# ---- design 1 ----
Fig. 1: design 1, where the registers sit
(8 px per um)
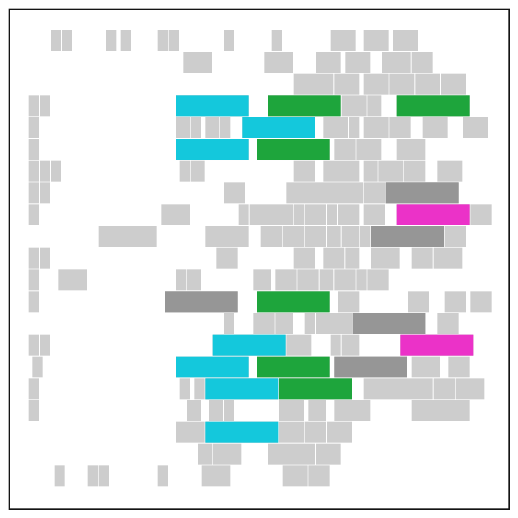

File: src/rtl/hazard_fwd_ctrl.sv
// Decode-stage hazard control: load-use and partial-lane stalls, EX operand forwarding selects, jump flush and end-of-program drain.
// Define HAZ_STATS_EN to build the saturating stall/flush event counters; otherwise both counter outputs are tied to zero.
module hazard_fwd_ctrl #(
   parameter int REG_AW = 3,
   parameter int LANES  = 2,
   parameter int STAT_W = 16
) (
   input  logic              clk,
   input  logic              rst_n,
   input  logic              id_valid,
   input  logic [REG_AW-1:0] id_src1,
   input  logic [REG_AW-1:0] id_src2,
   input  logic [LANES-1:0]  id_rd_lanes,
   input  logic [REG_AW-1:0] id_dst,
   input  logic [LANES-1:0]  id_wr_lanes,
   input  logic              id_is_load,
   input  logic              id_jmp,
   input  logic              id_eop,
   output logic [1:0]        fwd_sel1,
   output logic [1:0]        fwd_sel2,
   output logic              stall,
   output logic              flush,
   output logic              halted,
   output logic              drained,
   output logic [STAT_W-1:0] stall_cnt,
   output logic [STAT_W-1:0] flush_cnt
);

   typedef struct packed {
      logic              valid;
      logic [REG_AW-1:0] dst;
      logic [LANES-1:0]  wr_lanes;
      logic              is_load;
   } shadow_t;

   shadow_t    ex_q;
   shadow_t    mem_q;
   shadow_t    wb_q;
   logic       ex_m1;
   logic       ex_m2;
   logic       mem_m1;
   logic       mem_m2;
   logic       haz1;
   logic       haz2;
   logic       id_live;
   logic       accept;
   logic [1:0] sel1_d;
   logic [1:0] sel2_d;
   logic       wb_fields_unused;

   function automatic logic producer_match(input shadow_t s, input logic [REG_AW-1:0] src,
                                           input logic [LANES-1:0] rd);
      return s.valid && (s.dst == src) && ((s.wr_lanes & rd) != '0);
   endfunction

   // Only the youngest matching producer matters; WB is readable through the write-first register file.
   function automatic logic src_hazard(input logic ex_hit, input logic mem_hit, input shadow_t ex_s,
                                       input shadow_t mem_s, input logic [LANES-1:0] rd);
      logic h;
      h = 1'b0;
      if (ex_hit)
         h = ex_s.is_load || ((ex_s.wr_lanes & rd) != rd);
      else if (mem_hit)
         h = ((mem_s.wr_lanes & rd) != rd);
      return h;
   endfunction

   function automatic logic [1:0] fwd_pick(input logic ex_hit, input logic mem_hit);
      logic [1:0] s;
      s = 2'd0;
      if (ex_hit)
         s = 2'd1;
      else if (mem_hit)
         s = 2'd2;
      return s;
   endfunction

   // The instruction in decode during a flush cycle is wrong-path, and nothing is decoded once halted.
   always_comb begin
      ex_m1   = producer_match(ex_q, id_src1, id_rd_lanes);
      ex_m2   = producer_match(ex_q, id_src2, id_rd_lanes);
      mem_m1  = producer_match(mem_q, id_src1, id_rd_lanes);
      mem_m2  = producer_match(mem_q, id_src2, id_rd_lanes);
      haz1    = src_hazard(ex_m1, mem_m1, ex_q, mem_q, id_rd_lanes);
      haz2    = src_hazard(ex_m2, mem_m2, ex_q, mem_q, id_rd_lanes);
      id_live = id_valid && !halted && !flush;
      stall   = id_live && (haz1 || haz2);
      accept  = id_live && !stall;
      sel1_d  = fwd_pick(ex_m1, mem_m1);
      sel2_d  = fwd_pick(ex_m2, mem_m2);
   end

   // Shadow pipeline: EX takes the decoded instruction or a bubble, MEM and WB always advance.
   always_ff @(posedge clk or negedge rst_n) begin
      if (!rst_n) begin
         ex_q  <= '0;
         mem_q <= '0;
         wb_q  <= '0;
      end else begin
         if (accept)
            ex_q <= {1'b1, id_dst, id_wr_lanes, id_is_load};
         else
            ex_q <= '0;
         mem_q <= ex_q;
         wb_q  <= mem_q;
      end
   end

   // Forwarding selects follow the instruction into EX; jump and end-of-program act only on accepted instructions.
   always_ff @(posedge clk or negedge rst_n) begin
      if (!rst_n) begin
         fwd_sel1 <= 2'd0;
         fwd_sel2 <= 2'd0;
         flush    <= 1'b0;
         halted   <= 1'b0;
      end else begin
         fwd_sel1 <= accept ? sel1_d : 2'd0;
         fwd_sel2 <= accept ? sel2_d : 2'd0;
         flush    <= accept && id_jmp;
         halted   <= halted || (accept && id_eop);
      end
   end

   assign drained = halted && !(ex_q.valid || mem_q.valid || wb_q.valid);

   assign wb_fields_unused = ^{wb_q.dst, wb_q.wr_lanes, wb_q.is_load};

`ifdef HAZ_STATS_EN
   localparam logic [STAT_W-1:0] CNT_ONE = STAT_W'(1);

   // Event counters stick at all-ones rather than wrapping.
   always_ff @(posedge clk or negedge rst_n) begin
      if (!rst_n) begin
         stall_cnt <= '0;
         flush_cnt <= '0;
      end else begin
         if (stall && (stall_cnt != '1))
            stall_cnt <= stall_cnt + CNT_ONE;
         if (flush && (flush_cnt != '1))
            flush_cnt <= flush_cnt + CNT_ONE;
      end
   end
`else
   assign stall_cnt = '0;
   assign flush_cnt = '0;
`endif

endmodule

File: config.mk
export PLATFORM = sky130hd
export DESIGN_NAME = hazard_fwd_ctrl
export DESIGN_NICKNAME = d
export VERILOG_FILES = /design/src/rtl/hazard_fwd_ctrl.sv
export SDC_FILE = /design/constraint.sdc
export NUM_CORES = 1
export LEC_CHECK = 0
export ABC_AREA = 0
export CORE_MARGIN = 2
export CORE_UTILIZATION = 35
export DETAILED_ROUTE_END_ITERATION = 6
export HOLD_SLACK_MARGIN = 0.1
export PLACE_DENSITY = 0.74
export SLEW_MARGIN = 10
export SYNTH_ARGS = -nofsm -noshare
export SYNTH_HDL_FRONTEND = slang
export SYNTH_SLANG_ARGS = --single-unit
File: constraint.sdc
create_clock -name clk -period 1.8 [get_ports clk]
set_input_delay 0.36 -clock clk [delete_from_list [all_inputs] [get_ports clk]]
set_output_delay 0.36 -clock clk [all_outputs]
set_load 0.05 [all_outputs]
# ---- design 2 ----
### src/rtl/platform_utils_ccip_mmio_csr_pkg.sv
// Shared types for the AFU-side CCI-P MMIO CSR responder: trimmed CCI-P channel
// structs, CSR index map and the request pipeline stage record.
package platform_utils_ccip_mmio_csr_pkg;

  localparam int CSR_IDX_DFH    = 0;
  localparam int CSR_IDX_ID_L   = 1;
  localparam int CSR_IDX_ID_H   = 2;
  localparam int CSR_IDX_CYCLES = 3;
  localparam int CSR_IDX_ERRCNT = 4;
  localparam int CSR_IDX_RW0    = 5;

  typedef enum logic [1:0] {
    LEN_4B  = 2'd0,
    LEN_8B  = 2'd1,
    LEN_64B = 2'd2
  } t_mmio_len;

  // Only the c0 MMIO request fields this responder consumes are carried.
  typedef struct packed {
    logic [15:0] address;
    logic [1:0]  length;
    logic [8:0]  tid;
  } t_ccip_c0_ReqMmioHdr;

  typedef struct packed {
    t_ccip_c0_ReqMmioHdr hdr;
    logic [63:0]         data;
    logic                mmioRdValid;
    logic                mmioWrValid;
  } t_if_ccip_c0_Rx;

  typedef struct packed {
    t_if_ccip_c0_Rx c0;
  } t_if_ccip_Rx;

  typedef struct packed {
    logic [8:0] tid;
  } t_ccip_c2_RspMmioHdr;

  typedef struct packed {
    t_ccip_c2_RspMmioHdr hdr;
    logic                mmioRdValid;
    logic [63:0]         data;
  } t_if_ccip_c2_Tx;

  typedef struct packed {
    logic        valid;
    logic        is_rd;
    logic        is_wr;
    logic [14:0] idx;
    logic        dw;
    t_mmio_len   len;
    logic [8:0]  tid;
    logic [63:0] data;
    logic        err;
    logic        is_ro;
  } t_mmio_req_s1;

endpackage

### src/rtl/platform_utils_ccip_mmio_csr_if.sv
// CCI-P MMIO channel bundle between the shim (master) and the AFU CSR block (slave).
interface platform_utils_ccip_mmio_csr_if;
  import platform_utils_ccip_mmio_csr_pkg::*;

  t_if_ccip_Rx    cp2af_sRx;
  t_if_ccip_c2_Tx af2cp_sTxC2;

  modport master (output cp2af_sRx, input  af2cp_sTxC2);
  modport slave  (input  cp2af_sRx, output af2cp_sTxC2);

endinterface

### src/rtl/platform_utils_ccip_mmio_decode.sv
// Combinational MMIO address/length decode into a 64-bit CSR index with
// error and read-only classification.
module platform_utils_ccip_mmio_decode
  import platform_utils_ccip_mmio_csr_pkg::*;
#(
  parameter logic [15:0] CSR_BASE_ADDR = 16'h0000,
  parameter int          NUM_RW        = 4,
  parameter int          NUM_STATUS    = 2
) (
  input  logic [15:0] addr,
  input  t_mmio_len   len,
  output logic [14:0] idx,
  output logic        dw,
  output logic        err,
  output logic        is_ro
);

  localparam int N_CSR = CSR_IDX_RW0 + NUM_RW + NUM_STATUS;

  logic [15:0] off;
  logic        below;
  logic        len_bad;
  logic        out_range;

  always_comb begin
    off       = addr - CSR_BASE_ADDR;
    idx       = off[15:1];
    dw        = off[0];
    below     = (addr < CSR_BASE_ADDR);
    out_range = (int'(idx) >= N_CSR);
    case (len)
      LEN_4B:  len_bad = 1'b0;
      LEN_8B:  len_bad = off[0];
      default: len_bad = 1'b1;
    endcase
    err   = below | out_range | len_bad;
    // ERRCNT accepts an 8B clear, so only it and the scratch block are writable.
    is_ro = !((int'(idx) == CSR_IDX_ERRCNT) ||
              ((int'(idx) >= CSR_IDX_RW0) && (int'(idx) < CSR_IDX_RW0 + NUM_RW)));
  end

endmodule

### src/rtl/platform_utils_ccip_mmio_csr.sv
// AFU-side CCI-P MMIO responder: two-stage request pipeline over a 64-bit CSR bank
// (DFH, AFU ID, cycle counter, error counter, RW scratch, AFU status).
module platform_utils_ccip_mmio_csr
  import platform_utils_ccip_mmio_csr_pkg::*;
#(
  parameter logic [15:0] CSR_BASE_ADDR = 16'h0000,
  parameter logic [63:0] DFH_VALUE     = 64'h1000_0000_0000_0000,
  parameter logic [63:0] AFU_ID_L      = 64'h0,
  parameter logic [63:0] AFU_ID_H      = 64'h0,
  parameter int          NUM_RW        = 4,
  parameter int          NUM_STATUS    = 2
) (
  input  logic                         clk,
  input  logic                         reset,
  platform_utils_ccip_mmio_csr_if.slave ccip,
  output logic [NUM_RW-1:0][63:0]      csr_rw,
  output logic [NUM_RW-1:0]            csr_wr_pulse,
  input  logic [NUM_STATUS-1:0][63:0]  csr_status
);

  t_if_ccip_c0_Rx  c0;
  t_mmio_len       req_len;
  logic            req_valid;
  logic [14:0]     dec_idx;
  logic            dec_dw;
  logic            dec_err;
  logic            dec_ro;
  t_mmio_req_s1    s1;
  t_mmio_req_s1    s1_d;
  logic [63:0]     cycles;
  logic [31:0]     errcnt;
  logic            s1_wr_ok;
  logic            errcnt_clr;
  logic            new_err;
  logic [NUM_RW-1:0] wr_mask;
  logic [NUM_RW-1:0] wr_mask_q;
  logic [63:0]     rd_val;
  logic [63:0]     rd_data;
  t_if_ccip_c2_Tx  c2_d;

  assign c0        = ccip.cp2af_sRx.c0;
  assign req_len   = t_mmio_len'(c0.hdr.length);
  assign req_valid = c0.mmioRdValid | c0.mmioWrValid;

  platform_utils_ccip_mmio_decode #(
    .CSR_BASE_ADDR (CSR_BASE_ADDR),
    .NUM_RW        (NUM_RW),
    .NUM_STATUS    (NUM_STATUS)
  ) u_decode (
    .addr  (c0.hdr.address),
    .len   (req_len),
    .idx   (dec_idx),
    .dw    (dec_dw),
    .err   (dec_err),
    .is_ro (dec_ro)
  );

  always_comb begin
    s1_d       = '0;
    s1_d.valid = req_valid;
    s1_d.is_rd = c0.mmioRdValid;
    s1_d.is_wr = c0.mmioWrValid;
    s1_d.idx   = dec_idx;
    s1_d.dw    = dec_dw;
    s1_d.len   = req_len;
    s1_d.tid   = c0.hdr.tid;
    s1_d.data  = c0.data;
    s1_d.err   = dec_err;
    s1_d.is_ro = dec_ro;
  end

  always_ff @(posedge clk) begin
    if (reset) s1 <= '0;
    else       s1 <= s1_d;
  end

  assign s1_wr_ok   = s1.valid & s1.is_wr & ~s1.err & ~s1.is_ro;
  assign errcnt_clr = s1_wr_ok & (int'(s1.idx) == CSR_IDX_ERRCNT) & (s1.len == LEN_8B);
  // Errors are counted as they enter S1, so a clear in S2 can coincide with a new error.
  assign new_err    = req_valid & dec_err;

  always_comb begin
    wr_mask = '0;
    for (int k = 0; k < NUM_RW; k++)
      wr_mask[k] = s1_wr_ok && (int'(s1.idx) == CSR_IDX_RW0 + k);
  end

  always_ff @(posedge clk) begin
    if (reset) begin
      csr_rw       <= '0;
      wr_mask_q    <= '0;
      csr_wr_pulse <= '0;
    end else begin
      wr_mask_q    <= wr_mask;
      csr_wr_pulse <= wr_mask_q;
      for (int k = 0; k < NUM_RW; k++) begin
        if (wr_mask[k]) begin
          if (s1.len == LEN_8B) csr_rw[k]        <= s1.data;
          else if (s1.dw)       csr_rw[k][63:32] <= s1.data[31:0];
          else                  csr_rw[k][31:0]  <= s1.data[31:0];
        end
      end
    end
  end

  always_ff @(posedge clk) begin
    if (reset) begin
      cycles <= '0;
      errcnt <= '0;
    end else begin
      cycles <= cycles + 64'd1;
      if (errcnt_clr)
        errcnt <= {31'd0, new_err};
      else if (new_err && (errcnt != 32'hFFFF_FFFF))
        errcnt <= errcnt + 32'd1;
    end
  end

  always_comb begin
    rd_val = '0;
    case (int'(s1.idx))
      CSR_IDX_DFH:    rd_val = DFH_VALUE;
      CSR_IDX_ID_L:   rd_val = AFU_ID_L;
      CSR_IDX_ID_H:   rd_val = AFU_ID_H;
      CSR_IDX_CYCLES: rd_val = cycles;
      CSR_IDX_ERRCNT: rd_val = {32'd0, errcnt};
      default:        rd_val = '0;
    endcase
    for (int k = 0; k < NUM_RW; k++)
      if (int'(s1.idx) == CSR_IDX_RW0 + k) rd_val = csr_rw[k];
    for (int k = 0; k < NUM_STATUS; k++)
      if (int'(s1.idx) == CSR_IDX_RW0 + NUM_RW + k) rd_val = csr_status[k];

    if (s1.err)                rd_data = '0;
    else if (s1.len == LEN_4B) rd_data = {32'd0, (s1.dw ? rd_val[63:32] : rd_val[31:0])};
    else                       rd_data = rd_val;
  end

  always_comb begin
    c2_d = '0;
    if (s1.valid && s1.is_rd) begin
      c2_d.mmioRdValid = 1'b1;
      c2_d.hdr.tid     = s1.tid;
      c2_d.data        = rd_data;
    end
  end

  always_ff @(posedge clk) begin
    if (reset) ccip.af2cp_sTxC2 <= '0;
    else       ccip.af2cp_sTxC2 <= c2_d;
  end

endmodule

### src/flat_wrapper.sv
// flat-port wrapper written by rule: the top's interface ports become plain ports
module platform_utils_ccip_mmio_csr_flat import platform_utils_ccip_mmio_csr_pkg::*;
#(
  parameter logic [15:0] CSR_BASE_ADDR = 16'h0000,
  parameter logic [63:0] DFH_VALUE     = 64'h1000_0000_0000_0000,
  parameter logic [63:0] AFU_ID_L      = 64'h0,
  parameter logic [63:0] AFU_ID_H      = 64'h0,
  parameter int          NUM_RW        = 4,
  parameter int          NUM_STATUS    = 2
)
  (clk, reset, csr_rw, csr_wr_pulse, csr_status, ccip_cp2af_sRx, ccip_af2cp_sTxC2);
  platform_utils_ccip_mmio_csr_if ccip_i ();
  input  logic clk;
  input  logic reset;
  output logic [NUM_RW-1:0][63:0] csr_rw;
  output logic [NUM_RW-1:0] csr_wr_pulse;
  input  logic [NUM_STATUS-1:0][63:0] csr_status;
  input wire logic [$bits(ccip_i.cp2af_sRx)-1:0] ccip_cp2af_sRx;
  output wire logic [$bits(ccip_i.af2cp_sTxC2)-1:0] ccip_af2cp_sTxC2;
  assign ccip_i.cp2af_sRx = ccip_cp2af_sRx;
  assign ccip_af2cp_sTxC2 = ccip_i.af2cp_sTxC2;
  platform_utils_ccip_mmio_csr #(.CSR_BASE_ADDR(CSR_BASE_ADDR), .DFH_VALUE(DFH_VALUE), .AFU_ID_L(AFU_ID_L), .AFU_ID_H(AFU_ID_H), .NUM_RW(NUM_RW), .NUM_STATUS(NUM_STATUS)) u_core (.clk(clk), .reset(reset), .ccip(ccip_i), .csr_rw(csr_rw), .csr_wr_pulse(csr_wr_pulse), .csr_status(csr_status));
endmodule
### config.mk
export PLATFORM = sky130hd
export DESIGN_NAME = platform_utils_ccip_mmio_csr_flat
export DESIGN_NICKNAME = d
export VERILOG_FILES = /design/src/rtl/platform_utils_ccip_mmio_csr_pkg.sv /design/src/rtl/platform_utils_ccip_mmio_csr_if.sv /design/src/rtl/platform_utils_ccip_mmio_decode.sv /design/src/rtl/platform_utils_ccip_mmio_csr.sv /design/src/flat_wrapper.sv
export SDC_FILE = /design/constraint.sdc
export NUM_CORES = 1
export LEC_CHECK = 0
export CELL_PAD_IN_SITES_DETAIL_PLACEMENT = 0
export CELL_PAD_IN_SITES_GLOBAL_PLACEMENT = 1
export CORE_ASPECT_RATIO = 0.75
export CORE_MARGIN = 1
export CORE_UTILIZATION = 37
export DETAILED_ROUTE_END_ITERATION = 12
export GPL_TIMING_DRIVEN = 0
export MAX_ROUTING_LAYER = met4
export PLACE_DENSITY = 0.82
export SYNTH_ARGS = -nofsm -noshare
export SYNTH_HDL_FRONTEND = slang
export SYNTH_SLANG_ARGS = --single-unit
### constraint.sdc
create_clock -name clk -period 2.9 [get_ports clk]
set_input_delay 0.87 -clock clk [delete_from_list [all_inputs] [get_ports clk]]
set_output_delay 0.87 -clock clk [all_outputs]
set_load 0.01 [all_outputs]
# ---- design 3 ----
File: config.mk
export PLATFORM = sky130hd
export DESIGN_NAME = store_write_buffer
export DESIGN_NICKNAME = d
export VERILOG_FILES = /design/src/rtl/store_write_buffer.sv
export SDC_FILE = /design/constraint.sdc
export NUM_CORES = 1
export LEC_CHECK = 0
export ABC_AREA = 0
export CORE_MARGIN = 2
export CORE_UTILIZATION = 35
export DETAILED_ROUTE_END_ITERATION = 12
export PLACE_DENSITY_LB_ADDON = 0.2
export SYNTH_ARGS = -nofsm -noshare
export SYNTH_HDL_FRONTEND = slang
export SYNTH_SLANG_ARGS = --single-unit
export TNS_END_PERCENT = 5
File: constraint.sdc
create_clock -name clk -period 4.9 [get_ports clk]
set_clock_uncertainty 0.2 [all_clocks]
set_input_delay 1.47 -clock clk [delete_from_list [all_inputs] [get_ports clk]]
set_output_delay 1.47 -clock clk [all_outputs]
set_load 0.01 [all_outputs]
File: src/rtl/store_write_buffer.sv
`default_nettype none
// ============================================================================
// Module   : store_write_buffer
// Purpose  : Posted-write buffer between the MEM-stage store formatter and the
//            data memory. Accepts one formatted store per cycle, drains stores
//            to memory in order, and forwards buffered bytes to loads.
// Revision : 1.0 - initial release
// ============================================================================
module store_write_buffer #(
  parameter int DEPTH = 4,
  parameter int PTR_W = 2
) (
  input  logic        clk,
  input  logic        reset,
  input  logic        st_valid,
  input  logic [31:0] st_addr,
  input  logic [31:0] st_data,
  input  logic [3:0]  st_be,
  output logic        st_stall,
  input  logic [31:0] ld_addr,
  output logic [31:0] fwd_data,
  output logic [3:0]  fwd_mask,
  output logic        mem_we,
  output logic [31:0] mem_addr,
  output logic [31:0] mem_wdata,
  output logic [3:0]  mem_be,
  input  logic        mem_ready,
  output logic        buf_empty
);

  localparam logic [PTR_W:0]   C_FULL = (PTR_W+1)'(DEPTH);
  localparam logic [PTR_W-1:0] C_ONE  = PTR_W'(1);

  // Buffer storage and pointers
  logic [29:0]      ent_addr_q [DEPTH];
  logic [31:0]      ent_data_q [DEPTH];
  logic [3:0]       ent_be_q   [DEPTH];
  logic [29:0]      ent_addr_d [DEPTH];
  logic [31:0]      ent_data_d [DEPTH];
  logic [3:0]       ent_be_d   [DEPTH];

  logic [PTR_W-1:0] wr_ptr_q, wr_ptr_d;
  logic [PTR_W-1:0] rd_ptr_q, rd_ptr_d;
  logic [PTR_W:0]   count_q,  count_d;

  logic             push;
  logic             pop;
  logic             not_empty;
  logic [PTR_W-1:0] fwd_idx;

  // Byte-offset bits of both addresses are irrelevant: everything is word-granular.
  logic unused_addr_bits;
  assign unused_addr_bits = ^{st_addr[1:0], ld_addr[1:0]};

  // Handshake and status decode; stall looks only at the registered count so a
  // full buffer stalls even when the head drains in the same cycle.
  always_comb begin
    not_empty = (count_q != '0);
    push      = st_valid && (st_be != 4'b0000) && (count_q != C_FULL);
    mem_we    = not_empty;
    pop       = mem_we && mem_ready;
    st_stall  = st_valid && (count_q == C_FULL);
    buf_empty = !not_empty;
  end

  // Head entry drives the memory port; zeroed when nothing is buffered.
  always_comb begin
    mem_addr  = 32'h0;
    mem_wdata = 32'h0;
    mem_be    = 4'b0000;
    if (not_empty) begin
      mem_addr  = {ent_addr_q[rd_ptr_q], 2'b00};
      mem_wdata = ent_data_q[rd_ptr_q];
      mem_be    = ent_be_q[rd_ptr_q];
    end
  end

  // Next-state for pointers, occupancy and the entry written by a push.
  always_comb begin
    wr_ptr_d   = wr_ptr_q;
    rd_ptr_d   = rd_ptr_q;
    count_d    = count_q;
    ent_addr_d = ent_addr_q;
    ent_data_d = ent_data_q;
    ent_be_d   = ent_be_q;

    if (push) begin
      ent_addr_d[wr_ptr_q] = st_addr[31:2];
      ent_data_d[wr_ptr_q] = st_data;
      ent_be_d[wr_ptr_q]   = st_be;
      wr_ptr_d             = wr_ptr_q + C_ONE;
    end

    if (pop) begin
      rd_ptr_d = rd_ptr_q + C_ONE;
    end

    case ({push, pop})
      2'b10:   count_d = count_q + (PTR_W+1)'(1);
      2'b01:   count_d = count_q - (PTR_W+1)'(1);
      default: count_d = count_q;
    endcase
  end

  // Control state; reset discards every pending store.
  always_ff @(posedge clk) begin
    if (reset) begin
      wr_ptr_q <= '0;
      rd_ptr_q <= '0;
      count_q  <= '0;
    end else begin
      wr_ptr_q <= wr_ptr_d;
      rd_ptr_q <= rd_ptr_d;
      count_q  <= count_d;
    end
  end

  // Entry payload; never cleared because count gates every observation of it.
  always_ff @(posedge clk) begin
    ent_addr_q <= ent_addr_d;
    ent_data_q <= ent_data_d;
    ent_be_q   <= ent_be_d;
  end

  // Load forwarding: walk valid entries oldest to youngest so younger bytes
  // overwrite older ones. The store arriving this cycle is not yet visible;
  // the head being popped this cycle still is.
  always_comb begin
    fwd_data = 32'h0;
    fwd_mask = 4'b0000;
    fwd_idx  = rd_ptr_q;
    for (int k = 0; k < DEPTH; k++) begin
      fwd_idx = rd_ptr_q + PTR_W'(k);
      if (((PTR_W+1)'(k) < count_q) && (ent_addr_q[fwd_idx] == ld_addr[31:2])) begin
        for (int b = 0; b < 4; b++) begin
          if (ent_be_q[fwd_idx][b]) begin
            fwd_mask[b]       = 1'b1;
            fwd_data[8*b +: 8] = ent_data_q[fwd_idx][8*b +: 8];
          end
        end
      end
    end
  end

endmodule
`default_nettype wire

# ---- design 4 ----
==> src/rtl/imem_loader.sv <==
`default_nettype none
// ---------------------------------------------------------------------------
// Module : imem_loader
// Brief  : Boot loader that parses a framed byte stream (SYNC, LEN_LO, LEN_HI,
//          4*N little-endian data bytes, XOR checksum), writes each word into
//          instruction memory and holds the CPU in reset until a good image.
// Rev    : 1.0  initial release
// ---------------------------------------------------------------------------
module imem_loader #(
  parameter logic [31:0] BASE_ADDR = 32'h0000_0000,
  parameter int          MAX_WORDS = 1024,
  parameter logic [7:0]  SYNC_BYTE = 8'hA5
) (
  input  logic        clock,
  input  logic        reset,
  input  logic        byte_valid,
  input  logic [7:0]  byte_data,
  output logic        byte_ready,
  output logic        imem_we,
  output logic [31:0] imem_address,
  output logic [31:0] imem_data_in,
  output logic        cpu_reset,
  output logic        done,
  output logic        error
);

  // One extra bit so an index equal to MAX_WORDS is representable.
  localparam int          IDX_W   = $clog2(MAX_WORDS) + 1;
  localparam logic [16:0] MAX_LEN = 17'(MAX_WORDS);

  typedef enum logic [2:0] {
    S_IDLE  = 3'd0,
    S_LEN0  = 3'd1,
    S_LEN1  = 3'd2,
    S_DATA  = 3'd3,
    S_WRITE = 3'd4,
    S_CHK   = 3'd5,
    S_DONE  = 3'd6,
    S_ERROR = 3'd7
  } state_t;

  state_t            state;
  state_t            state_next;
  logic [7:0]        len_lo;
  logic [IDX_W-1:0]  len_words;
  logic [IDX_W-1:0]  word_idx;
  logic [1:0]        byte_cnt;
  logic [7:0]        checksum;
  logic [23:0]       word_buf;   // lower three bytes of the word in progress

  logic              fire;
  logic              is_sync;
  logic [15:0]       len_full;
  logic              last_word;

  assign fire      = byte_valid && byte_ready;
  assign is_sync   = (byte_data == SYNC_BYTE);
  assign len_full  = {byte_data, len_lo};
  assign last_word = ((word_idx + IDX_W'(1)) == len_words);

  // Status outputs are pure decodes of the state register.
  assign byte_ready = (state != S_WRITE);
  assign done       = (state == S_DONE);
  assign error      = (state == S_ERROR);
  assign cpu_reset  = (state != S_DONE);

  // State register.
  always_ff @(posedge clock) begin
    if (reset) state <= S_IDLE;
    else       state <= state_next;
  end

  // Next-state logic; every state holds when no byte is transferred.
  always_comb begin
    state_next = state;
    case (state)
      S_IDLE:  if (fire && is_sync) state_next = S_LEN0;
      S_LEN0:  if (fire) state_next = S_LEN1;
      S_LEN1: begin
        if (fire) begin
          if ({1'b0, len_full} > MAX_LEN) state_next = S_ERROR;
          else if (len_full == 16'd0)     state_next = S_CHK;
          else                            state_next = S_DATA;
        end
      end
      S_DATA:  if (fire && (byte_cnt == 2'd3)) state_next = S_WRITE;
      S_WRITE: state_next = last_word ? S_CHK : S_DATA;
      S_CHK:   if (fire) state_next = (byte_data == checksum) ? S_DONE : S_ERROR;
      S_DONE:  if (fire && is_sync) state_next = S_LEN0;
      S_ERROR: if (fire && is_sync) state_next = S_LEN0;
      default: state_next = S_IDLE;
    endcase
  end

  // Datapath: length latch, word assembly, checksum, write strobe and address.
  always_ff @(posedge clock) begin
    if (reset) begin
      imem_we      <= 1'b0;
      imem_address <= BASE_ADDR;
      imem_data_in <= 32'h0;
      len_lo       <= 8'h0;
      len_words    <= '0;
      word_idx     <= '0;
      byte_cnt     <= 2'd0;
      checksum     <= 8'h0;
      word_buf     <= 24'h0;
    end else begin
      // Strobe is high for exactly the cycle spent in WRITE.
      imem_we <= (state_next == S_WRITE);
      if (fire) begin
        case (state)
          S_IDLE, S_DONE, S_ERROR: begin
            if (is_sync) begin
              word_idx <= '0;
              byte_cnt <= 2'd0;
              checksum <= 8'h0;
            end
          end
          S_LEN0: len_lo <= byte_data;
          // Only in-range lengths are used, so truncation is safe.
          S_LEN1: len_words <= len_full[IDX_W-1:0];
          S_DATA: begin
            checksum <= checksum ^ byte_data;
            byte_cnt <= byte_cnt + 2'd1;
            case (byte_cnt)
              2'd0: word_buf[7:0]   <= byte_data;
              2'd1: word_buf[15:8]  <= byte_data;
              2'd2: word_buf[23:16] <= byte_data;
              default: begin
                imem_data_in <= {byte_data, word_buf};
                imem_address <= BASE_ADDR + (32'(word_idx) << 2);
              end
            endcase
          end
          default: ;
        endcase
      end
      if (state == S_WRITE) word_idx <= word_idx + IDX_W'(1);
    end
  end

endmodule
`default_nettype wire

==> config.mk <==
export PLATFORM = sky130hd
export DESIGN_NAME = imem_loader
export DESIGN_NICKNAME = d
export VERILOG_FILES = /design/src/rtl/imem_loader.sv
export SDC_FILE = /design/constraint.sdc
export NUM_CORES = 1
export LEC_CHECK = 0
export ABC_AREA = 1
export CAP_MARGIN = 25
export CORE_ASPECT_RATIO = 0.7
export CORE_MARGIN = 5
export CORE_UTILIZATION = 48
export DETAILED_ROUTE_END_ITERATION = 16
export GPL_TIMING_DRIVEN = 0
export PLACE_DENSITY = 0.8
export SYNTH_ARGS = -nofsm -noshare
export SYNTH_HDL_FRONTEND = slang
export SYNTH_SLANG_ARGS = --single-unit
==> constraint.sdc <==
create_clock -name clock -period 1.45 [get_ports clock]
set_input_delay 0.29 -clock clock [delete_from_list [all_inputs] [get_ports clock]]
set_output_delay 0.29 -clock clock [all_outputs]
set_load 0.1 [all_outputs]

==> notes/layouts.md <==
Pictures saved along the way, in no particular order.

Where the registers sit.
picture 1
(4 px per um)
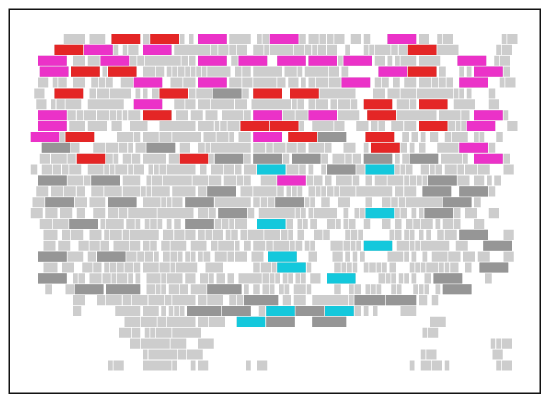
picture 2
(2 px per um)
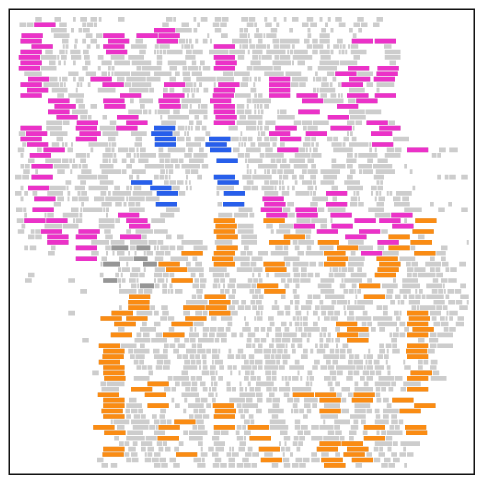
picture 3
(1.5 px per um)
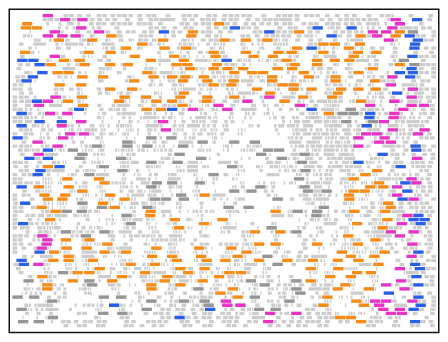
Design 2 is picture 3.
Design 4 is picture 1.
Design 3 is picture 2.
Of these, fewest sequential cells: picture 1
Of these, most sequential cells: picture 3

Fig. 2: design 2, metal 1
(1 px per um)
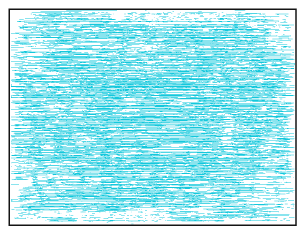
- share of all routed wire: 41%
- wire length on this layer: 55.4 mm

Fig. 3: design 2, track usage over the die
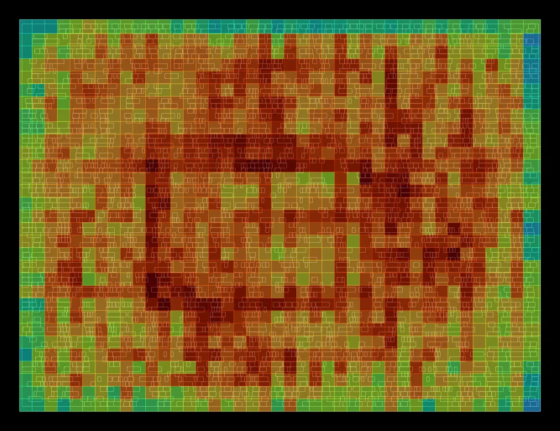
M1 GR Usage: 58.3%
GR Util met3: 12.5%
gr usage total: 43.3%
final core occ: 54.4%

==> qor.yml, design 2 <==
cells_and_area:
  design_area_um2: 32200
  largest_register: "u_core.csr_rw"
  flops: 530
  comb_area_um2: 11300
  nClkBuffers: 82
  area_dominant_class: "combinational gates"
  num-fill-cells: 5501
  antenna_cells: 4
  drive_gt1_share_pct: 12.6
  multiInputCombCellCount: 1800
  seq_share_pct: 32.9
clock_tree:
  cts_tree: "done"
  clock_latency_ps: 640
  cts_buffer_depth: 3
  cts-buffers-inserted: 56
  cts-hold-fix-buffers: 0
  cts_resized: 187
  cts.sink_count: 530
  cts_setup_buffers: 45
setup_path:
  crit_end: "u_core.ccip.af2cp_sTxC2[28]$_SDFF_PP0_"
  critPathMostFrequentCell: "buf_4"
  cp_top_family: "simple AND/OR/NAND/NOR gates"
  critical_path_depth: 9
  worstSetupEndpointType: "register"
  worst_ep_required_time_ps: 3360
  path_class: "reg -> reg"
power_and_ir_drop:
  power.share.clock_pct: 46.8
  ir_drop_uv: 426
  pg_seq_mw: 7.48
  switching_power_mw: 4.16
  power_mw: 16.5
  seq_power_share_pct: 45.3
drt:
  drt-initial-drc-count: 4081
  dr.pass1.iters: 9
  highest_layer: "met4"
sta:
  rsz0062_at_grt: "yes"
  setup_ws_ps: -112
  worst_pin_slew_ps: 1370
  slew_viol_final: 0
  fin_setup_tns_ps: -1170
  fin_hold_ws_ps: 426
  setup_violations: 35
  slew_headroom_pct: 8.13
status:
  failed_checks: "setup timing"
  status: "finished, violations left"
yosys:
  muxShareOfSynthArea_pct: 2.89
  synthTopLogicFamily: "simple AND/OR/NAND/NOR gates"
  yosysWarningCount: 0
  ys_seq_share_pct: 47.6
  edf_count: 0
placed_design:
  pre_cts_ws_ps: -1960
  place.gp.congestion: 1.06
global_routing:
  top_usage_layer: "met2"
  overflow: 0
floorplan:
  nWellTaps: 790
Fig. 4: design 3, a small window of the routed layout
Region (161, 161) to (186, 186) um. Cells in grey, sequential cells in the stronger grey; small squares are vias.
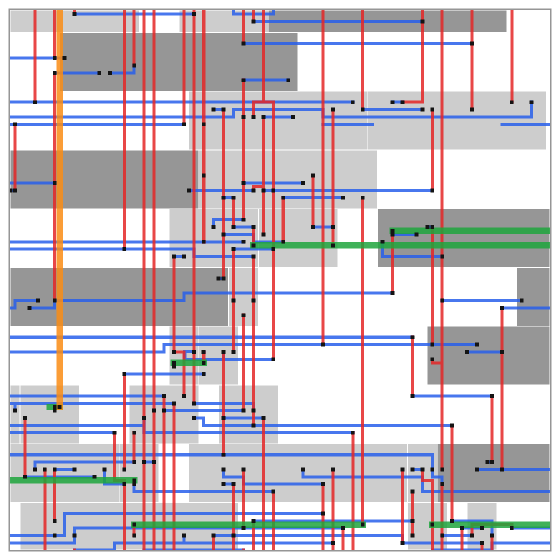
- blue: metal 1
- red: metal 2
- green: metal 3
- orange: metal 4
- netlist names of flops here include: ent_data_q (5)
- most frequent: edfxtp_1 (5), mux4_2 (3)
- cells with their middle in the window: 23
- sequential cells in the window: 5

Fig. 5: design 3, metal 1
(1 px per um)
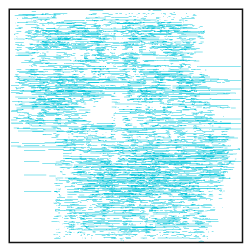
- main direction: horizontal
- longest straight run: 59.3 um
- nets with wire on the layer: 1,903
- share of all routed wire: 43%
- wire length on this layer: 26.9 mm

==> qor.yml, design 3 <==
floorplan:
  nWellTaps: 680
global_routing:
  grt_use_met2_pct: 38.3
  use_met3_pct: 3.02
  top_usage_layer: "met2"
  overflow: 0
  grt_max_degree: 92
sta:
  setup_ws_ps: -890
  slew_viol_final: 0
  setup_violations: 46
  fin_crit_ps: 5790
  fin_crit_sh_pct: 118
setup_path:
  cp_top_family: "AND-OR/OR-AND gates"
  worst_setup_path_start_kind: "input pin"
  arrival_ps: 4120
power_and_ir_drop:
  power.share.clock_pct: 20.4
  ir_drop_uv: 359
  largestPowerGroup: "combinational logic"
clock_tree:
  cts_tree: "done"
  cts-hold-fix-buffers: 0
  cts.sink_count: 271
cells_and_area:
  design_area_um2: 26500
  drive_gt1_share_pct: 41.3
  largest_register: "ent_data_q"
  comb_area_share_pct: 40.9
  largest_reg_flops: 128
  comb_area_um2: 10800
yosys:
  yosys_cells: 1428
  yosys_most_used_dff: "edfxtp_1"
  syn_avg_cell_area_um2: 12.7
status:
  failed_checks: "setup timing"
  status: "finished, violations left"
placed_design:
  place.gp.congestion: 0.930
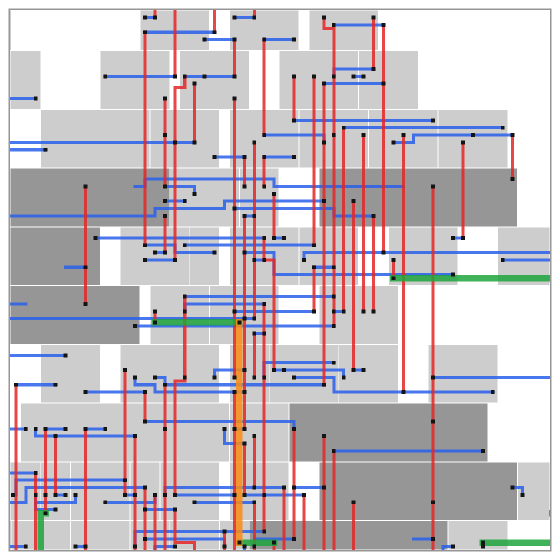
Fig. 6. A small window of the routed layout (design 1).
Region (34, 34) to (59, 59) um. Cells in grey, sequential cells in the stronger grey; small squares are vias.
- orange: metal 4
- green: metal 3
- blue: metal 1
- red: metal 2
- most frequent: buf_4 (11)
- cells with their middle in the window: 50
- sequential cells in the window: 6
- netlist names of flops here include: mem_q (3)

## Picture notes: Fig. 1
- magenta: fwd_sel2 (sequential cells 2)
- cyan: ex_q (sequential cells 7)
- green: mem_q (sequential cells 6)
- not coloured: 5
Seq. pwr: 509 uW
flop share of the area: 31.2%
Sequential Area: 500 um2
final core occ: 48.4%

==> qor.yml, design 1 <==
cells_and_area:
  inverters: 1
  design_area_um2: 1600
  reg_top3: "ex_q (7), mem_q (6)"
  mostFrequentLayoutCells: "conb_1 (32), buf_4 (28), dfrtp_1 (20)"
  clock_area_share_pct: 2.27
  multiInputCombCellCount: 92
  flops: 20
  comb_area_share_pct: 36.4
  nonClkBufAreaFrac_pct: 26.2
power_and_ir_drop:
  pg_comb_uw: 447
  share_comb_of_total_power_pct: 37.0
  pg_clk_uw: 252
  p_sw_share_pct: 37.5
  ir_drop_uv: 227
  power.share.clock_pct: 20.9
clock_tree:
  cts-hold-fix-buffers: 0
  cts_tree: "done"
  cts-buffers-inserted: 3
  cts_resized: 9
drt:
  wl_met2_um: 1190
  vias_per_cell: 4.20
  routed_wl_um: 2360
setup_path:
  slowest_delay_ps: 410
  reg2reg_from: "mem_q[4]$_DFF_PN0_"
  r2r_cells: 7
sta:
  fmax_mhz: 470
  setup_violations: 1
  setup_ws_ps: -327
  fin_crit_sh_pct: 118
  fin_setup_tns_ps: -327
  hold_viol: 0
placed_design:
  post-dp-hpwl_um: 1870
  dp_cells: 201
floorplan:
  nWellTaps: 46
  die_w_um: 62.3
global_routing:
  grt_pass1_wl_um: 3820
  grt_antenna_before_repair: 0
yosys:
  ys.flops: 20
  xor_area_share_pct: 10.3
status:
  status: "finished, violations left"
  failed_checks: "setup timing"
Fig. 7: design 4, a small window of the routed layout
Region (87, 59) to (112, 84) um. Cells in grey, sequential cells in the stronger grey; small squares are vias.
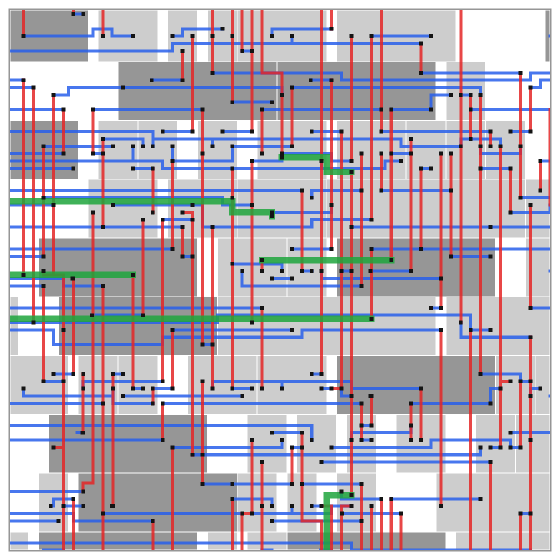
- blue: metal 1
- red: metal 2
- green: metal 3
- most frequent: o21ai_0 (9), dfxtp_1 (8)
- sequential cells in the window: 8
- netlist names of flops here include: word_buf (7), imem_data_in (1)
- cells with their middle in the window: 47

==> qor.yml, design 4 <==
yosys:
  synthTopCellsByCount: "dfxtp_1 (111), nor2_1 (93), nand2_1 (92)"
  synthCells: 673
  yosysWarningCount: 0
  yosysMostFrequentCell: "dfxtp_1"
  ys_seq_share_pct: 44.2
run:
  tool_warnings: 33
cells_and_area:
  nClkBuffers: 10
  fin_util_pct: 72.2
  comb_area_share_pct: 39.9
  largest_reg_flops: 32
sta:
  fin_crit_ps: 1820
  worst_pin_slew_ps: 689
  fmax_mhz: 550
  setup_ws_ps: -367
  setup_violations: 106
placed_design:
  post-dp-hpwl_um: 9930
  pre_cts_ws_ps: -856
  dp_cells: 882
  place.gp.congestion: 0.866
setup_path:
  slowest_delay_ps: 390
  path_buffers: 1
  r2r_end: "state[1]$_SDFF_PP0_"
drt:
  dr.pass1.iters: 6
  drt-initial-drc-count: 709
  drt-met1-wl_um: 7550
status:
  failed_checks: "setup timing"
  status: "finished, violations left"
clock_tree:
  cts-buffers-inserted: 9
  cts_setup_buffers: 18
  cts-hold-fix-buffers: 0
worst_hold_path:
  holdPathStages: 3
power_and_ir_drop:
  power.share.clock_pct: 33.8
  pg_comb_mw: 1.69
global_routing:
  use_met1_pct: 30.9
  gr-usage-all-layers_pct: 22.6
  grt_pass1_wl_um: 23100

# ---- design 5 ----
**src/rtl/stepper_seq_driver.sv**
```systemverilog
// 4-coil unipolar stepper sequencer: wave / full / half step, counted or continuous moves.
// Optional holding torque in IDLE when STEP_HOLD_EN is defined.
module stepper_seq_driver #(
  parameter int DIV_W = 16,
  parameter int CNT_W = 16
) (
  input  logic             clk,
  input  logic             rst_n,
  input  logic [1:0]       mode,
  input  logic             dir,
  input  logic [DIV_W-1:0] step_period,
  input  logic [CNT_W-1:0] step_count,
  input  logic             start,
  input  logic             run_en,
  input  logic             stop,
  output logic [3:0]       coils,
  output logic [2:0]       phase,
  output logic             busy,
  output logic             done
);

  // state | meaning
  // IDLE  | waiting for start or run_en; coils off (or held with STEP_HOLD_EN)
  // MOVE  | counted move, remaining steps in rem_q
  // CONT  | continuous stepping while run_en stays high
  typedef enum logic [1:0] {IDLE, MOVE, CONT} state_t;

  state_t           state_q, state_d;
  logic [DIV_W-1:0] presc_q, presc_d;
  logic [DIV_W-1:0] period_q, period_d;
  logic [CNT_W-1:0] rem_q, rem_d;
  logic [2:0]       phase_q, phase_d;
  logic             done_q, done_d;
  logic [3:0]       coils_q, coils_d;
  logic             tick;
  logic             active;

  function automatic logic [3:0] coil_tbl(input logic [2:0] idx);
    logic [3:0] c;
    case (idx)
      3'd0:    c = 4'b0001;
      3'd1:    c = 4'b0011;
      3'd2:    c = 4'b0010;
      3'd3:    c = 4'b0110;
      3'd4:    c = 4'b0100;
      3'd5:    c = 4'b1100;
      3'd6:    c = 4'b1000;
      default: c = 4'b1001;
    endcase
    return c;
  endfunction

  // Wave stays on even indices, full on odd; off-grid indices snap in the step direction.
  function automatic logic [2:0] next_phase(input logic [2:0] idx, input logic [1:0] md,
                                            input logic fwd);
    logic [2:0] n;
    case (md)
      2'b00:   n = fwd ? ((idx | 3'd1) + 3'd1) : ((idx - 3'd1) & 3'b110);
      2'b10:   n = fwd ? (idx + 3'd1) : (idx - 3'd1);
      default: n = fwd ? ((idx + 3'd1) | 3'd1) : ((idx - 3'd2) | 3'd1);
    endcase
    return n;
  endfunction

  assign tick   = (presc_q == period_q);
  assign active = (state_q != IDLE);

  always_comb begin
    state_d  = state_q;
    presc_d  = presc_q;
    period_d = period_q;
    rem_d    = rem_q;
    phase_d  = phase_q;
    done_d   = 1'b0;
    case (state_q)
      IDLE: begin
        if (start) begin
          if (step_count != '0) begin
            state_d  = MOVE;
            rem_d    = step_count;
            presc_d  = '0;
            period_d = step_period;
          end else begin
            done_d = 1'b1;
          end
        end else if (run_en) begin
          state_d  = CONT;
          presc_d  = '0;
          period_d = step_period;
        end
      end
      MOVE: begin
        if (stop) begin
          state_d = IDLE;
        end else begin
          presc_d = tick ? '0 : presc_q + DIV_W'(1);
          if (tick) begin
            phase_d = next_phase(phase_q, mode, dir);
            rem_d   = rem_q - CNT_W'(1);
            if (rem_q == CNT_W'(1)) begin
              state_d = IDLE;
              done_d  = 1'b1;
            end
          end
        end
      end
      CONT: begin
        // A tick coinciding with run_en falling is dropped.
        if (stop || !run_en) begin
          state_d = IDLE;
        end else begin
          presc_d = tick ? '0 : presc_q + DIV_W'(1);
          if (tick) phase_d = next_phase(phase_q, mode, dir);
        end
      end
      default: state_d = IDLE;
    endcase
  end

`ifdef STEP_HOLD_EN
  // Holding torque only once the motor has been driven since reset.
  logic armed_q;

  always_ff @(posedge clk or negedge rst_n) begin
    if (!rst_n) armed_q <= 1'b0;
    else if (active) armed_q <= 1'b1;
  end

  always_comb begin
    coils_d = 4'b0000;
    if (active || armed_q) coils_d = coil_tbl(phase_q);
  end
`else
  always_comb begin
    coils_d = 4'b0000;
    if (active) coils_d = coil_tbl(phase_q);
  end
`endif

  always_ff @(posedge clk or negedge rst_n) begin
    if (!rst_n) begin
      state_q  <= IDLE;
      presc_q  <= '0;
      period_q <= '0;
      rem_q    <= '0;
      phase_q  <= 3'd0;
      done_q   <= 1'b0;
      coils_q  <= 4'b0000;
    end else begin
      state_q  <= state_d;
      presc_q  <= presc_d;
      period_q <= period_d;
      rem_q    <= rem_d;
      phase_q  <= phase_d;
      done_q   <= done_d;
      coils_q  <= coils_d;
    end
  end

  assign coils = coils_q;
  assign phase = phase_q;
  assign busy  = active;
  assign done  = done_q;

endmodule

```
**config.mk**
```make
export PLATFORM = sky130hd
export DESIGN_NAME = stepper_seq_driver
export DESIGN_NICKNAME = d
export VERILOG_FILES = /design/src/rtl/stepper_seq_driver.sv
export SDC_FILE = /design/constraint.sdc
export NUM_CORES = 1
export LEC_CHECK = 0
export CORE_MARGIN = 8
export CORE_UTILIZATION = 30
export DETAILED_ROUTE_END_ITERATION = 10
export PLACE_DENSITY_LB_ADDON = 0.2
export SYNTH_ARGS = -nofsm -noshare
export SYNTH_HDL_FRONTEND = slang
export SYNTH_SLANG_ARGS = --single-unit
```
**constraint.sdc**
```tcl
create_clock -name clk -period 3.43 [get_ports clk]
set_clock_uncertainty 0.1 [all_clocks]
set_input_delay 0.5145 -clock clk [delete_from_list [all_inputs] [get_ports clk]]
set_output_delay 0.5145 -clock clk [all_outputs]
set_load 0.005 [all_outputs]
```
# ---- design 6 ----
### src/rtl/updown_ctrl_pkg.sv
// Shared encodings and sizing helper for the up/down counter controller.
// Pure declarations: no latency, no flow control.
package updown_ctrl_pkg;

  localparam logic [1:0] ST_IDLE  = 2'b00;
  localparam logic [1:0] ST_RUN   = 2'b01;
  localparam logic [1:0] ST_PAUSE = 2'b10;

  localparam logic UD_UP   = 1'b1;
  localparam logic UD_DOWN = 1'b0;

  typedef enum logic [1:0] {
    S_IDLE  = ST_IDLE,
    S_RUN   = ST_RUN,
    S_PAUSE = ST_PAUSE
  } state_t;

  // Prescaler must hold 0..div-1; never narrower than one bit.
  function automatic int presc_width(input int div);
    return (div <= 2) ? 1 : $clog2(div);
  endfunction

endpackage

### src/rtl/btn_edge.sv
// Pushbutton synchronizer and rising-edge detector; pe is high one cycle, two edges after the input rises.
// No backpressure: holding the button yields exactly one pulse.
module btn_edge (
  input  logic clk,
  input  logic rst,
  input  logic btn,
  output logic pe
);

  logic s1, s2, s3;

  always_ff @(posedge clk or negedge rst) begin
    if (!rst) begin
      s1 <= 1'b0;
      s2 <= 1'b0;
      s3 <= 1'b0;
    end else begin
      s1 <= btn;
      s2 <= s1;
      s3 <= s2;
    end
  end

  assign pe = s2 & ~s3;

endmodule

### src/rtl/updown_counter_ctrl.sv
// Button-driven run/pause/step/clear sequencer for the 4-bit up/down counter; outputs react two edges after a button edge.
// No backpressure. UPDOWN_CTRL_AUTO_REVERSE_EN flips direction at the count terminals while running.
module updown_counter_ctrl
  import updown_ctrl_pkg::*;
#(
  parameter int DIV   = 10,
  parameter int CNT_W = 4
) (
  input  logic             clk,
  input  logic             rst,
  input  logic             btn_run,
  input  logic             btn_step,
  input  logic             btn_dir,
  input  logic             btn_clr,
  input  logic [CNT_W-1:0] count_in,
  output logic             cnt_en,
  output logic             ud,
  output logic             cnt_clr,
  output logic [1:0]       state_o
);

  localparam int            PW        = presc_width(DIV);
  localparam logic [PW-1:0] PRESC_MAX = PW'(DIV - 1);

  logic run_pe, step_pe, dir_pe, clr_pe;
  logic rev;
  state_t        state_q;
  logic [PW-1:0] presc;

  btn_edge u_run  (.clk(clk), .rst(rst), .btn(btn_run),  .pe(run_pe));
  btn_edge u_step (.clk(clk), .rst(rst), .btn(btn_step), .pe(step_pe));
  btn_edge u_dir  (.clk(clk), .rst(rst), .btn(btn_dir),  .pe(dir_pe));
  btn_edge u_clr  (.clk(clk), .rst(rst), .btn(btn_clr),  .pe(clr_pe));

`ifdef UPDOWN_CTRL_AUTO_REVERSE_EN
  // Terminal test uses the value the counter will hold once any pulse already
  // in flight lands, so back-to-back ticks (DIV=1) reverse at the right count.
  logic [CNT_W-1:0] cnt_next;

  always_comb begin
    cnt_next = count_in;
    if (cnt_clr)
      cnt_next = '0;
    else if (cnt_en)
      cnt_next = (ud == UD_UP) ? count_in + 1'b1 : count_in - 1'b1;
  end

  assign rev = (ud == UD_UP) ? (&cnt_next) : ~(|cnt_next);
`else
  logic unused_count;
  assign unused_count = ^count_in;
  assign rev          = 1'b0;
`endif

  always_ff @(posedge clk or negedge rst) begin
    if (!rst) begin
      state_q <= S_IDLE;
      presc   <= '0;
      cnt_en  <= 1'b0;
      cnt_clr <= 1'b0;
      ud      <= UD_UP;
    end else begin
      cnt_en  <= 1'b0;
      cnt_clr <= 1'b0;
      if (dir_pe)
        ud <= ~ud;

      if (clr_pe) begin
        cnt_clr <= 1'b1;
        presc   <= '0;
        state_q <= S_IDLE;
      end else begin
        case (state_q)
          S_IDLE: begin
            if (run_pe) begin
              state_q <= S_RUN;
              presc   <= '0;
            end else if (step_pe) begin
              cnt_en <= 1'b1;
            end
          end
          S_RUN: begin
            if (run_pe) begin
              state_q <= S_PAUSE;
            end else if (presc == PRESC_MAX) begin
              presc  <= '0;
              cnt_en <= 1'b1;
              if (!dir_pe && rev)
                ud <= ~ud;
            end else begin
              presc <= presc + 1'b1;
            end
          end
          S_PAUSE: begin
            if (run_pe)
              state_q <= S_RUN;
            else if (step_pe)
              cnt_en <= 1'b1;
          end
          default: begin
            state_q <= S_IDLE;
            presc   <= '0;
          end
        endcase
      end
    end
  end

  assign state_o = state_q;

endmodule

### config.mk
export PLATFORM = sky130hd
export DESIGN_NAME = updown_counter_ctrl
export DESIGN_NICKNAME = d
export VERILOG_FILES = /design/src/rtl/updown_ctrl_pkg.sv /design/src/rtl/btn_edge.sv /design/src/rtl/updown_counter_ctrl.sv
export SDC_FILE = /design/constraint.sdc
export NUM_CORES = 1
export LEC_CHECK = 0
export CAP_MARGIN = 20
export CORE_MARGIN = 2
export CORE_UTILIZATION = 45
export CTS_CLUSTER_SIZE = 28
export DETAILED_ROUTE_END_ITERATION = 16
export GPL_TIMING_DRIVEN = 0
export PLACE_DENSITY_LB_ADDON = 0.15
export RECOVER_POWER = 100
export SLEW_MARGIN = 20
export SYNTH_ARGS = -nofsm -noshare
export SYNTH_HDL_FRONTEND = slang
export SYNTH_SLANG_ARGS = --single-unit
### constraint.sdc
create_clock -name clk -period 1.8 [get_ports clk]
set_input_delay 0.27 -clock clk [delete_from_list [all_inputs] [get_ports clk]]
set_output_delay 0.27 -clock clk [all_outputs]
set_load 0.01 [all_outputs]
# ---- design 7 ----
File: config.mk
export PLATFORM = sky130hd
export DESIGN_NAME = rc4_msg_uart_tx
export DESIGN_NICKNAME = d
export VERILOG_FILES = /design/src/rtl/rc4_pkg.sv /design/src/rtl/uart_tx_byte.sv /design/src/rtl/rc4_msg_uart_tx.sv
export SDC_FILE = /design/constraint.sdc
export NUM_CORES = 1
export LEC_CHECK = 0
export CELL_PAD_IN_SITES_DETAIL_PLACEMENT = 0
export CELL_PAD_IN_SITES_GLOBAL_PLACEMENT = 1
export CORE_MARGIN = 2
export CORE_UTILIZATION = 30
export DETAILED_ROUTE_END_ITERATION = 7
export PLACE_DENSITY_LB_ADDON = 0.1
export SETUP_SLACK_MARGIN = 0.4
export SLEW_MARGIN = 25
export SYNTH_ARGS = -nofsm -noshare
export SYNTH_HDL_FRONTEND = slang
export SYNTH_SLANG_ARGS = --single-unit
File: constraint.sdc
create_clock -name clk -period 1.8 [get_ports clk]
set_input_delay 0.18 -clock clk [delete_from_list [all_inputs] [get_ports clk]]
set_output_delay 0.18 -clock clk [all_outputs]
set_load 0.005 [all_outputs]
File: src/rtl/rc4_pkg.sv
// Shared types and constants for the decrypted-message UART transmitter.
package rc4_pkg;

  localparam int MSG_LEN_DEFAULT = 32;

  localparam logic [7:0] ASCII_CR = 8'h0D;
  localparam logic [7:0] ASCII_LF = 8'h0A;

  // Message sequencer states: RAM fetch, data latch, frame in flight, done pulse.
  typedef enum logic [2:0] {
    T_IDLE,
    T_FETCH,
    T_READ,
    T_SEND,
    T_DONE
  } msg_state_e;

  // Serializer states for one 8N1 frame.
  typedef enum logic [1:0] {
    S_IDLE,
    S_START,
    S_DATA,
    S_STOP
  } ser_state_e;

endpackage

File: src/rtl/uart_tx_byte.sv
// 8N1 serializer: load latches a byte and starts a frame immediately, even
// in the final stop cycle of the previous frame, so frames can run back to back.
// frame_done_o is high in the last cycle of the stop bit.
module uart_tx_byte
  import rc4_pkg::*;
#(
  parameter int CLKS_PER_BIT = 434
) (
  input  logic       clk,
  input  logic       reset_n,
  input  logic       load_i,
  input  logic [7:0] data_i,
  output logic       tx_o,
  output logic       frame_done_o
);

  localparam logic [15:0] BAUD_LAST = 16'(CLKS_PER_BIT - 1);

  ser_state_e  state_q, state_d;
  logic [15:0] baud_q, baud_d;
  logic [2:0]  bit_q, bit_d;
  logic [7:0]  shreg_q, shreg_d;
  logic        tx_q, tx_d;
  logic        bit_end;

  assign bit_end = (baud_q == BAUD_LAST);
  assign tx_o    = tx_q;

  // Next-state logic: walk start, eight data bits LSB first, stop.
  always_comb begin
    // NOTE: every variable gets a default first so no path leaves one unassigned and infers a latch.
    state_d      = state_q;
    baud_d       = baud_q + 16'd1;
    bit_d        = bit_q;
    shreg_d      = shreg_q;
    tx_d         = tx_q;
    frame_done_o = 1'b0;
    unique case (state_q)
      S_IDLE: begin
        baud_d = '0;
        tx_d   = 1'b1;
      end
      S_START: if (bit_end) begin
        state_d = S_DATA;
        baud_d  = '0;
        tx_d    = shreg_q[0];
      end
      S_DATA: if (bit_end) begin
        baud_d  = '0;
        bit_d   = bit_q + 3'd1;
        shreg_d = shreg_q >> 1;
        if (bit_q == 3'd7) begin
          state_d = S_STOP;
          tx_d    = 1'b1;
        end else begin
          tx_d = shreg_q[1];
        end
      end
      S_STOP: if (bit_end) begin
        state_d      = S_IDLE;
        baud_d       = '0;
        frame_done_o = 1'b1;
      end
      default: state_d = S_IDLE;
    endcase
    if (load_i) begin
      state_d = S_START;
      baud_d  = '0;
      bit_d   = '0;
      shreg_d = data_i;
      tx_d    = 1'b0;
    end
  end

  // Serializer registers with synchronous active-low reset; the line idles high.
  always_ff @(posedge clk) begin
    // NOTE: non-blocking assignments here so all flops update together from pre-edge values.
    if (!reset_n) begin
      state_q <= S_IDLE;
      baud_q  <= '0;
      bit_q   <= '0;
      // NOTE: the data shift register is reset too, so nothing downstream ever sees X after reset.
      shreg_q <= '0;
      tx_q    <= 1'b1;
    end else begin
      state_q <= state_d;
      baud_q  <= baud_d;
      bit_q   <= bit_d;
      shreg_q <= shreg_d;
      tx_q    <= tx_d;
    end
  end

endmodule

File: src/rtl/rc4_msg_uart_tx.sv
// Streams the decrypted-message RAM out as 8N1 UART. Each byte is one FETCH
// cycle (address out), one READ cycle (RAM data latched into the serializer),
// then a full frame. Optional CR/LF trailer: define RC4_MSG_TX_CRLF_EN.
module rc4_msg_uart_tx
  import rc4_pkg::*;
#(
  parameter int CLKS_PER_BIT = 434,
  parameter int MSG_LEN      = MSG_LEN_DEFAULT,
  parameter int ADDR_W       = 5
) (
  input  logic              clk,
  input  logic              reset_n,
  input  logic              start,
  output logic [ADDR_W-1:0] mem_address,
  input  logic [7:0]        mem_q,
  output logic              tx,
  output logic              busy,
  output logic              done,
  output logic [ADDR_W-1:0] byte_idx
);

  localparam logic [ADDR_W-1:0] LAST_IDX = ADDR_W'(MSG_LEN - 1);

  msg_state_e        state_q, state_d;
  logic [ADDR_W-1:0] idx_q, idx_d;
  logic              load;
  logic [7:0]        load_data;
  logic              frame_done;
`ifdef RC4_MSG_TX_CRLF_EN
  // 0: message bytes, 1: CR frame in flight, 2: LF frame in flight.
  logic [1:0]        trail_q, trail_d;
`endif

  // The address is the byte index itself, so it stays put for the whole byte.
  assign mem_address = idx_q;
  assign byte_idx    = idx_q;
  assign busy        = (state_q != T_IDLE);
  assign done        = (state_q == T_DONE);

  // Sequencer: fetch each byte, hand it to the serializer, step on frame end.
  always_comb begin
    state_d   = state_q;
    idx_d     = idx_q;
    load      = 1'b0;
    load_data = mem_q;
`ifdef RC4_MSG_TX_CRLF_EN
    trail_d   = trail_q;
`endif
    unique case (state_q)
      T_IDLE: if (start) begin
        state_d = T_FETCH;
        idx_d   = '0;
`ifdef RC4_MSG_TX_CRLF_EN
        trail_d = 2'd0;
`endif
      end
      T_FETCH: state_d = T_READ;
      T_READ: begin
        load    = 1'b1;
        state_d = T_SEND;
      end
      T_SEND: if (frame_done) begin
`ifdef RC4_MSG_TX_CRLF_EN
        if (trail_q == 2'd1) begin
          load      = 1'b1;
          load_data = ASCII_LF;
          trail_d   = 2'd2;
        end else if (trail_q == 2'd2) begin
          state_d = T_DONE;
          trail_d = 2'd0;
        end else if (idx_q == LAST_IDX) begin
          load      = 1'b1;
          load_data = ASCII_CR;
          trail_d   = 2'd1;
        end else begin
          idx_d   = idx_q + 1'b1;
          state_d = T_FETCH;
        end
`else
        if (idx_q == LAST_IDX) begin
          state_d = T_DONE;
        end else begin
          idx_d   = idx_q + 1'b1;
          state_d = T_FETCH;
        end
`endif
      end
      T_DONE:  state_d = T_IDLE;
      default: state_d = T_IDLE;
    endcase
  end

  // Sequencer registers; reset aborts any message in progress.
  always_ff @(posedge clk) begin
    if (!reset_n) begin
      state_q <= T_IDLE;
      idx_q   <= '0;
`ifdef RC4_MSG_TX_CRLF_EN
      trail_q <= 2'd0;
`endif
    end else begin
      state_q <= state_d;
      idx_q   <= idx_d;
`ifdef RC4_MSG_TX_CRLF_EN
      trail_q <= trail_d;
`endif
    end
  end

  uart_tx_byte #(
    .CLKS_PER_BIT(CLKS_PER_BIT)
  ) u_ser (
    .clk         (clk),
    .reset_n     (reset_n),
    .load_i      (load),
    .data_i      (load_data),
    .tx_o        (tx),
    .frame_done_o(frame_done)
  );

endmodule


==> layout pictures side by side <==
Where the registers sit.
Plate I
(4 px per um)
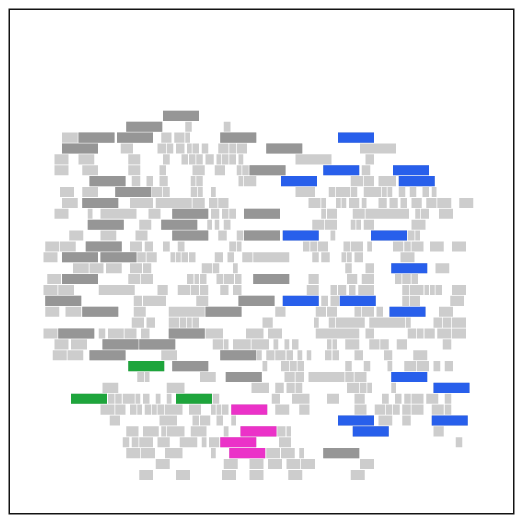
Plate II
(6 px per um)
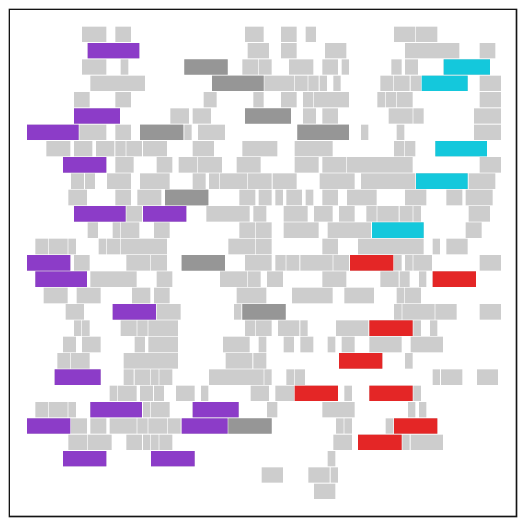
Plate III
(10 px per um)
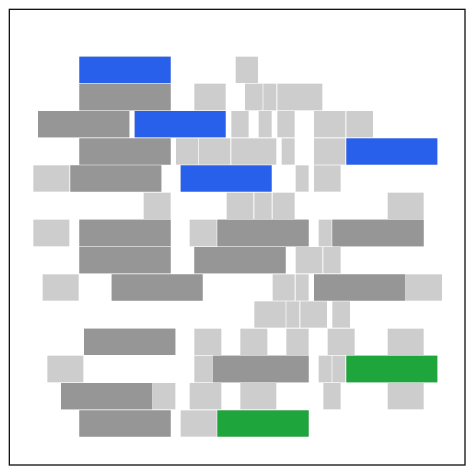
For design 6, see Plate III.
For design 5, see Plate I.
For design 7, see Plate II.

Fig. 8: design 6, gate-type map
(6 px per um)
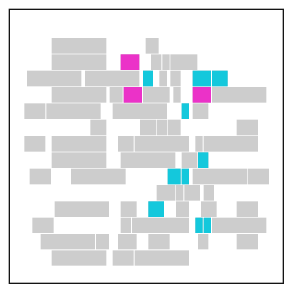
- magenta: non-inverting ao/oa cells (cells 3; most used a21o_2)
- cyan: nor cells (cells 10; most used nor2_1)

==> qor.yml, design 6 <==
status:
  status: "finished, final reports clean"
yosys:
  xor_area_share_pct: 2.27
  synthCells: 58
  synth-adder-area-share_pct: 3.24
  ys.flops: 21
  synthTopLogicFamily: "simple AND/OR/NAND/NOR gates"
  yosysMostFrequentCell: "dfrtp_1"
  ys_types: 24
  yosys_cells: 58
  syn_avg_cell_area_um2: 13.3
  ys_seq_share_pct: 68.2
setup_path:
  r2r_end: "presc[2]$_DFFE_PN0P_"
  r2r_slack_ps: 270
  path_buffers: 1
  crit_end: "state_o[0]"
  slowest_delay_ps: 630
  cp_max_fo: 7
power_and_ir_drop:
  static-leakage-power_nw: 0.426
  power.density_nw_per_um2: 976
  power_uw: 889
  pg_clk_uw: 215
  seq_power_share_pct: 61.8
cells_and_area:
  nets: 85
  largest_register: "presc"
  mostFrequentLayoutCells: "dfrtp_1 (20), dlygate4sd3_1 (9), nor2_1 (4)"
  clock_area_share_pct: 3.02
  layout.cells.non_filler: 88
  comb_area_um2: 229
  multiInputCombCellCount: 35
  nClkBuffers: 3
  lay_top_count: "dfrtp_1"
sta:
  rsz0062_at_grt: "no"
  slew_viol_final: 0
  fin_hold_ws_ps: 367
  slew_headroom_pct: 42.1
drt:
  wl_met2_um: 467
  drc: 0
  vias_per_cell: 5.07
  vias: 446
placed_design:
  post-dp-hpwl_um: 780
  place.gp.congestion: 0.714
worst_hold_path:
  holdPathStages: 0
global_routing:
  grt_max_degree: 22
  grt_pass1_wl_um: 1770
  grt_pass1_vias: 420
floorplan:
  initCoreUtil_pct: 49.5
  die_h_um: 45.4
  die_area_um2: 2060
clock_tree:
  cts.sink_count: 21
run:
  cap_violations: 0
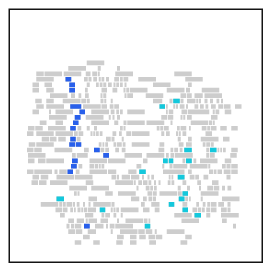
Fig. 9. Gate-type map (design 5).
(2 px per um)
- cyan: non-inverting ao/oa cells (cells 17; most used o22a_1)
- blue: xor and xnor cells (cells 17; most used xnor2_1; where left middle)

Fig. 10: design 5, metal 1
(2 px per um)
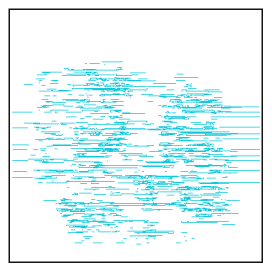
- share of all routed wire: 47%
- longest straight run: 26.2 um
- wire length on this layer: 4,760 um

==> qor.yml, design 5 <==
status:
  status: "finished, final reports clean"
cells_and_area:
  multiInputCombCellCount: 304
  num-fill-cells: 1187
  reg_top3: "period_q (16), presc_q (16), rem_q (16)"
  nClkBuffers: 11
  inverters: 13
  comb_area_um2: 2040
placed_design:
  post-dp-hpwl_um: 7450
sta:
  hold_viol: 0
  rsz0062_at_grt: "no"
  fin_crit_ps: 2820
  slew_viol_final: 0
  worst_pin_slew_ps: 667
worst_hold_path:
  min_path_type: "in -> async"
yosys:
  edf_count: 0
setup_path:
  crit_start: "presc_q[1]$_DFFE_PN0P_"
  worst_ep_required_time_ps: 3520
drt:
  drt-initial-drc-count: 244
  drt-met1-wl_um: 4760
  wl_per_cell_um: 16.7
floorplan:
  die_w_um: 126
global_routing:
  use_met1_pct: 16.5
power_and_ir_drop:
  static-leakage-power_nw: 1.77
run:
  cap_violations: 0
clock_tree:
  cts_setup_buffers: 0
Fig. 11: design 7, metal 1
(3 px per um)
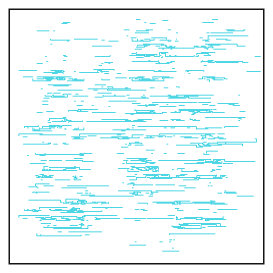
- main direction: horizontal
- wire length on this layer: 2,220 um
- longest straight run: 19.8 um
M1 GR Usage: 16.1%
Total Wirelength: 5110 um
total vias in the final route: 1,796

Fig. 12: design 7, track usage over the die
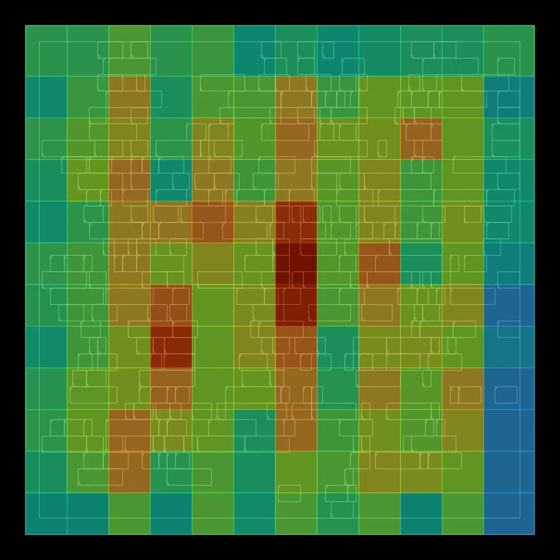
drt wl/cell: 13.9 um
final core occ: 49.2%
routing usage on met2: 25.5%
GR peak layer: met2
gr usage total: 14.4%

==> qor.yml, design 7 <==
power_and_ir_drop:
  p_sw_share_pct: 25.6
  p_int_mw: 1.67
  power_mw: 2.24
  pg_seq_uw: 902
  pg_comb_uw: 431
cells_and_area:
  lay_top_count: "buf_4"
  largest_register: "u_ser.baud_q"
  antenna_cells: 0
  signal_buffers: 66
  multiInputCombCellCount: 173
  syn_to_final_growth_pct: 59.7
  num-fill-cells: 594
  flops: 38
  clock_area_share_pct: 4.62
  comb_area_um2: 1420
  largest_reg_flops: 16
  nClkBuffers: 6
setup_path:
  path_cells: "ha_4 -> and3_4 -> and4_4 -> or3_4 -> clkbuf_16 -> nor2_1"
  path_buffers: 1
  cp_top_family: "simple AND/OR/NAND/NOR gates"
  crit_start: "u_ser.baud_q[0]$_SDFF_PP0_"
  cp_max_fo: 8
  r2r_slack_ps: 210
  worstSetupEndpointType: "register"
  reg2reg_from: "u_ser.baud_q[0]$_SDFF_PP0_"
  arrival_ps: 1830
yosys:
  simple_gate_area_share_pct: 27.0
  edf_count: 0
  ys_seq_share_pct: 39.3
  synthTopLogicFamily: "simple AND/OR/NAND/NOR gates"
  yosys_cells: 227
  largest_area_cell: "dfxtp_1"
  topCellsByArea: "dfxtp_1 (39%), nor2_1 (7.2%), ha_1 (7.1%)"
clock_tree:
  cts_tree: "done"
  cts_setup_buffers: 14
  cts.sink_count: 38
  root_buffer: "clkbuf_8"
run:
  tool_warnings: 34
drt:
  drt-met1-wl_um: 2220
  wl_met2_um: 2610
  vias_per_cell: 4.88
  dr.pass1.iters: 4
  highest_layer: "met4"
floorplan:
  coreArea_um2: 6280
  die_h_um: 84.3
  die_area_um2: 7110
  die_w_um: 84.3
  nWellTaps: 77
worst_hold_path:
  holdPathEnd: "u_ser.baud_q[0]$_SDFF_PP0_"
  holdPathStages: 1
placed_design:
  post-dp-hpwl_um: 3040
  pre_cts_ws_ps: 121
sta:
  fmax_mhz: 627
  hold_viol: 0
  fin_setup_tns_ps: 0
  fin_crit_ps: 1590
global_routing:
  grt_pass1_wl_um: 8090
  grt_max_degree: 17
  use_met3_pct: 3.93
  grt_pass1_vias: 1764
  grt_antenna_before_repair: 0
status:
  status: "finished, final reports clean"

# ---- design 8 ----
File: src/rtl/instr_encoder_pkg.sv
// rtl/instr_encoder_pkg.sv - mnemonic, opcode and funct constants shared by the encoder and the control decoder
package instr_encoder_pkg;

    typedef enum logic [4:0] {
        MN_ADD  = 5'd0,  MN_SUB  = 5'd1,  MN_AND  = 5'd2,  MN_OR   = 5'd3,
        MN_NOR  = 5'd4,  MN_XOR  = 5'd5,  MN_SLT  = 5'd6,  MN_MULT = 5'd7,
        MN_DIV  = 5'd8,  MN_SLL  = 5'd9,  MN_SRL  = 5'd10, MN_SRA  = 5'd11,
        MN_J    = 5'd12, MN_BEQ  = 5'd13, MN_ADDI = 5'd14, MN_ANDI = 5'd15,
        MN_LW   = 5'd16, MN_SW   = 5'd17
    } mnem_e;

    localparam logic [5:0] OP_RTYPE = 6'b000000;
    localparam logic [5:0] OP_SHIFT = 6'b110000;
    localparam logic [5:0] OP_J     = 6'b000010;
    localparam logic [5:0] OP_BEQ   = 6'b000100;
    localparam logic [5:0] OP_ADDI  = 6'b001000;
    localparam logic [5:0] OP_ANDI  = 6'b001100;
    localparam logic [5:0] OP_LW    = 6'b100011;
    localparam logic [5:0] OP_SW    = 6'b101011;

    localparam logic [5:0] FN_ADD  = 6'b100000;
    localparam logic [5:0] FN_SUB  = 6'b100010;
    localparam logic [5:0] FN_AND  = 6'b100100;
    localparam logic [5:0] FN_OR   = 6'b100101;
    localparam logic [5:0] FN_NOR  = 6'b100111;
    localparam logic [5:0] FN_XOR  = 6'b100110;
    localparam logic [5:0] FN_SLT  = 6'b101010;
    localparam logic [5:0] FN_MULT = 6'b011000;
    localparam logic [5:0] FN_DIV  = 6'b011010;
    localparam logic [5:0] FN_SLL  = 6'b000000;
    localparam logic [5:0] FN_SRL  = 6'b000010;
    localparam logic [5:0] FN_SRA  = 6'b000011;

    function automatic logic [5:0] funct_of(input logic [4:0] m);
        case (m)
            MN_ADD:  return FN_ADD;
            MN_SUB:  return FN_SUB;
            MN_AND:  return FN_AND;
            MN_OR:   return FN_OR;
            MN_NOR:  return FN_NOR;
            MN_XOR:  return FN_XOR;
            MN_SLT:  return FN_SLT;
            MN_MULT: return FN_MULT;
            MN_DIV:  return FN_DIV;
            MN_SRL:  return FN_SRL;
            MN_SRA:  return FN_SRA;
            default: return FN_SLL;
        endcase
    endfunction

endpackage

File: src/rtl/instr_encoder_if.sv
// rtl/instr_encoder_if.sv - request/response bus between the instruction source and the encoder
interface instr_encoder_if #(
    parameter int DEPTH  = 4,
    parameter int ADDR_W = 8
);
    logic                    in_valid;
    logic                    in_ready;
    logic [4:0]              mnem;
    logic [4:0]              rs;
    logic [4:0]              rt;
    logic [4:0]              rd;
    logic [4:0]              shamt;
    logic [15:0]             imm;
    logic [25:0]             target;
    logic                    out_valid;
    logic                    out_ready;
    logic [31:0]             out_word;
    logic [ADDR_W-1:0]       out_addr;
    logic                    illegal_op;
    logic [$clog2(DEPTH):0]  fifo_count;

    modport master (
        output in_valid, mnem, rs, rt, rd, shamt, imm, target, out_ready,
        input  in_ready, out_valid, out_word, out_addr, illegal_op, fifo_count
    );

    modport slave (
        input  in_valid, mnem, rs, rt, rd, shamt, imm, target, out_ready,
        output in_ready, out_valid, out_word, out_addr, illegal_op, fifo_count
    );
endinterface

File: src/rtl/instr_encoder_sync_fifo.sv
// rtl/instr_encoder_sync_fifo.sv - registered word FIFO with occupancy count
module sync_fifo #(
    parameter int WIDTH = 32,
    parameter int DEPTH = 4
) (
    input  logic                     clk,
    input  logic                     reset,
    input  logic                     push_i,
    input  logic [WIDTH-1:0]         data_i,
    input  logic                     pop_i,
    output logic [WIDTH-1:0]         data_o,
    output logic [$clog2(DEPTH):0]   count_o
);
    localparam int PTR_W = $clog2(DEPTH);
    localparam int CNT_W = PTR_W + 1;

    logic [WIDTH-1:0] mem_q [DEPTH];
    logic [PTR_W-1:0] wr_ptr_q, rd_ptr_q;
    logic [CNT_W-1:0] count_q;
    logic             do_push, do_pop;

    assign do_push = push_i && (count_q != CNT_W'(DEPTH));
    assign do_pop  = pop_i && (count_q != '0);

    // Storage is cleared on reset so the head reads 0 until the first push.
    always_ff @(posedge clk or posedge reset) begin
        if (reset) begin
            for (int i = 0; i < DEPTH; i++) mem_q[i] <= '0;
            wr_ptr_q <= '0;
            rd_ptr_q <= '0;
            count_q  <= '0;
        end else begin
            if (do_push) begin
                mem_q[wr_ptr_q] <= data_i;
                wr_ptr_q        <= wr_ptr_q + PTR_W'(1);
            end
            if (do_pop) rd_ptr_q <= rd_ptr_q + PTR_W'(1);
            if (do_push && !do_pop)      count_q <= count_q + CNT_W'(1);
            else if (do_pop && !do_push) count_q <= count_q - CNT_W'(1);
        end
    end

    assign data_o  = mem_q[rd_ptr_q];
    assign count_o = count_q;
endmodule

File: src/rtl/instr_encoder.sv
// rtl/instr_encoder.sv - assembles instruction words from mnemonic+fields and streams them with byte addresses
module instr_encoder
    import instr_encoder_pkg::*;
#(
    parameter int DEPTH     = 4,
    parameter int ADDR_W    = 8,
    parameter int BASE_ADDR = 0
) (
    input  logic          clk,
    input  logic          reset,
    instr_encoder_if.slave bus
);
    localparam int CNT_W = $clog2(DEPTH) + 1;

    logic [31:0]       word_d;
    logic              legal_d;
    logic              accept, push, pop;
    logic [CNT_W-1:0]  count;
    logic [ADDR_W-1:0] addr_q, addr_d;
    logic              illegal_q, illegal_d;

    always_comb begin
        word_d  = '0;
        legal_d = 1'b1;
        case (bus.mnem)
            MN_ADD, MN_SUB, MN_AND, MN_OR, MN_NOR, MN_XOR, MN_SLT, MN_MULT, MN_DIV:
                word_d = {OP_RTYPE, bus.rs, bus.rt, bus.rd, 5'd0, funct_of(bus.mnem)};
            MN_SLL, MN_SRL, MN_SRA:
                word_d = {OP_SHIFT, 5'd0, bus.rt, bus.rd, bus.shamt, funct_of(bus.mnem)};
            MN_J:    word_d = {OP_J, bus.target};
            MN_BEQ:  word_d = {OP_BEQ,  bus.rs, bus.rt, bus.imm};
            MN_ADDI: word_d = {OP_ADDI, bus.rs, bus.rt, bus.imm};
            MN_ANDI: word_d = {OP_ANDI, bus.rs, bus.rt, bus.imm};
            MN_LW:   word_d = {OP_LW,   bus.rs, bus.rt, bus.imm};
            MN_SW:   word_d = {OP_SW,   bus.rs, bus.rt, bus.imm};
            default: legal_d = 1'b0;
        endcase
    end

    // Illegal requests are still accepted so the source never stalls on them.
    assign accept = bus.in_valid && bus.in_ready;
    assign push   = accept && legal_d;
    assign pop    = bus.out_valid && bus.out_ready;

    sync_fifo #(.WIDTH(32), .DEPTH(DEPTH)) u_fifo (
        .clk     (clk),
        .reset   (reset),
        .push_i  (push),
        .data_i  (word_d),
        .pop_i   (pop),
        .data_o  (bus.out_word),
        .count_o (count)
    );

    assign addr_d    = pop ? addr_q + ADDR_W'(4) : addr_q;
    assign illegal_d = illegal_q || (accept && !legal_d);

    always_ff @(posedge clk or posedge reset) begin
        if (reset) begin
            addr_q    <= ADDR_W'(BASE_ADDR);
            illegal_q <= 1'b0;
        end else begin
            addr_q    <= addr_d;
            illegal_q <= illegal_d;
        end
    end

    assign bus.fifo_count = count;
    assign bus.in_ready   = (count != CNT_W'(DEPTH));
    assign bus.out_valid  = (count != '0);
    assign bus.out_addr   = addr_q;
    assign bus.illegal_op = illegal_q;
endmodule

File: src/flat_wrapper.sv
// flat-port wrapper written by rule: the top's interface ports become plain ports
module instr_encoder_flat import instr_encoder_pkg::*;
#(
    parameter int DEPTH     = 4,
    parameter int ADDR_W    = 8,
    parameter int BASE_ADDR = 0
)
  (clk, reset, bus_in_valid, bus_mnem, bus_rs, bus_rt, bus_rd, bus_shamt, bus_imm, bus_target, bus_out_ready, bus_in_ready, bus_out_valid, bus_out_word, bus_out_addr, bus_illegal_op, bus_fifo_count);
  instr_encoder_if #(.DEPTH(DEPTH), .ADDR_W(ADDR_W)) bus_i ();
  input  logic clk;
  input  logic reset;
  input wire logic [$bits(bus_i.in_valid)-1:0] bus_in_valid;
  input wire logic [$bits(bus_i.mnem)-1:0] bus_mnem;
  input wire logic [$bits(bus_i.rs)-1:0] bus_rs;
  input wire logic [$bits(bus_i.rt)-1:0] bus_rt;
  input wire logic [$bits(bus_i.rd)-1:0] bus_rd;
  input wire logic [$bits(bus_i.shamt)-1:0] bus_shamt;
  input wire logic [$bits(bus_i.imm)-1:0] bus_imm;
  input wire logic [$bits(bus_i.target)-1:0] bus_target;
  input wire logic [$bits(bus_i.out_ready)-1:0] bus_out_ready;
  output wire logic [$bits(bus_i.in_ready)-1:0] bus_in_ready;
  output wire logic [$bits(bus_i.out_valid)-1:0] bus_out_valid;
  output wire logic [$bits(bus_i.out_word)-1:0] bus_out_word;
  output wire logic [$bits(bus_i.out_addr)-1:0] bus_out_addr;
  output wire logic [$bits(bus_i.illegal_op)-1:0] bus_illegal_op;
  output wire logic [$bits(bus_i.fifo_count)-1:0] bus_fifo_count;
  assign bus_i.in_valid = bus_in_valid;
  assign bus_i.mnem = bus_mnem;
  assign bus_i.rs = bus_rs;
  assign bus_i.rt = bus_rt;
  assign bus_i.rd = bus_rd;
  assign bus_i.shamt = bus_shamt;
  assign bus_i.imm = bus_imm;
  assign bus_i.target = bus_target;
  assign bus_i.out_ready = bus_out_ready;
  assign bus_in_ready = bus_i.in_ready;
  assign bus_out_valid = bus_i.out_valid;
  assign bus_out_word = bus_i.out_word;
  assign bus_out_addr = bus_i.out_addr;
  assign bus_illegal_op = bus_i.illegal_op;
  assign bus_fifo_count = bus_i.fifo_count;
  instr_encoder #(.DEPTH(DEPTH), .ADDR_W(ADDR_W), .BASE_ADDR(BASE_ADDR)) u_core (.clk(clk), .reset(reset), .bus(bus_i));
endmodule
File: config.mk
export PLATFORM = sky130hd
export DESIGN_NAME = instr_encoder_flat
export DESIGN_NICKNAME = d
export VERILOG_FILES = /design/src/rtl/instr_encoder_pkg.sv /design/src/rtl/instr_encoder_if.sv /design/src/rtl/instr_encoder_sync_fifo.sv /design/src/rtl/instr_encoder.sv /design/src/flat_wrapper.sv
export SDC_FILE = /design/constraint.sdc
export NUM_CORES = 1
export LEC_CHECK = 0
export ABC_AREA = 1
export CAP_MARGIN = 20
export CORE_MARGIN = 5
export CORE_UTILIZATION = 61
export CTS_BUF_LIST = sky130_fd_sc_hd__clkbuf_2
export DETAILED_ROUTE_END_ITERATION = 12
export PLACE_DENSITY = 0.89
export SLEW_MARGIN = 20
export SYNTH_ARGS = -nofsm -noshare
export SYNTH_HDL_FRONTEND = slang
export SYNTH_SLANG_ARGS = --single-unit
File: constraint.sdc
create_clock -name clk -period 9.4 [get_ports clk]
set_input_delay 2.82 -clock clk [delete_from_list [all_inputs] [get_ports clk]]
set_output_delay 2.82 -clock clk [all_outputs]
set_load 0.1 [all_outputs]
# ---- design 9 ----
$ cat config.mk
export PLATFORM = sky130hd
export DESIGN_NAME = mem_dma
export DESIGN_NICKNAME = d
export VERILOG_FILES = /design/src/rtl/mem_dma_pkg.sv /design/src/rtl/mem_dma_agen.sv /design/src/rtl/mem_dma.sv
export SDC_FILE = /design/constraint.sdc
export NUM_CORES = 1
export LEC_CHECK = 0
export ABC_AREA = 1
export CORE_UTILIZATION = 39
export CTS_BUF_LIST = sky130_fd_sc_hd__clkbuf_16
export CTS_CLUSTER_DIAMETER = 30
export CTS_CLUSTER_SIZE = 20
export DETAILED_ROUTE_END_ITERATION = 10
export PLACE_DENSITY = 0.67
export SLEW_MARGIN = 20
export SYNTH_ARGS = -nofsm -noshare
export SYNTH_HDL_FRONTEND = slang
export SYNTH_SLANG_ARGS = --single-unit
$ cat constraint.sdc
create_clock -name clockg -period 3.2 [get_ports clockg]
set_input_delay 0.32 -clock clockg [delete_from_list [all_inputs] [get_ports clockg]]
set_output_delay 0.32 -clock clockg [all_outputs]
set_load 0.005 [all_outputs]
$ cat src/rtl/mem_dma_pkg.sv
// rtl/mem_dma_pkg.sv - shared types and helpers for the mem_dma block-copy/fill engine
package mem_dma_pkg;

  localparam int ADDR_W = 16;
  localparam int DATA_W = 16;

  typedef enum logic [1:0] {
    IDLE  = 2'd0,
    READ  = 2'd1,
    WRITE = 2'd2,
    DONE  = 2'd3
  } dma_state_t;

  // End address of a block, one past its last byte; 18 bits so no command can wrap the compare
  function automatic logic [17:0] span_end(input logic [ADDR_W-1:0] base,
                                           input logic [ADDR_W-1:0] len,
                                           input int step);
    return {2'b00, base} + (18'(len) * 18'(step));
  endfunction

endpackage

$ cat src/rtl/mem_dma_agen.sv
// rtl/mem_dma_agen.sv - source/destination word pointers and remaining-word counter
module mem_dma_agen
  import mem_dma_pkg::*;
#(
  parameter int ADDR_STEP = 2
) (
  input  logic              clockg,
  input  logic              rst,
  input  logic              load,
  input  logic              step,
  input  logic              desc,
  input  logic [ADDR_W-1:0] src_base,
  input  logic [ADDR_W-1:0] dst_base,
  input  logic [ADDR_W-1:0] length,
  output logic [ADDR_W-1:0] src_ptr,
  output logic [ADDR_W-1:0] dst_ptr,
  output logic              last
);

  localparam logic [ADDR_W-1:0] STEP = ADDR_W'(ADDR_STEP);

  logic [ADDR_W-1:0] count;
  logic              down;
  logic [ADDR_W-1:0] back_off;

  // Descending transfers start on the last word of each block
  assign back_off = ADDR_W'((length - 16'd1) * STEP);

  always_ff @(posedge clockg or posedge rst) begin
    if (rst) begin
      src_ptr <= '0;
      dst_ptr <= '0;
      count   <= '0;
      down    <= 1'b0;
    end else if (load) begin
      src_ptr <= desc ? src_base + back_off : src_base;
      dst_ptr <= desc ? dst_base + back_off : dst_base;
      count   <= length;
      down    <= desc;
    end else if (step) begin
      src_ptr <= down ? src_ptr - STEP : src_ptr + STEP;
      dst_ptr <= down ? dst_ptr - STEP : dst_ptr + STEP;
      count   <= count - 16'd1;
    end
  end

  assign last = (count == 16'd1);

endmodule

$ cat src/rtl/mem_dma.sv
// rtl/mem_dma.sv - block-copy / block-fill initiator on the main-memory port
module mem_dma
  import mem_dma_pkg::*;
#(
  parameter int ADDR_STEP = 2
) (
  input  logic              clockg,
  input  logic              rst,
  input  logic              halt_sys,
  input  logic              start,
  input  logic              fill_mode,
  input  logic [ADDR_W-1:0] src_addr,
  input  logic [ADDR_W-1:0] dst_addr,
  input  logic [ADDR_W-1:0] length,
  input  logic [DATA_W-1:0] fill_data,
  output logic              busy,
  output logic              done,
  output logic              err,
  output logic [ADDR_W-1:0] mem_address,
  output logic              mem_write_en,
  output logic [DATA_W-1:0] mem_write_data,
  input  logic [DATA_W-1:0] mem_data_in
);

  dma_state_t        state, state_next;
  logic              fill_q;
  logic              err_q;
  logic [DATA_W-1:0] pattern_q;
  logic [DATA_W-1:0] word_buf;

  logic [17:0]       src_end, dst_end;
  logic              reject, desc, accept;
  logic [ADDR_W-1:0] src_ptr, dst_ptr;
  logic              last;

  assign src_end = span_end(src_addr, length, ADDR_STEP);
  assign dst_end = span_end(dst_addr, length, ADDR_STEP);

  assign reject = (length == '0)
               || (!fill_mode && (src_end > 18'h10000))
               || (dst_end > 18'h10000);

  // A forward copy would overwrite source words not yet read when dst lands inside src
  assign desc = !fill_mode && (dst_addr > src_addr) && ({2'b00, dst_addr} < src_end);

  assign accept = (state == IDLE) && start && !halt_sys;

  mem_dma_agen #(.ADDR_STEP(ADDR_STEP)) u_agen (
    .clockg   (clockg),
    .rst      (rst),
    .load     (accept && !reject),
    .step     ((state == WRITE) && !halt_sys),
    .desc     (desc),
    .src_base (src_addr),
    .dst_base (dst_addr),
    .length   (length),
    .src_ptr  (src_ptr),
    .dst_ptr  (dst_ptr),
    .last     (last)
  );

  always_ff @(posedge clockg or posedge rst) begin
    if (rst) begin
      state     <= IDLE;
      fill_q    <= 1'b0;
      err_q     <= 1'b0;
      pattern_q <= '0;
      word_buf  <= '0;
    end else begin
      state <= state_next;
      if (accept) begin
        fill_q    <= fill_mode;
        pattern_q <= fill_data;
        err_q     <= reject;
      end
      if ((state == READ) && !halt_sys) begin
        word_buf <= mem_data_in;
      end
    end
  end

  always_comb begin
    state_next = state;
    if (!halt_sys) begin
      case (state)
        IDLE:    if (start) state_next = reject ? DONE : (fill_mode ? WRITE : READ);
        READ:    state_next = WRITE;
        WRITE:   state_next = last ? DONE : (fill_q ? WRITE : READ);
        DONE:    state_next = IDLE;
        default: state_next = IDLE;
      endcase
    end
  end

  always_comb begin
    mem_address    = '0;
    mem_write_en   = 1'b0;
    mem_write_data = '0;
    case (state)
      READ: mem_address = src_ptr;
      WRITE: begin
        mem_address    = dst_ptr;
        mem_write_en   = !halt_sys;
        mem_write_data = fill_q ? pattern_q : word_buf;
      end
      default: ;
    endcase
  end

  assign busy = (state != IDLE);
  assign done = (state == DONE);
  assign err  = (state == DONE) && err_q;

endmodule

Fig. 13: design 9, metal 1
(1.5 px per um)
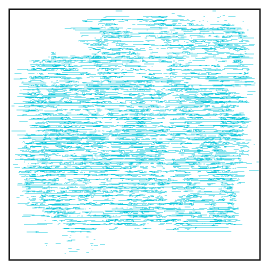
- wire length on this layer: 16,300 um
- nets with wire on the layer: 2,041
- main direction: horizontal
M1 GR Usage: 34.6%
total vias in the final route: 11,800
Total Wirelength: 35,900 um

==> qor.yml, design 9 <==
status:
  status: "finished, violations left"
  failed_checks: "DRC"
clock_tree:
  clock_latency_ps: 350
power_and_ir_drop:
  pg_clk_mw: 1.00
  switching_power_mw: 3.77
  seq_power_share_pct: 23.8
  pg_seq_mw: 1.96
drt:
  drt-met1-wl_um: 16300
  wl_met2_um: 16600
  drc: 8
  dr.pass1.iters: 11
cells_and_area:
  lay_top_count: "nand2_1"
  num-fill-cells: 2569
  nClkBuffers: 9
  fin_util_pct: 55.3
  design_area_um2: 14500
  flops: 85
global_routing:
  use_met3_pct: 2.10
  grt_max_degree: 51
  grt_pass1_wl_um: 56600
setup_path:
  path_buffers: 4
  worst_ep_required_time_ps: 3430
  critPathMostFrequentCell: "nand2_1"
  crit_start: "src_addr[5]"
  slowest_stage: "ha_1"
  slowest_delay_ps: 320
yosys:
  synth_nets: 1869
  yosys_area_um2: 10500
  ys.flops: 85
  top_cell_area_share_pct: 20.2
  synthTopLogicFamily: "simple AND/OR/NAND/NOR gates"
  syn_avg_cell_area_um2: 6.35
  synth_area_um2: 10500
  yosys_most_used_dff: "dfrtp_1"
  ys_seq_share_pct: 20.2
  ys_sh_aoi_pct: 11.9
sta:
  slew_headroom_pct: 53.5
  slew_viol_final: 0
  setup_violations: 0
placed_design:
  dp_cells: 2303
  placed_area_um2: 13700
floorplan:
  die_area_um2: 27600
  nWellTaps: 335
run:
  tool_warnings: 33
Fig. 14: design 8, where the registers sit
(4 px per um)
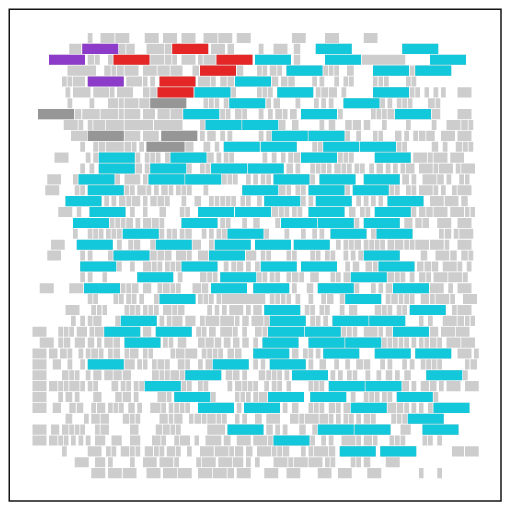
- cyan: u_core.u_fifo.mem_q (sequential cells 128)
- red: u_core.bus.out_addr (sequential cells 6)
- purple: u_core.u_fifo.count_o (sequential cells 3)

==> qor.yml, design 8 <==
setup_path:
  path_class: "reg -> out"
  critical_path_depth: 6
  crit_start: "u_core.u_fifo.rd_ptr_q[0]$_DFFE_PP0P_"
  path_buffers: 3
  critPathMostFrequentCell: "o21ai_0"
  path_cells: "clkinv_1 -> buf_4 -> a21oi_1 -> o21ai_0 -> o21ai_0 -> clkdlybuf4s50_1"
  worst_setup_path_start_kind: "register"
  slowest_stage: "clkdlybuf4s50_1"
  cp_max_fo: 61
  cp_top_family: "buffers and inverters"
placed_design:
  dp_cells: 1286
  post-dp-hpwl_um: 13600
run:
  cap_violations: 0
  tool_warnings: 29
yosys:
  ys_types: 36
  topCellsByArea: "dfrtp_1 (46%), nand2_1 (23%), o21ai_0 (5.3%)"
  xor_area_share_pct: 1.02
  yosysMostFrequentCell: "nand2_1"
  synthCells: 1054
  synth_area_um2: 7730
  synth-adder-area-share_pct: 1.39
  syn_avg_cell_area_um2: 7.34
  yosys_most_used_dff: "dfrtp_1"
  simple_gate_area_share_pct: 35.8
power_and_ir_drop:
  p_int_mw: 1.51
  static-leakage-power_nw: 4.63
  p_sw_share_pct: 57.8
  switching_power_mw: 2.07
  power_mw: 3.57
  pg_clk_uw: 341
  largestPowerGroup: "combinational logic"
  pg_seq_mw: 1.07
sta:
  fin_crit_sh_pct: 77.3
  clock_skew_ps: 15.6
  setup_ws_ps: 2130
  fin_setup_tns_ps: 0
  fmax_mhz: 138
  fin_crit_ps: 7270
  fin_hold_ws_ps: 491
global_routing:
  use_met1_pct: 39.1
  use_met3_pct: 8.02
  grt_use_met2_pct: 45.2
worst_hold_path:
  min_path_type: "reg -> reg"
  holdPathStages: 1
cells_and_area:
  largest_reg_flops: 128
  design_area_um2: 9000
  seqCellArea_um2: 3550
  mostFrequentLayoutCells: "nand2_1 (480), dfrtp_1 (141), clkdlybuf4s50_1 (114)"
  flops: 142
  comb_area_um2: 3690
  largest_register: "u_core.u_fifo.mem_q"
  lay_top_count: "nand2_1"
  syn_to_final_growth_pct: 16.4
  nClkBuffers: 18
  signal_buffers: 119
  antenna_cells: 0
  area_dominant_class: "combinational gates"
floorplan:
  rows: 41
  ios: 117
  nWellTaps: 172
  die_area_um2: 15000
clock_tree:
  cts_buffer_depth: 2
  cts_resized: 0
  clkTransAtPathRegs_ps: 180
drt:
  wl_met2_um: 9720
  routed_wl_um: 21200
  wl_per_cell_um: 16.1
  drtAntennaViolNets: 0
  route.met3.wl_um: 2130
status:
  status: "finished, final reports clean"

# ---- design 10 ----
Fig. 15: design 10, gate-type map
(4 px per um)
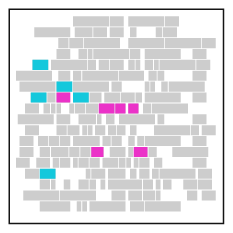

===== config.mk =====
export PLATFORM = sky130hd
export DESIGN_NAME = mips_multicycle_ctrl
export DESIGN_NICKNAME = d
export VERILOG_FILES = /design/src/rtl/mips_multicycle_ctrl.sv
export SDC_FILE = /design/constraint.sdc
export NUM_CORES = 1
export LEC_CHECK = 0
export CORE_UTILIZATION = 52
export CTS_BUF_LIST = sky130_fd_sc_hd__clkbuf_4 sky130_fd_sc_hd__clkbuf_8 sky130_fd_sc_hd__clkbuf_16
export DETAILED_ROUTE_END_ITERATION = 8
export PLACE_DENSITY = 0.83
export SYNTH_ARGS = -nofsm -noshare
export SYNTH_HDL_FRONTEND = slang
export SYNTH_SLANG_ARGS = --single-unit

===== constraint.sdc =====
create_clock -name clk -period 3.1 [get_ports clk]
set_clock_uncertainty 0.15 [all_clocks]
set_input_delay 0.62 -clock clk [delete_from_list [all_inputs] [get_ports clk]]
set_output_delay 0.62 -clock clk [all_outputs]
set_load 0.01 [all_outputs]

===== src/rtl/mips_multicycle_ctrl.sv =====
// Main control FSM for the multi-cycle MIPS datapath: fetch/decode/execute/memory/write-back sequencing.
// Optional MCTRL_ILLEGAL_TRAP_EN: unrecognized opcodes park the FSM in TRAP instead of retiring as a NOP.

module mips_multicycle_ctrl (
  input  logic       clk,
  input  logic       reset_n,
  input  logic [5:0] opcode,
  input  logic       mem_ready,
  output logic       PCWrite,
  output logic       PCWriteCond,
  output logic       BranchNe,
  output logic       IorD,
  output logic       MemRead,
  output logic       MemWrite,
  output logic       IRWrite,
  output logic       RegDst,
  output logic       MemtoReg,
  output logic       RegWrite,
  output logic       ALUSrcA,
  output logic [1:0] ALUSrcB,
  output logic [1:0] PCSource,
  output logic [2:0] ALUOp,
  output logic       instr_done,
  output logic [3:0] state
);

  // state    | meaning
  // IDLE     | one cycle after reset before the first fetch
  // FETCH    | read instruction at PC, PC += 4 when memory is ready
  // DECODE   | latch opcode, compute branch target into ALUOut
  // MEM_ADDR | effective address for lw/sw
  // MEM_RD   | data read, waits on mem_ready
  // MEM_WB   | load result to rt
  // MEM_WR   | data write, waits on mem_ready
  // R_EXEC   | R-type ALU operation
  // R_WB     | R-type result to rd
  // BRANCH   | beq/bne compare and conditional PC write
  // JUMP     | PC <= jump target
  // I_EXEC   | immediate ALU operation
  // I_WB     | immediate result to rt
  // TRAP     | illegal opcode, held until reset (optional)
  typedef enum logic [3:0] {
    S_IDLE     = 4'd0,
    S_FETCH    = 4'd1,
    S_DECODE   = 4'd2,
    S_MEM_ADDR = 4'd3,
    S_MEM_RD   = 4'd4,
    S_MEM_WB   = 4'd5,
    S_MEM_WR   = 4'd6,
    S_R_EXEC   = 4'd7,
    S_R_WB     = 4'd8,
    S_BRANCH   = 4'd9,
    S_JUMP     = 4'd10,
    S_I_EXEC   = 4'd11,
    S_I_WB     = 4'd12
`ifdef MCTRL_ILLEGAL_TRAP_EN
    , S_TRAP   = 4'd13
`endif
  } state_e;

  localparam logic [5:0] OP_RTYPE = 6'b000000;
  localparam logic [5:0] OP_J     = 6'b000010;
  localparam logic [5:0] OP_BEQ   = 6'b000100;
  localparam logic [5:0] OP_BNE   = 6'b000101;
  localparam logic [5:0] OP_ADDI  = 6'b001000;
  localparam logic [5:0] OP_ADDIU = 6'b001001;
  localparam logic [5:0] OP_SLTI  = 6'b001010;
  localparam logic [5:0] OP_SLTIU = 6'b001011;
  localparam logic [5:0] OP_ANDI  = 6'b001100;
  localparam logic [5:0] OP_ORI   = 6'b001101;
  localparam logic [5:0] OP_LW    = 6'b100011;
  localparam logic [5:0] OP_SW    = 6'b101011;

  state_e     state_q, state_d;
  logic [5:0] op_q, op_d;
  logic       op_legal;

  logic       pcwr_q, pcwr_d, pcc_q, pcc_d, bne_q, bne_d, iord_q, iord_d;
  logic       mrd_q, mrd_d, mwr_q, mwr_d, rdst_q, rdst_d, m2r_q, m2r_d;
  logic       rwr_q, rwr_d, asa_q, asa_d, done_q, done_d;
  logic [1:0] asb_q, asb_d, pcs_q, pcs_d;
  logic [2:0] aluop_q, aluop_d;

  always_comb begin
    op_legal = 1'b0;
    case (opcode)
      OP_LW, OP_SW, OP_RTYPE, OP_BEQ, OP_BNE, OP_J,
      OP_ADDI, OP_ADDIU, OP_ANDI, OP_ORI, OP_SLTI, OP_SLTIU: op_legal = 1'b1;
      default: op_legal = 1'b0;
    endcase
  end

  // Outputs are decoded from the next state so the registered copies line up with state_q.
  always_comb begin
    state_d = state_q;
    op_d    = op_q;
    case (state_q)
      S_IDLE:     state_d = S_FETCH;
      S_FETCH:    if (mem_ready) state_d = S_DECODE;
      S_DECODE: begin
        op_d = opcode;
        if (!op_legal) begin
`ifdef MCTRL_ILLEGAL_TRAP_EN
          state_d = S_TRAP;
`else
          state_d = S_FETCH;
`endif
        end else begin
          case (opcode)
            OP_LW, OP_SW:   state_d = S_MEM_ADDR;
            OP_RTYPE:       state_d = S_R_EXEC;
            OP_BEQ, OP_BNE: state_d = S_BRANCH;
            OP_J:           state_d = S_JUMP;
            default:        state_d = S_I_EXEC;
          endcase
        end
      end
      S_MEM_ADDR: state_d = (op_q == OP_SW) ? S_MEM_WR : S_MEM_RD;
      S_MEM_RD:   if (mem_ready) state_d = S_MEM_WB;
      S_MEM_WR:   if (mem_ready) state_d = S_FETCH;
      S_R_EXEC:   state_d = S_R_WB;
      S_I_EXEC:   state_d = S_I_WB;
      S_MEM_WB, S_R_WB, S_BRANCH, S_JUMP, S_I_WB: state_d = S_FETCH;
`ifdef MCTRL_ILLEGAL_TRAP_EN
      S_TRAP:     state_d = S_TRAP;
`endif
      default:    state_d = S_IDLE;
    endcase

    pcwr_d = 1'b0; pcc_d = 1'b0; bne_d = 1'b0; iord_d = 1'b0;
    mrd_d  = 1'b0; mwr_d = 1'b0; rdst_d = 1'b0; m2r_d = 1'b0;
    rwr_d  = 1'b0; asa_d = 1'b0; done_d = 1'b0;
    asb_d  = 2'b00; pcs_d = 2'b00; aluop_d = 3'b000;
    case (state_d)
      S_FETCH:    begin mrd_d = 1'b1; asb_d = 2'b01; end
      S_DECODE:   asb_d = 2'b11;
      S_MEM_ADDR: begin asa_d = 1'b1; asb_d = 2'b10; end
      S_MEM_RD:   begin mrd_d = 1'b1; iord_d = 1'b1; end
      S_MEM_WB:   begin rwr_d = 1'b1; m2r_d = 1'b1; done_d = 1'b1; end
      S_MEM_WR:   begin mwr_d = 1'b1; iord_d = 1'b1; end
      S_R_EXEC:   begin asa_d = 1'b1; aluop_d = 3'b010; end
      S_R_WB:     begin rwr_d = 1'b1; rdst_d = 1'b1; done_d = 1'b1; end
      S_BRANCH: begin
        asa_d   = 1'b1;
        aluop_d = 3'b001;
        pcc_d   = 1'b1;
        pcs_d   = 2'b01;
        bne_d   = (op_d == OP_BNE);
        done_d  = 1'b1;
      end
      S_JUMP:     begin pcwr_d = 1'b1; pcs_d = 2'b10; done_d = 1'b1; end
      S_I_EXEC: begin
        asa_d = 1'b1;
        asb_d = 2'b10;
        case (op_d)
          OP_ANDI:           aluop_d = 3'b100;
          OP_ORI:            aluop_d = 3'b101;
          OP_SLTI, OP_SLTIU: aluop_d = 3'b110;
          default:           aluop_d = 3'b000;
        endcase
      end
      S_I_WB:     begin rwr_d = 1'b1; done_d = 1'b1; end
      default: ;
    endcase
  end

  always_ff @(posedge clk or negedge reset_n) begin
    if (!reset_n) begin
      state_q <= S_IDLE;
      op_q    <= 6'd0;
      pcwr_q  <= 1'b0; pcc_q <= 1'b0; bne_q <= 1'b0; iord_q <= 1'b0;
      mrd_q   <= 1'b0; mwr_q <= 1'b0; rdst_q <= 1'b0; m2r_q <= 1'b0;
      rwr_q   <= 1'b0; asa_q <= 1'b0; done_q <= 1'b0;
      asb_q   <= 2'b00; pcs_q <= 2'b00; aluop_q <= 3'b000;
    end else begin
      state_q <= state_d;
      op_q    <= op_d;
      pcwr_q  <= pcwr_d; pcc_q <= pcc_d; bne_q <= bne_d; iord_q <= iord_d;
      mrd_q   <= mrd_d; mwr_q <= mwr_d; rdst_q <= rdst_d; m2r_q <= m2r_d;
      rwr_q   <= rwr_d; asa_q <= asa_d; done_q <= done_d;
      asb_q   <= asb_d; pcs_q <= pcs_d; aluop_q <= aluop_d;
    end
  end

  // Strobes that depend on the handshake in the current cycle cannot be registered.
  logic fetch_ok, wr_ok, decode_nop;
  assign fetch_ok = (state_q == S_FETCH) && mem_ready;
  assign wr_ok    = (state_q == S_MEM_WR) && mem_ready;
`ifdef MCTRL_ILLEGAL_TRAP_EN
  assign decode_nop = 1'b0;
`else
  assign decode_nop = (state_q == S_DECODE) && !op_legal;
`endif

  assign PCWrite     = pcwr_q | fetch_ok;
  assign IRWrite     = fetch_ok;
  assign instr_done  = done_q | wr_ok | decode_nop;
  assign PCWriteCond = pcc_q;
  assign BranchNe    = bne_q;
  assign IorD        = iord_q;
  assign MemRead     = mrd_q;
  assign MemWrite    = mwr_q;
  assign RegDst      = rdst_q;
  assign MemtoReg    = m2r_q;
  assign RegWrite    = rwr_q;
  assign ALUSrcA     = asa_q;
  assign ALUSrcB     = asb_q;
  assign PCSource    = pcs_q;
  assign ALUOp       = aluop_q;
  assign state       = state_q;

endmodule


# ---- design 11 ----
`config.mk`:
```
export PLATFORM = sky130hd
export DESIGN_NAME = uart_rx_unit
export DESIGN_NICKNAME = d
export VERILOG_FILES = /design/src/rtl/uart_pkg.sv /design/src/rtl/uart_rx_sync.sv /design/src/rtl/uart_rx_unit.sv
export SDC_FILE = /design/constraint.sdc
export NUM_CORES = 1
export LEC_CHECK = 0
export CAP_MARGIN = 40
export CORE_MARGIN = 3
export CORE_UTILIZATION = 62
export CTS_CLUSTER_SIZE = 14
export DETAILED_ROUTE_END_ITERATION = 12
export DONT_BUFFER_PORTS = 1
export MAX_ROUTING_LAYER = met4
export PLACE_DENSITY = 0.82
export SLEW_MARGIN = 20
export SYNTH_ARGS = -nofsm -noshare
export SYNTH_HDL_FRONTEND = slang
export SYNTH_HIERARCHICAL = 1
export SYNTH_SLANG_ARGS = --single-unit
```
`constraint.sdc`:
```
create_clock -name i_clk -period 2.4 [get_ports i_clk]
set_clock_uncertainty 0.15 [all_clocks]
set_input_delay 0.24 -clock i_clk [delete_from_list [all_inputs] [get_ports i_clk]]
set_output_delay 0.24 -clock i_clk [all_outputs]
set_load 0.02 [all_outputs]
```
`src/rtl/uart_pkg.sv`:
```
`default_nettype none
// ============================================================================
// Module      : uart_pkg
// Description : Shared UART definitions used by the receiver and transmitter.
//               Contents:
//               - the receiver state encoding;
//               - the default bit timing and frame width.
// Revision    : 1.0 - initial release
// ============================================================================
package uart_pkg;

  // 50 MHz system clock / 115200 baud
  localparam int CLKS_PER_BIT_DEFAULT = 434;
  localparam int DATA_LENGTH_DEFAULT  = 8;

  typedef enum logic [2:0] {
    IDLE   = 3'd0,
    START  = 3'd1,
    DATA   = 3'd2,
    PARITY = 3'd3,
    STOP   = 3'd4,
    BREAK  = 3'd5
  } rx_state_e;

endpackage : uart_pkg
`default_nettype wire

```
`src/rtl/uart_rx_sync.sv`:
```
`default_nettype none
// ============================================================================
// Module      : uart_rx_sync
// Description : Two-flop synchronizer for the asynchronous serial line.
//               Both flops reset to 1 so that a reset looks like an idle line
//               and cannot be mistaken for a start bit.
// Ports       : clk_i   - system clock
//               rst_i   - synchronous active-high reset
//               async_i - asynchronous serial input
//               sync_o  - synchronized serial line
// Revision    : 1.0 - initial release
// ============================================================================
module uart_rx_sync (
  input  logic clk_i,
  input  logic rst_i,
  input  logic async_i,
  output logic sync_o
);

  logic [1:0] sync_q;

  always_ff @(posedge clk_i) begin
    if (rst_i) begin
      sync_q <= 2'b11;
    end else begin
      sync_q <= {sync_q[0], async_i};
    end
  end

  assign sync_o = sync_q[1];

endmodule : uart_rx_sync
`default_nettype wire

```
`src/rtl/uart_rx_unit.sv`:
```
`default_nettype none
// ============================================================================
// Module      : uart_rx_unit
// Description : Asynchronous serial receiver, LSB first, idle-high line,
//               mid-bit sampling from a fixed clocks-per-bit count.
//               Default frame 8N1. Defining UART_RX_PARITY_EN adds an even
//               parity bit (8E1); a parity mismatch pulses o_error and the
//               byte is discarded.
// Ports       : i_clk           - system clock
//               i_rst           - synchronous active-high reset
//               i_RX_bit        - asynchronous serial line, idle high
//               o_Received_byte - last correctly framed byte
//               o_receive_state - high while a frame is being handled
//               o_RX_done       - one-cycle pulse on an accepted frame
//               o_error         - one-cycle pulse on framing/parity error
// Revision    : 1.0 - initial release
// ============================================================================
module uart_rx_unit
  import uart_pkg::*;
#(
  parameter int CLKS_PER_BIT = CLKS_PER_BIT_DEFAULT,
  parameter int DATA_LENGTH  = DATA_LENGTH_DEFAULT
) (
  input  logic                   i_clk,
  input  logic                   i_rst,
  input  logic                   i_RX_bit,
  output logic [DATA_LENGTH-1:0] o_Received_byte,
  output logic                   o_receive_state,
  output logic                   o_RX_done,
  output logic                   o_error
);

  localparam int CNT_W = 16;
  localparam int IDX_W = (DATA_LENGTH > 1) ? $clog2(DATA_LENGTH) : 1;

  localparam logic [CNT_W-1:0] CNT_LAST = CNT_W'(CLKS_PER_BIT - 1);
  localparam logic [CNT_W-1:0] CNT_HALF = CNT_W'((CLKS_PER_BIT - 1) / 2);
  localparam logic [IDX_W-1:0] IDX_LAST = IDX_W'(DATA_LENGTH - 1);

  logic rx_s;

  rx_state_e              state_q,   state_d;
  logic [CNT_W-1:0]       clk_cnt_q, clk_cnt_d;
  logic [IDX_W-1:0]       idx_q,     idx_d;
  logic [DATA_LENGTH-1:0] shift_q,   shift_d;
  logic [DATA_LENGTH-1:0] byte_q,    byte_d;
  logic                   done_q,    done_d;
  logic                   err_q,     err_d;
`ifdef UART_RX_PARITY_EN
  logic                   par_err_q, par_err_d;
`endif

  uart_rx_sync u_sync (
    .clk_i   (i_clk),
    .rst_i   (i_rst),
    .async_i (i_RX_bit),
    .sync_o  (rx_s)
  );

  always_ff @(posedge i_clk) begin
    if (i_rst) begin
      state_q   <= IDLE;
      clk_cnt_q <= '0;
      idx_q     <= '0;
      shift_q   <= '0;
      byte_q    <= '0;
      done_q    <= 1'b0;
      err_q     <= 1'b0;
`ifdef UART_RX_PARITY_EN
      par_err_q <= 1'b0;
`endif
    end else begin
      state_q   <= state_d;
      clk_cnt_q <= clk_cnt_d;
      idx_q     <= idx_d;
      shift_q   <= shift_d;
      byte_q    <= byte_d;
      done_q    <= done_d;
      err_q     <= err_d;
`ifdef UART_RX_PARITY_EN
      par_err_q <= par_err_d;
`endif
    end
  end

  always_comb begin
    state_d   = state_q;
    clk_cnt_d = clk_cnt_q;
    idx_d     = idx_q;
    shift_d   = shift_q;
    byte_d    = byte_q;
    done_d    = 1'b0;
    err_d     = 1'b0;
`ifdef UART_RX_PARITY_EN
    par_err_d = par_err_q;
`endif

    unique case (state_q)
      IDLE: begin
        clk_cnt_d = '0;
        if (!rx_s) begin
          state_d = START;
        end
      end

      // Re-check the start bit at its centre; a line that has gone high
      // again was only a glitch.
      START: begin
        if (clk_cnt_q == CNT_HALF) begin
          clk_cnt_d = '0;
          idx_d     = '0;
          state_d   = rx_s ? IDLE : DATA;
        end else begin
          clk_cnt_d = clk_cnt_q + 1'b1;
        end
      end

      // Counting a full bit from the start-bit centre lands on data centres.
      DATA: begin
        if (clk_cnt_q == CNT_LAST) begin
          clk_cnt_d      = '0;
          shift_d[idx_q] = rx_s;
          if (idx_q == IDX_LAST) begin
`ifdef UART_RX_PARITY_EN
            state_d = PARITY;
`else
            state_d = STOP;
`endif
          end else begin
            idx_d = idx_q + 1'b1;
          end
        end else begin
          clk_cnt_d = clk_cnt_q + 1'b1;
        end
      end

`ifdef UART_RX_PARITY_EN
      // Even parity: data bits plus parity bit hold an even number of ones.
      PARITY: begin
        if (clk_cnt_q == CNT_LAST) begin
          clk_cnt_d = '0;
          par_err_d = rx_s ^ (^shift_q);
          state_d   = STOP;
        end else begin
          clk_cnt_d = clk_cnt_q + 1'b1;
        end
      end
`endif

      STOP: begin
        if (clk_cnt_q == CNT_LAST) begin
          clk_cnt_d = '0;
          if (!rx_s) begin
            // Low stop bit: wait out the held-low line before re-arming.
            err_d   = 1'b1;
            state_d = BREAK;
`ifdef UART_RX_PARITY_EN
          end else if (par_err_q) begin
            err_d   = 1'b1;
            state_d = IDLE;
`endif
          end else begin
            byte_d  = shift_q;
            done_d  = 1'b1;
            state_d = IDLE;
          end
        end else begin
          clk_cnt_d = clk_cnt_q + 1'b1;
        end
      end

      BREAK: begin
        if (rx_s) begin
          state_d = IDLE;
        end
      end

      default: begin
        state_d = IDLE;
      end
    endcase
  end

  assign o_Received_byte = byte_q;
  assign o_receive_state = (state_q != IDLE);
  assign o_RX_done       = done_q;
  assign o_error         = err_q;

endmodule : uart_rx_unit
`default_nettype wire

```

==> notes/layouts.md <==
Pictures saved along the way, in no particular order.

A small window of the routed layout.
image #1
Region (36, 36) to (61, 61) um. Cells in grey, sequential cells in the stronger grey; small squares are vias.
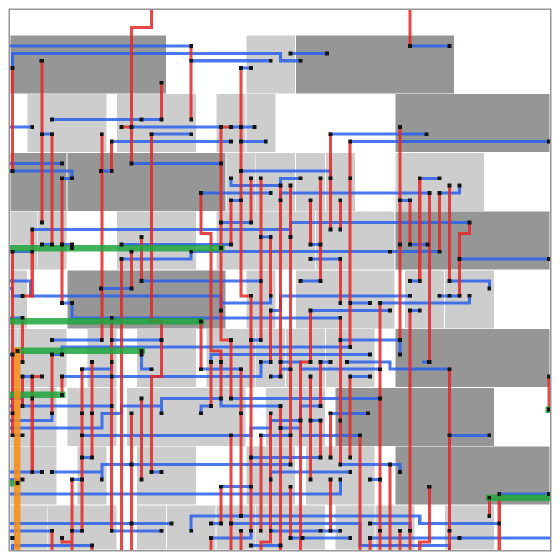
image #2
Region (27, 27) to (52, 52) um. Cells in grey, sequential cells in the stronger grey; small squares are vias.
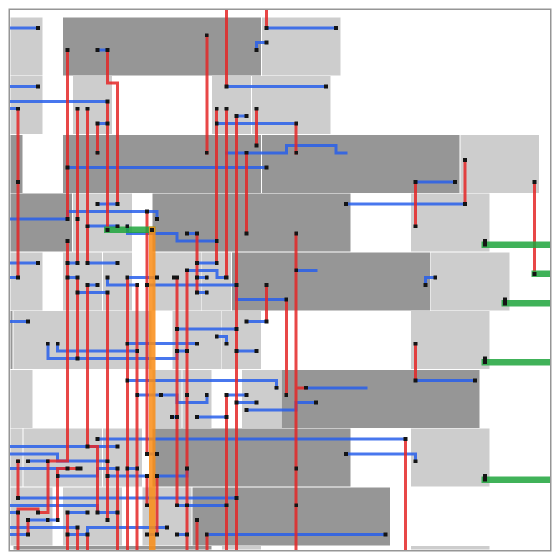
- image #1 = design 11
- image #2 = design 10

Fig. 16: design 10, metal 1
(4 px per um)
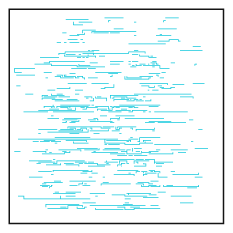
- wire length on this layer: 1,160 um
- main direction: horizontal
Total Wirelength: 2920 um
M1 GR Usage: 27.5%
total vias in the final route: 1,136

Fig. 17: design 10, track usage over the die
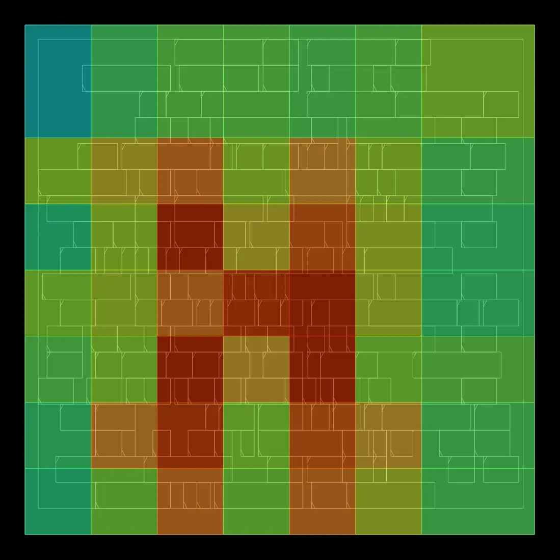
routing usage on met2: 40.7%
final core occ: 73.0%
GR Util met3: 2.87%
gr usage total: 22.9%
drt wl/cell: 15.0 um

## Picture notes: Fig. 15
- cyan: mux cells (cells 5; most used mux2_2)
- magenta: non-inverting ao/oa cells (cells 6; most used o21a_1; where middle)
Comb area share: 35.2%
most numerous logic cell after layout: clkdlybuf4s50_1
final cell count without fillers: 195

==> qor.yml, design 10 <==
sta:
  fin_setup_tns_ps: 0
  hold_viol: 0
  fin_hold_ws_ps: 369
  rsz0062_at_grt: "no"
  fmax_mhz: 355
  setup_ws_ps: 282
  fin_crit_ps: 2820
  slew_viol_final: 0
cells_and_area:
  antenna_cells: 0
  nets: 175
  mostFrequentLayoutCells: "clkdlybuf4s50_1 (30), dfrtp_1 (27), buf_4 (13)"
  comb_area_um2: 636
  nClkBuffers: 3
  seq_share_pct: 37.4
  multiInputCombCellCount: 85
  drive_gt1_share_pct: 21.2
  inverters: 5
  area_dominant_class: "flip-flops and latches"
yosys:
  simple_gate_area_share_pct: 28.9
  yosysMostFrequentCell: "dfrtp_1"
  yosysWarningCount: 0
  ys_seq_share_pct: 49.6
  yosys_most_used_dff: "dfrtp_1"
  synthCells: 124
  muxShareOfSynthArea_pct: 4.14
  syn_avg_cell_area_um2: 11.0
  synth-adder-area-share_pct: 0
  synth_nets: 133
  edf_count: 0
  top_cell_area_share_pct: 49.6
  yosys_cells: 124
global_routing:
  grt_pass1_vias: 1050
  grt_pass1_wl_um: 4640
  grt_max_degree: 28
  top_usage_layer: "met2"
setup_path:
  critical_path_depth: 4
  cp_top_family: "simple AND/OR/NAND/NOR gates"
  worst_ep_required_time_ps: 2330
  path_class: "reg -> out"
  r2r_cells: 6
  r2r_slack_ps: 820
  crit_start: "state[2]$_DFF_PN0_"
  path_cells: "nor2_1 -> and4b_1 -> or2_2 -> clkdlybuf4s50_1"
clock_tree:
  cts_buffer_depth: 2
  clkTransAtPathRegs_ps: 160
floorplan:
  coreArea_um2: 2480
  die_h_um: 53.2
power_and_ir_drop:
  power_mw: 1.33
  power.share.clock_pct: 12.0
  pg_seq_uw: 542
  switching_power_uw: 499
  largestPowerGroup: "combinational logic"
  static-leakage-power_nw: 0.795
  power.density_nw_per_um2: 735
  share_comb_of_total_power_pct: 47.2
  seq_power_share_pct: 40.8
run:
  cap_violations: 0
placed_design:
  placed_area_um2: 1750
  port_buffers: 31
  dp_cells: 190
drt:
  dr.pass1.iters: 4
  drc: 0
  highest_layer: "met4"
worst_hold_path:
  holdPathEnd: "op_q[0]$_DFF_PN0_"
  min_path_type: "reg -> reg"
status:
  status: "finished, final reports clean"
Fig. 18: design 11, where the registers sit
(8 px per um)
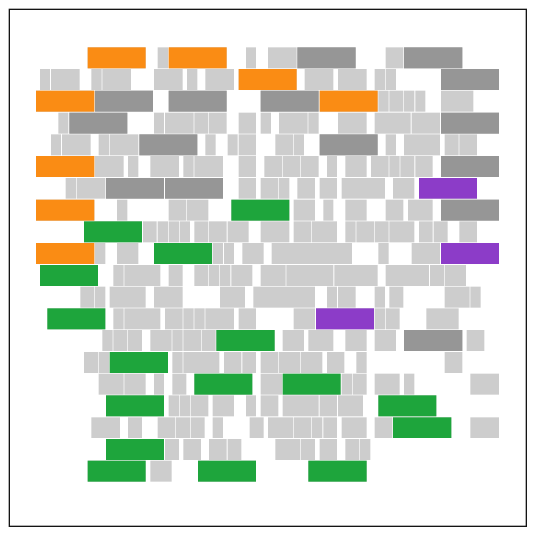
- orange: o_Received_byte (sequential cells 8; where top left)
- purple: state_q (sequential cells 3)
- green: clk_cnt_q (sequential cells 16)
- not coloured: 15
final core occ: 71.7%
Sequential Area: 841 um2

==> qor.yml, design 11 <==
status:
  status: "finished, final reports clean"
power_and_ir_drop:
  largestPowerGroup: "registers"
  power_mw: 1.11
  pg_clk_uw: 346
  ir_drop_uv: 357
  power.share.clock_pct: 31.3
  static-leakage-power_nw: 0.803
setup_path:
  worst_ep_required_time_ps: 2540
  cp_max_fo: 13
  slowest_delay_ps: 510
  path_cells: "inv_1 -> ha_1 -> and4b_1 -> and4_2 -> o32ai_4 -> nand3b_1 -> a31oi_1"
  r2r_end: "clk_cnt_q[2]$_SDFFE_PP0P_"
  path_class: "reg -> reg"
  r2r_slack_ps: 150
  crit_end: "clk_cnt_q[2]$_SDFFE_PP0P_"
  slowest_stage: "o32ai_4"
cells_and_area:
  comb_area_um2: 1200
  mostFrequentLayoutCells: "dfxtp_1 (42), nand2_1 (28), nor2_1 (27)"
  flops: 42
  largest_reg_flops: 16
  clock_area_share_pct: 2.43
  drive_gt1_share_pct: 10.1
  signal_buffers: 11
sta:
  slew_viol_final: 0
  fin_crit_sh_pct: 93.7
  fin_setup_tns_ps: 0
  rsz0062_at_grt: "no"
  fin_crit_ps: 2250
  slew_headroom_pct: 63.2
floorplan:
  nWellTaps: 44
  coreArea_um2: 3150
  initCoreUtil_pct: 67.2
  die_h_um: 64.5
yosys:
  synthTopLogicFamily: "simple AND/OR/NAND/NOR gates"
  xor_area_share_pct: 0.413
  yosys_cells: 241
  topCellsByArea: "dfxtp_1 (40%), mux2i_1 (8.5%), nand2_1 (5.0%)"
  synth-adder-area-share_pct: 2.95
  top_cell_area_share_pct: 39.7
  ys.flops: 42
  largest_area_cell: "dfxtp_1"
  yosysMostFrequentCell: "dfxtp_1"
  synthArstFlopShare_pct: 0
  yosys_most_used_dff: "dfxtp_1"
  yosys_area_um2: 2120
  muxShareOfSynthArea_pct: 9.04
  synthTopCellsByCount: "dfxtp_1 (42), nand2_1 (28), nor2_1 (27)"
drt:
  drc: 0
  wl_per_cell_um: 14.4
  routed_wl_um: 4190
  vias: 1758
  vias_per_cell: 6.04
  drt-initial-drc-count: 160
  route.met3.wl_um: 251
run:
  cap_violations: 0
  tool_warnings: 28
global_routing:
  use_met3_pct: 6.07
  use_met1_pct: 31.4
  grt_max_degree: 31
  grt_antenna_before_repair: 0
placed_design:
  placed_area_um2: 2170
  place.gp.congestion: 0.860
clock_tree:
  cts_resized: 0
  cts_setup_buffers: 0
  clkTransAtPathRegs_ps: 130
worst_hold_path:
  min_path_type: "in -> reg"


==> screenshots <==
Track usage over the die.
shot_01.png
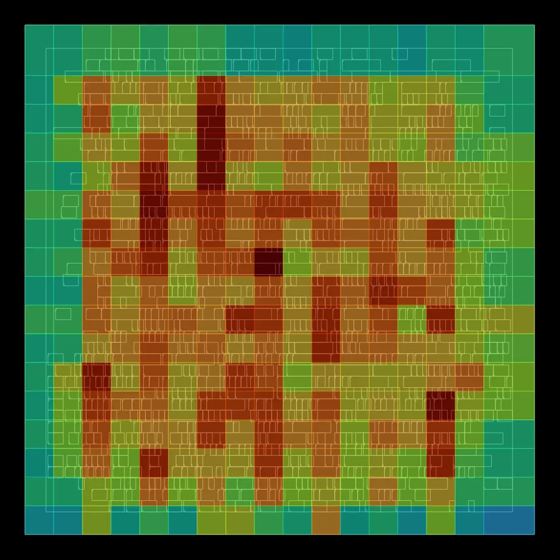
shot_02.png
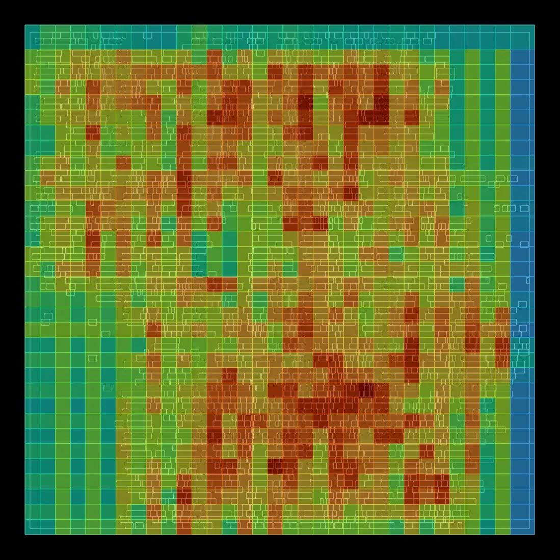
shot_03.png
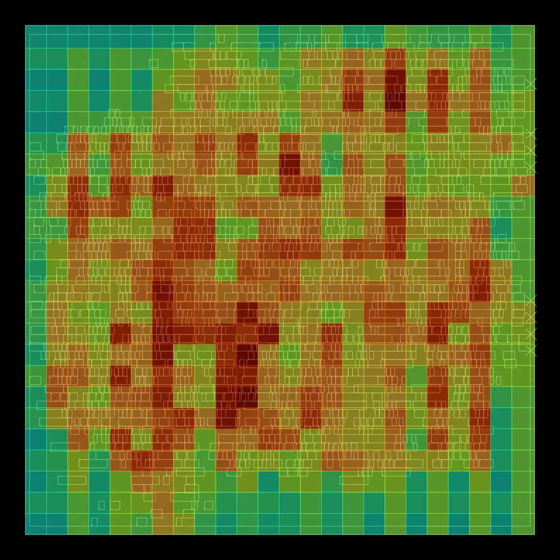
shot_04.png
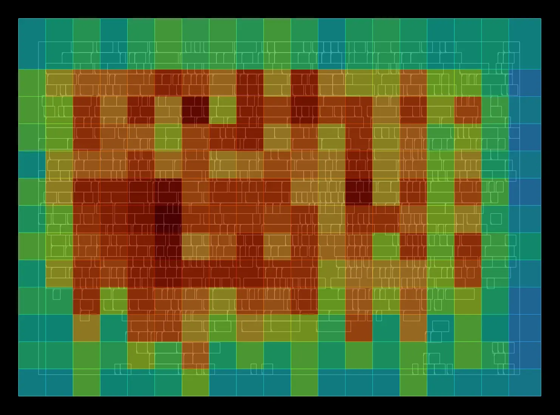
shot_05.png
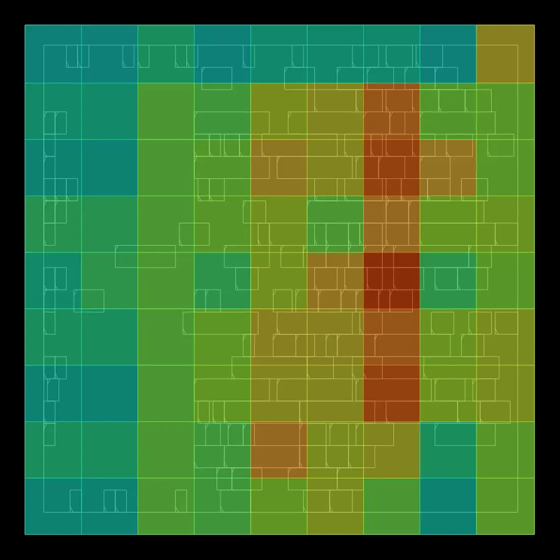
- design 9 = shot_03.png
- design 8 = shot_01.png
- design 3 = shot_02.png
- design 1 = shot_05.png
- design 4 = shot_04.png
Of these, most wire per cell: shot_02.png
Of these, lowest track usage: shot_05.png


==> layout pictures side by side <==
Gate-type map.
(a)
(4 px per um)
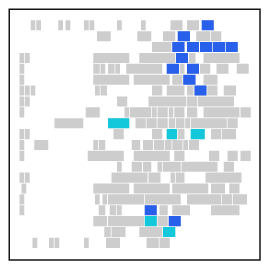
(b)
(2 px per um)
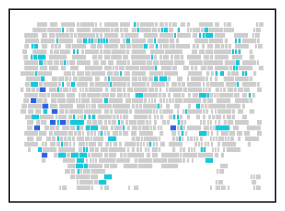
(c)
(1.5 px per um)
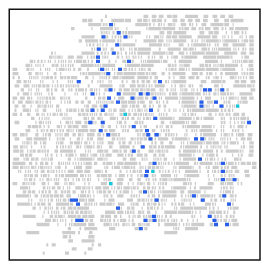
(d)
(4 px per um)
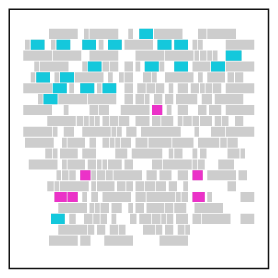
(e)
(2 px per um)
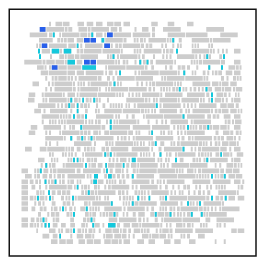
(f)
(3 px per um)
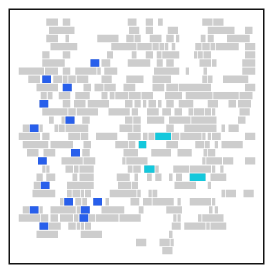
- fewest cells: (a)
- (d) = design 11
- (c) = design 9
- (a) = design 1
- (b) = design 4
- (f) = design 7
- (e) = design 8

Key to (f):
- cyan: non-inverting ao/oa cells (cells 4; most used a21o_4; where middle)
- blue: xor and xnor cells (cells 15; most used xor2_1)

No activity file was given, so power comes from the tool's default toggle rates.
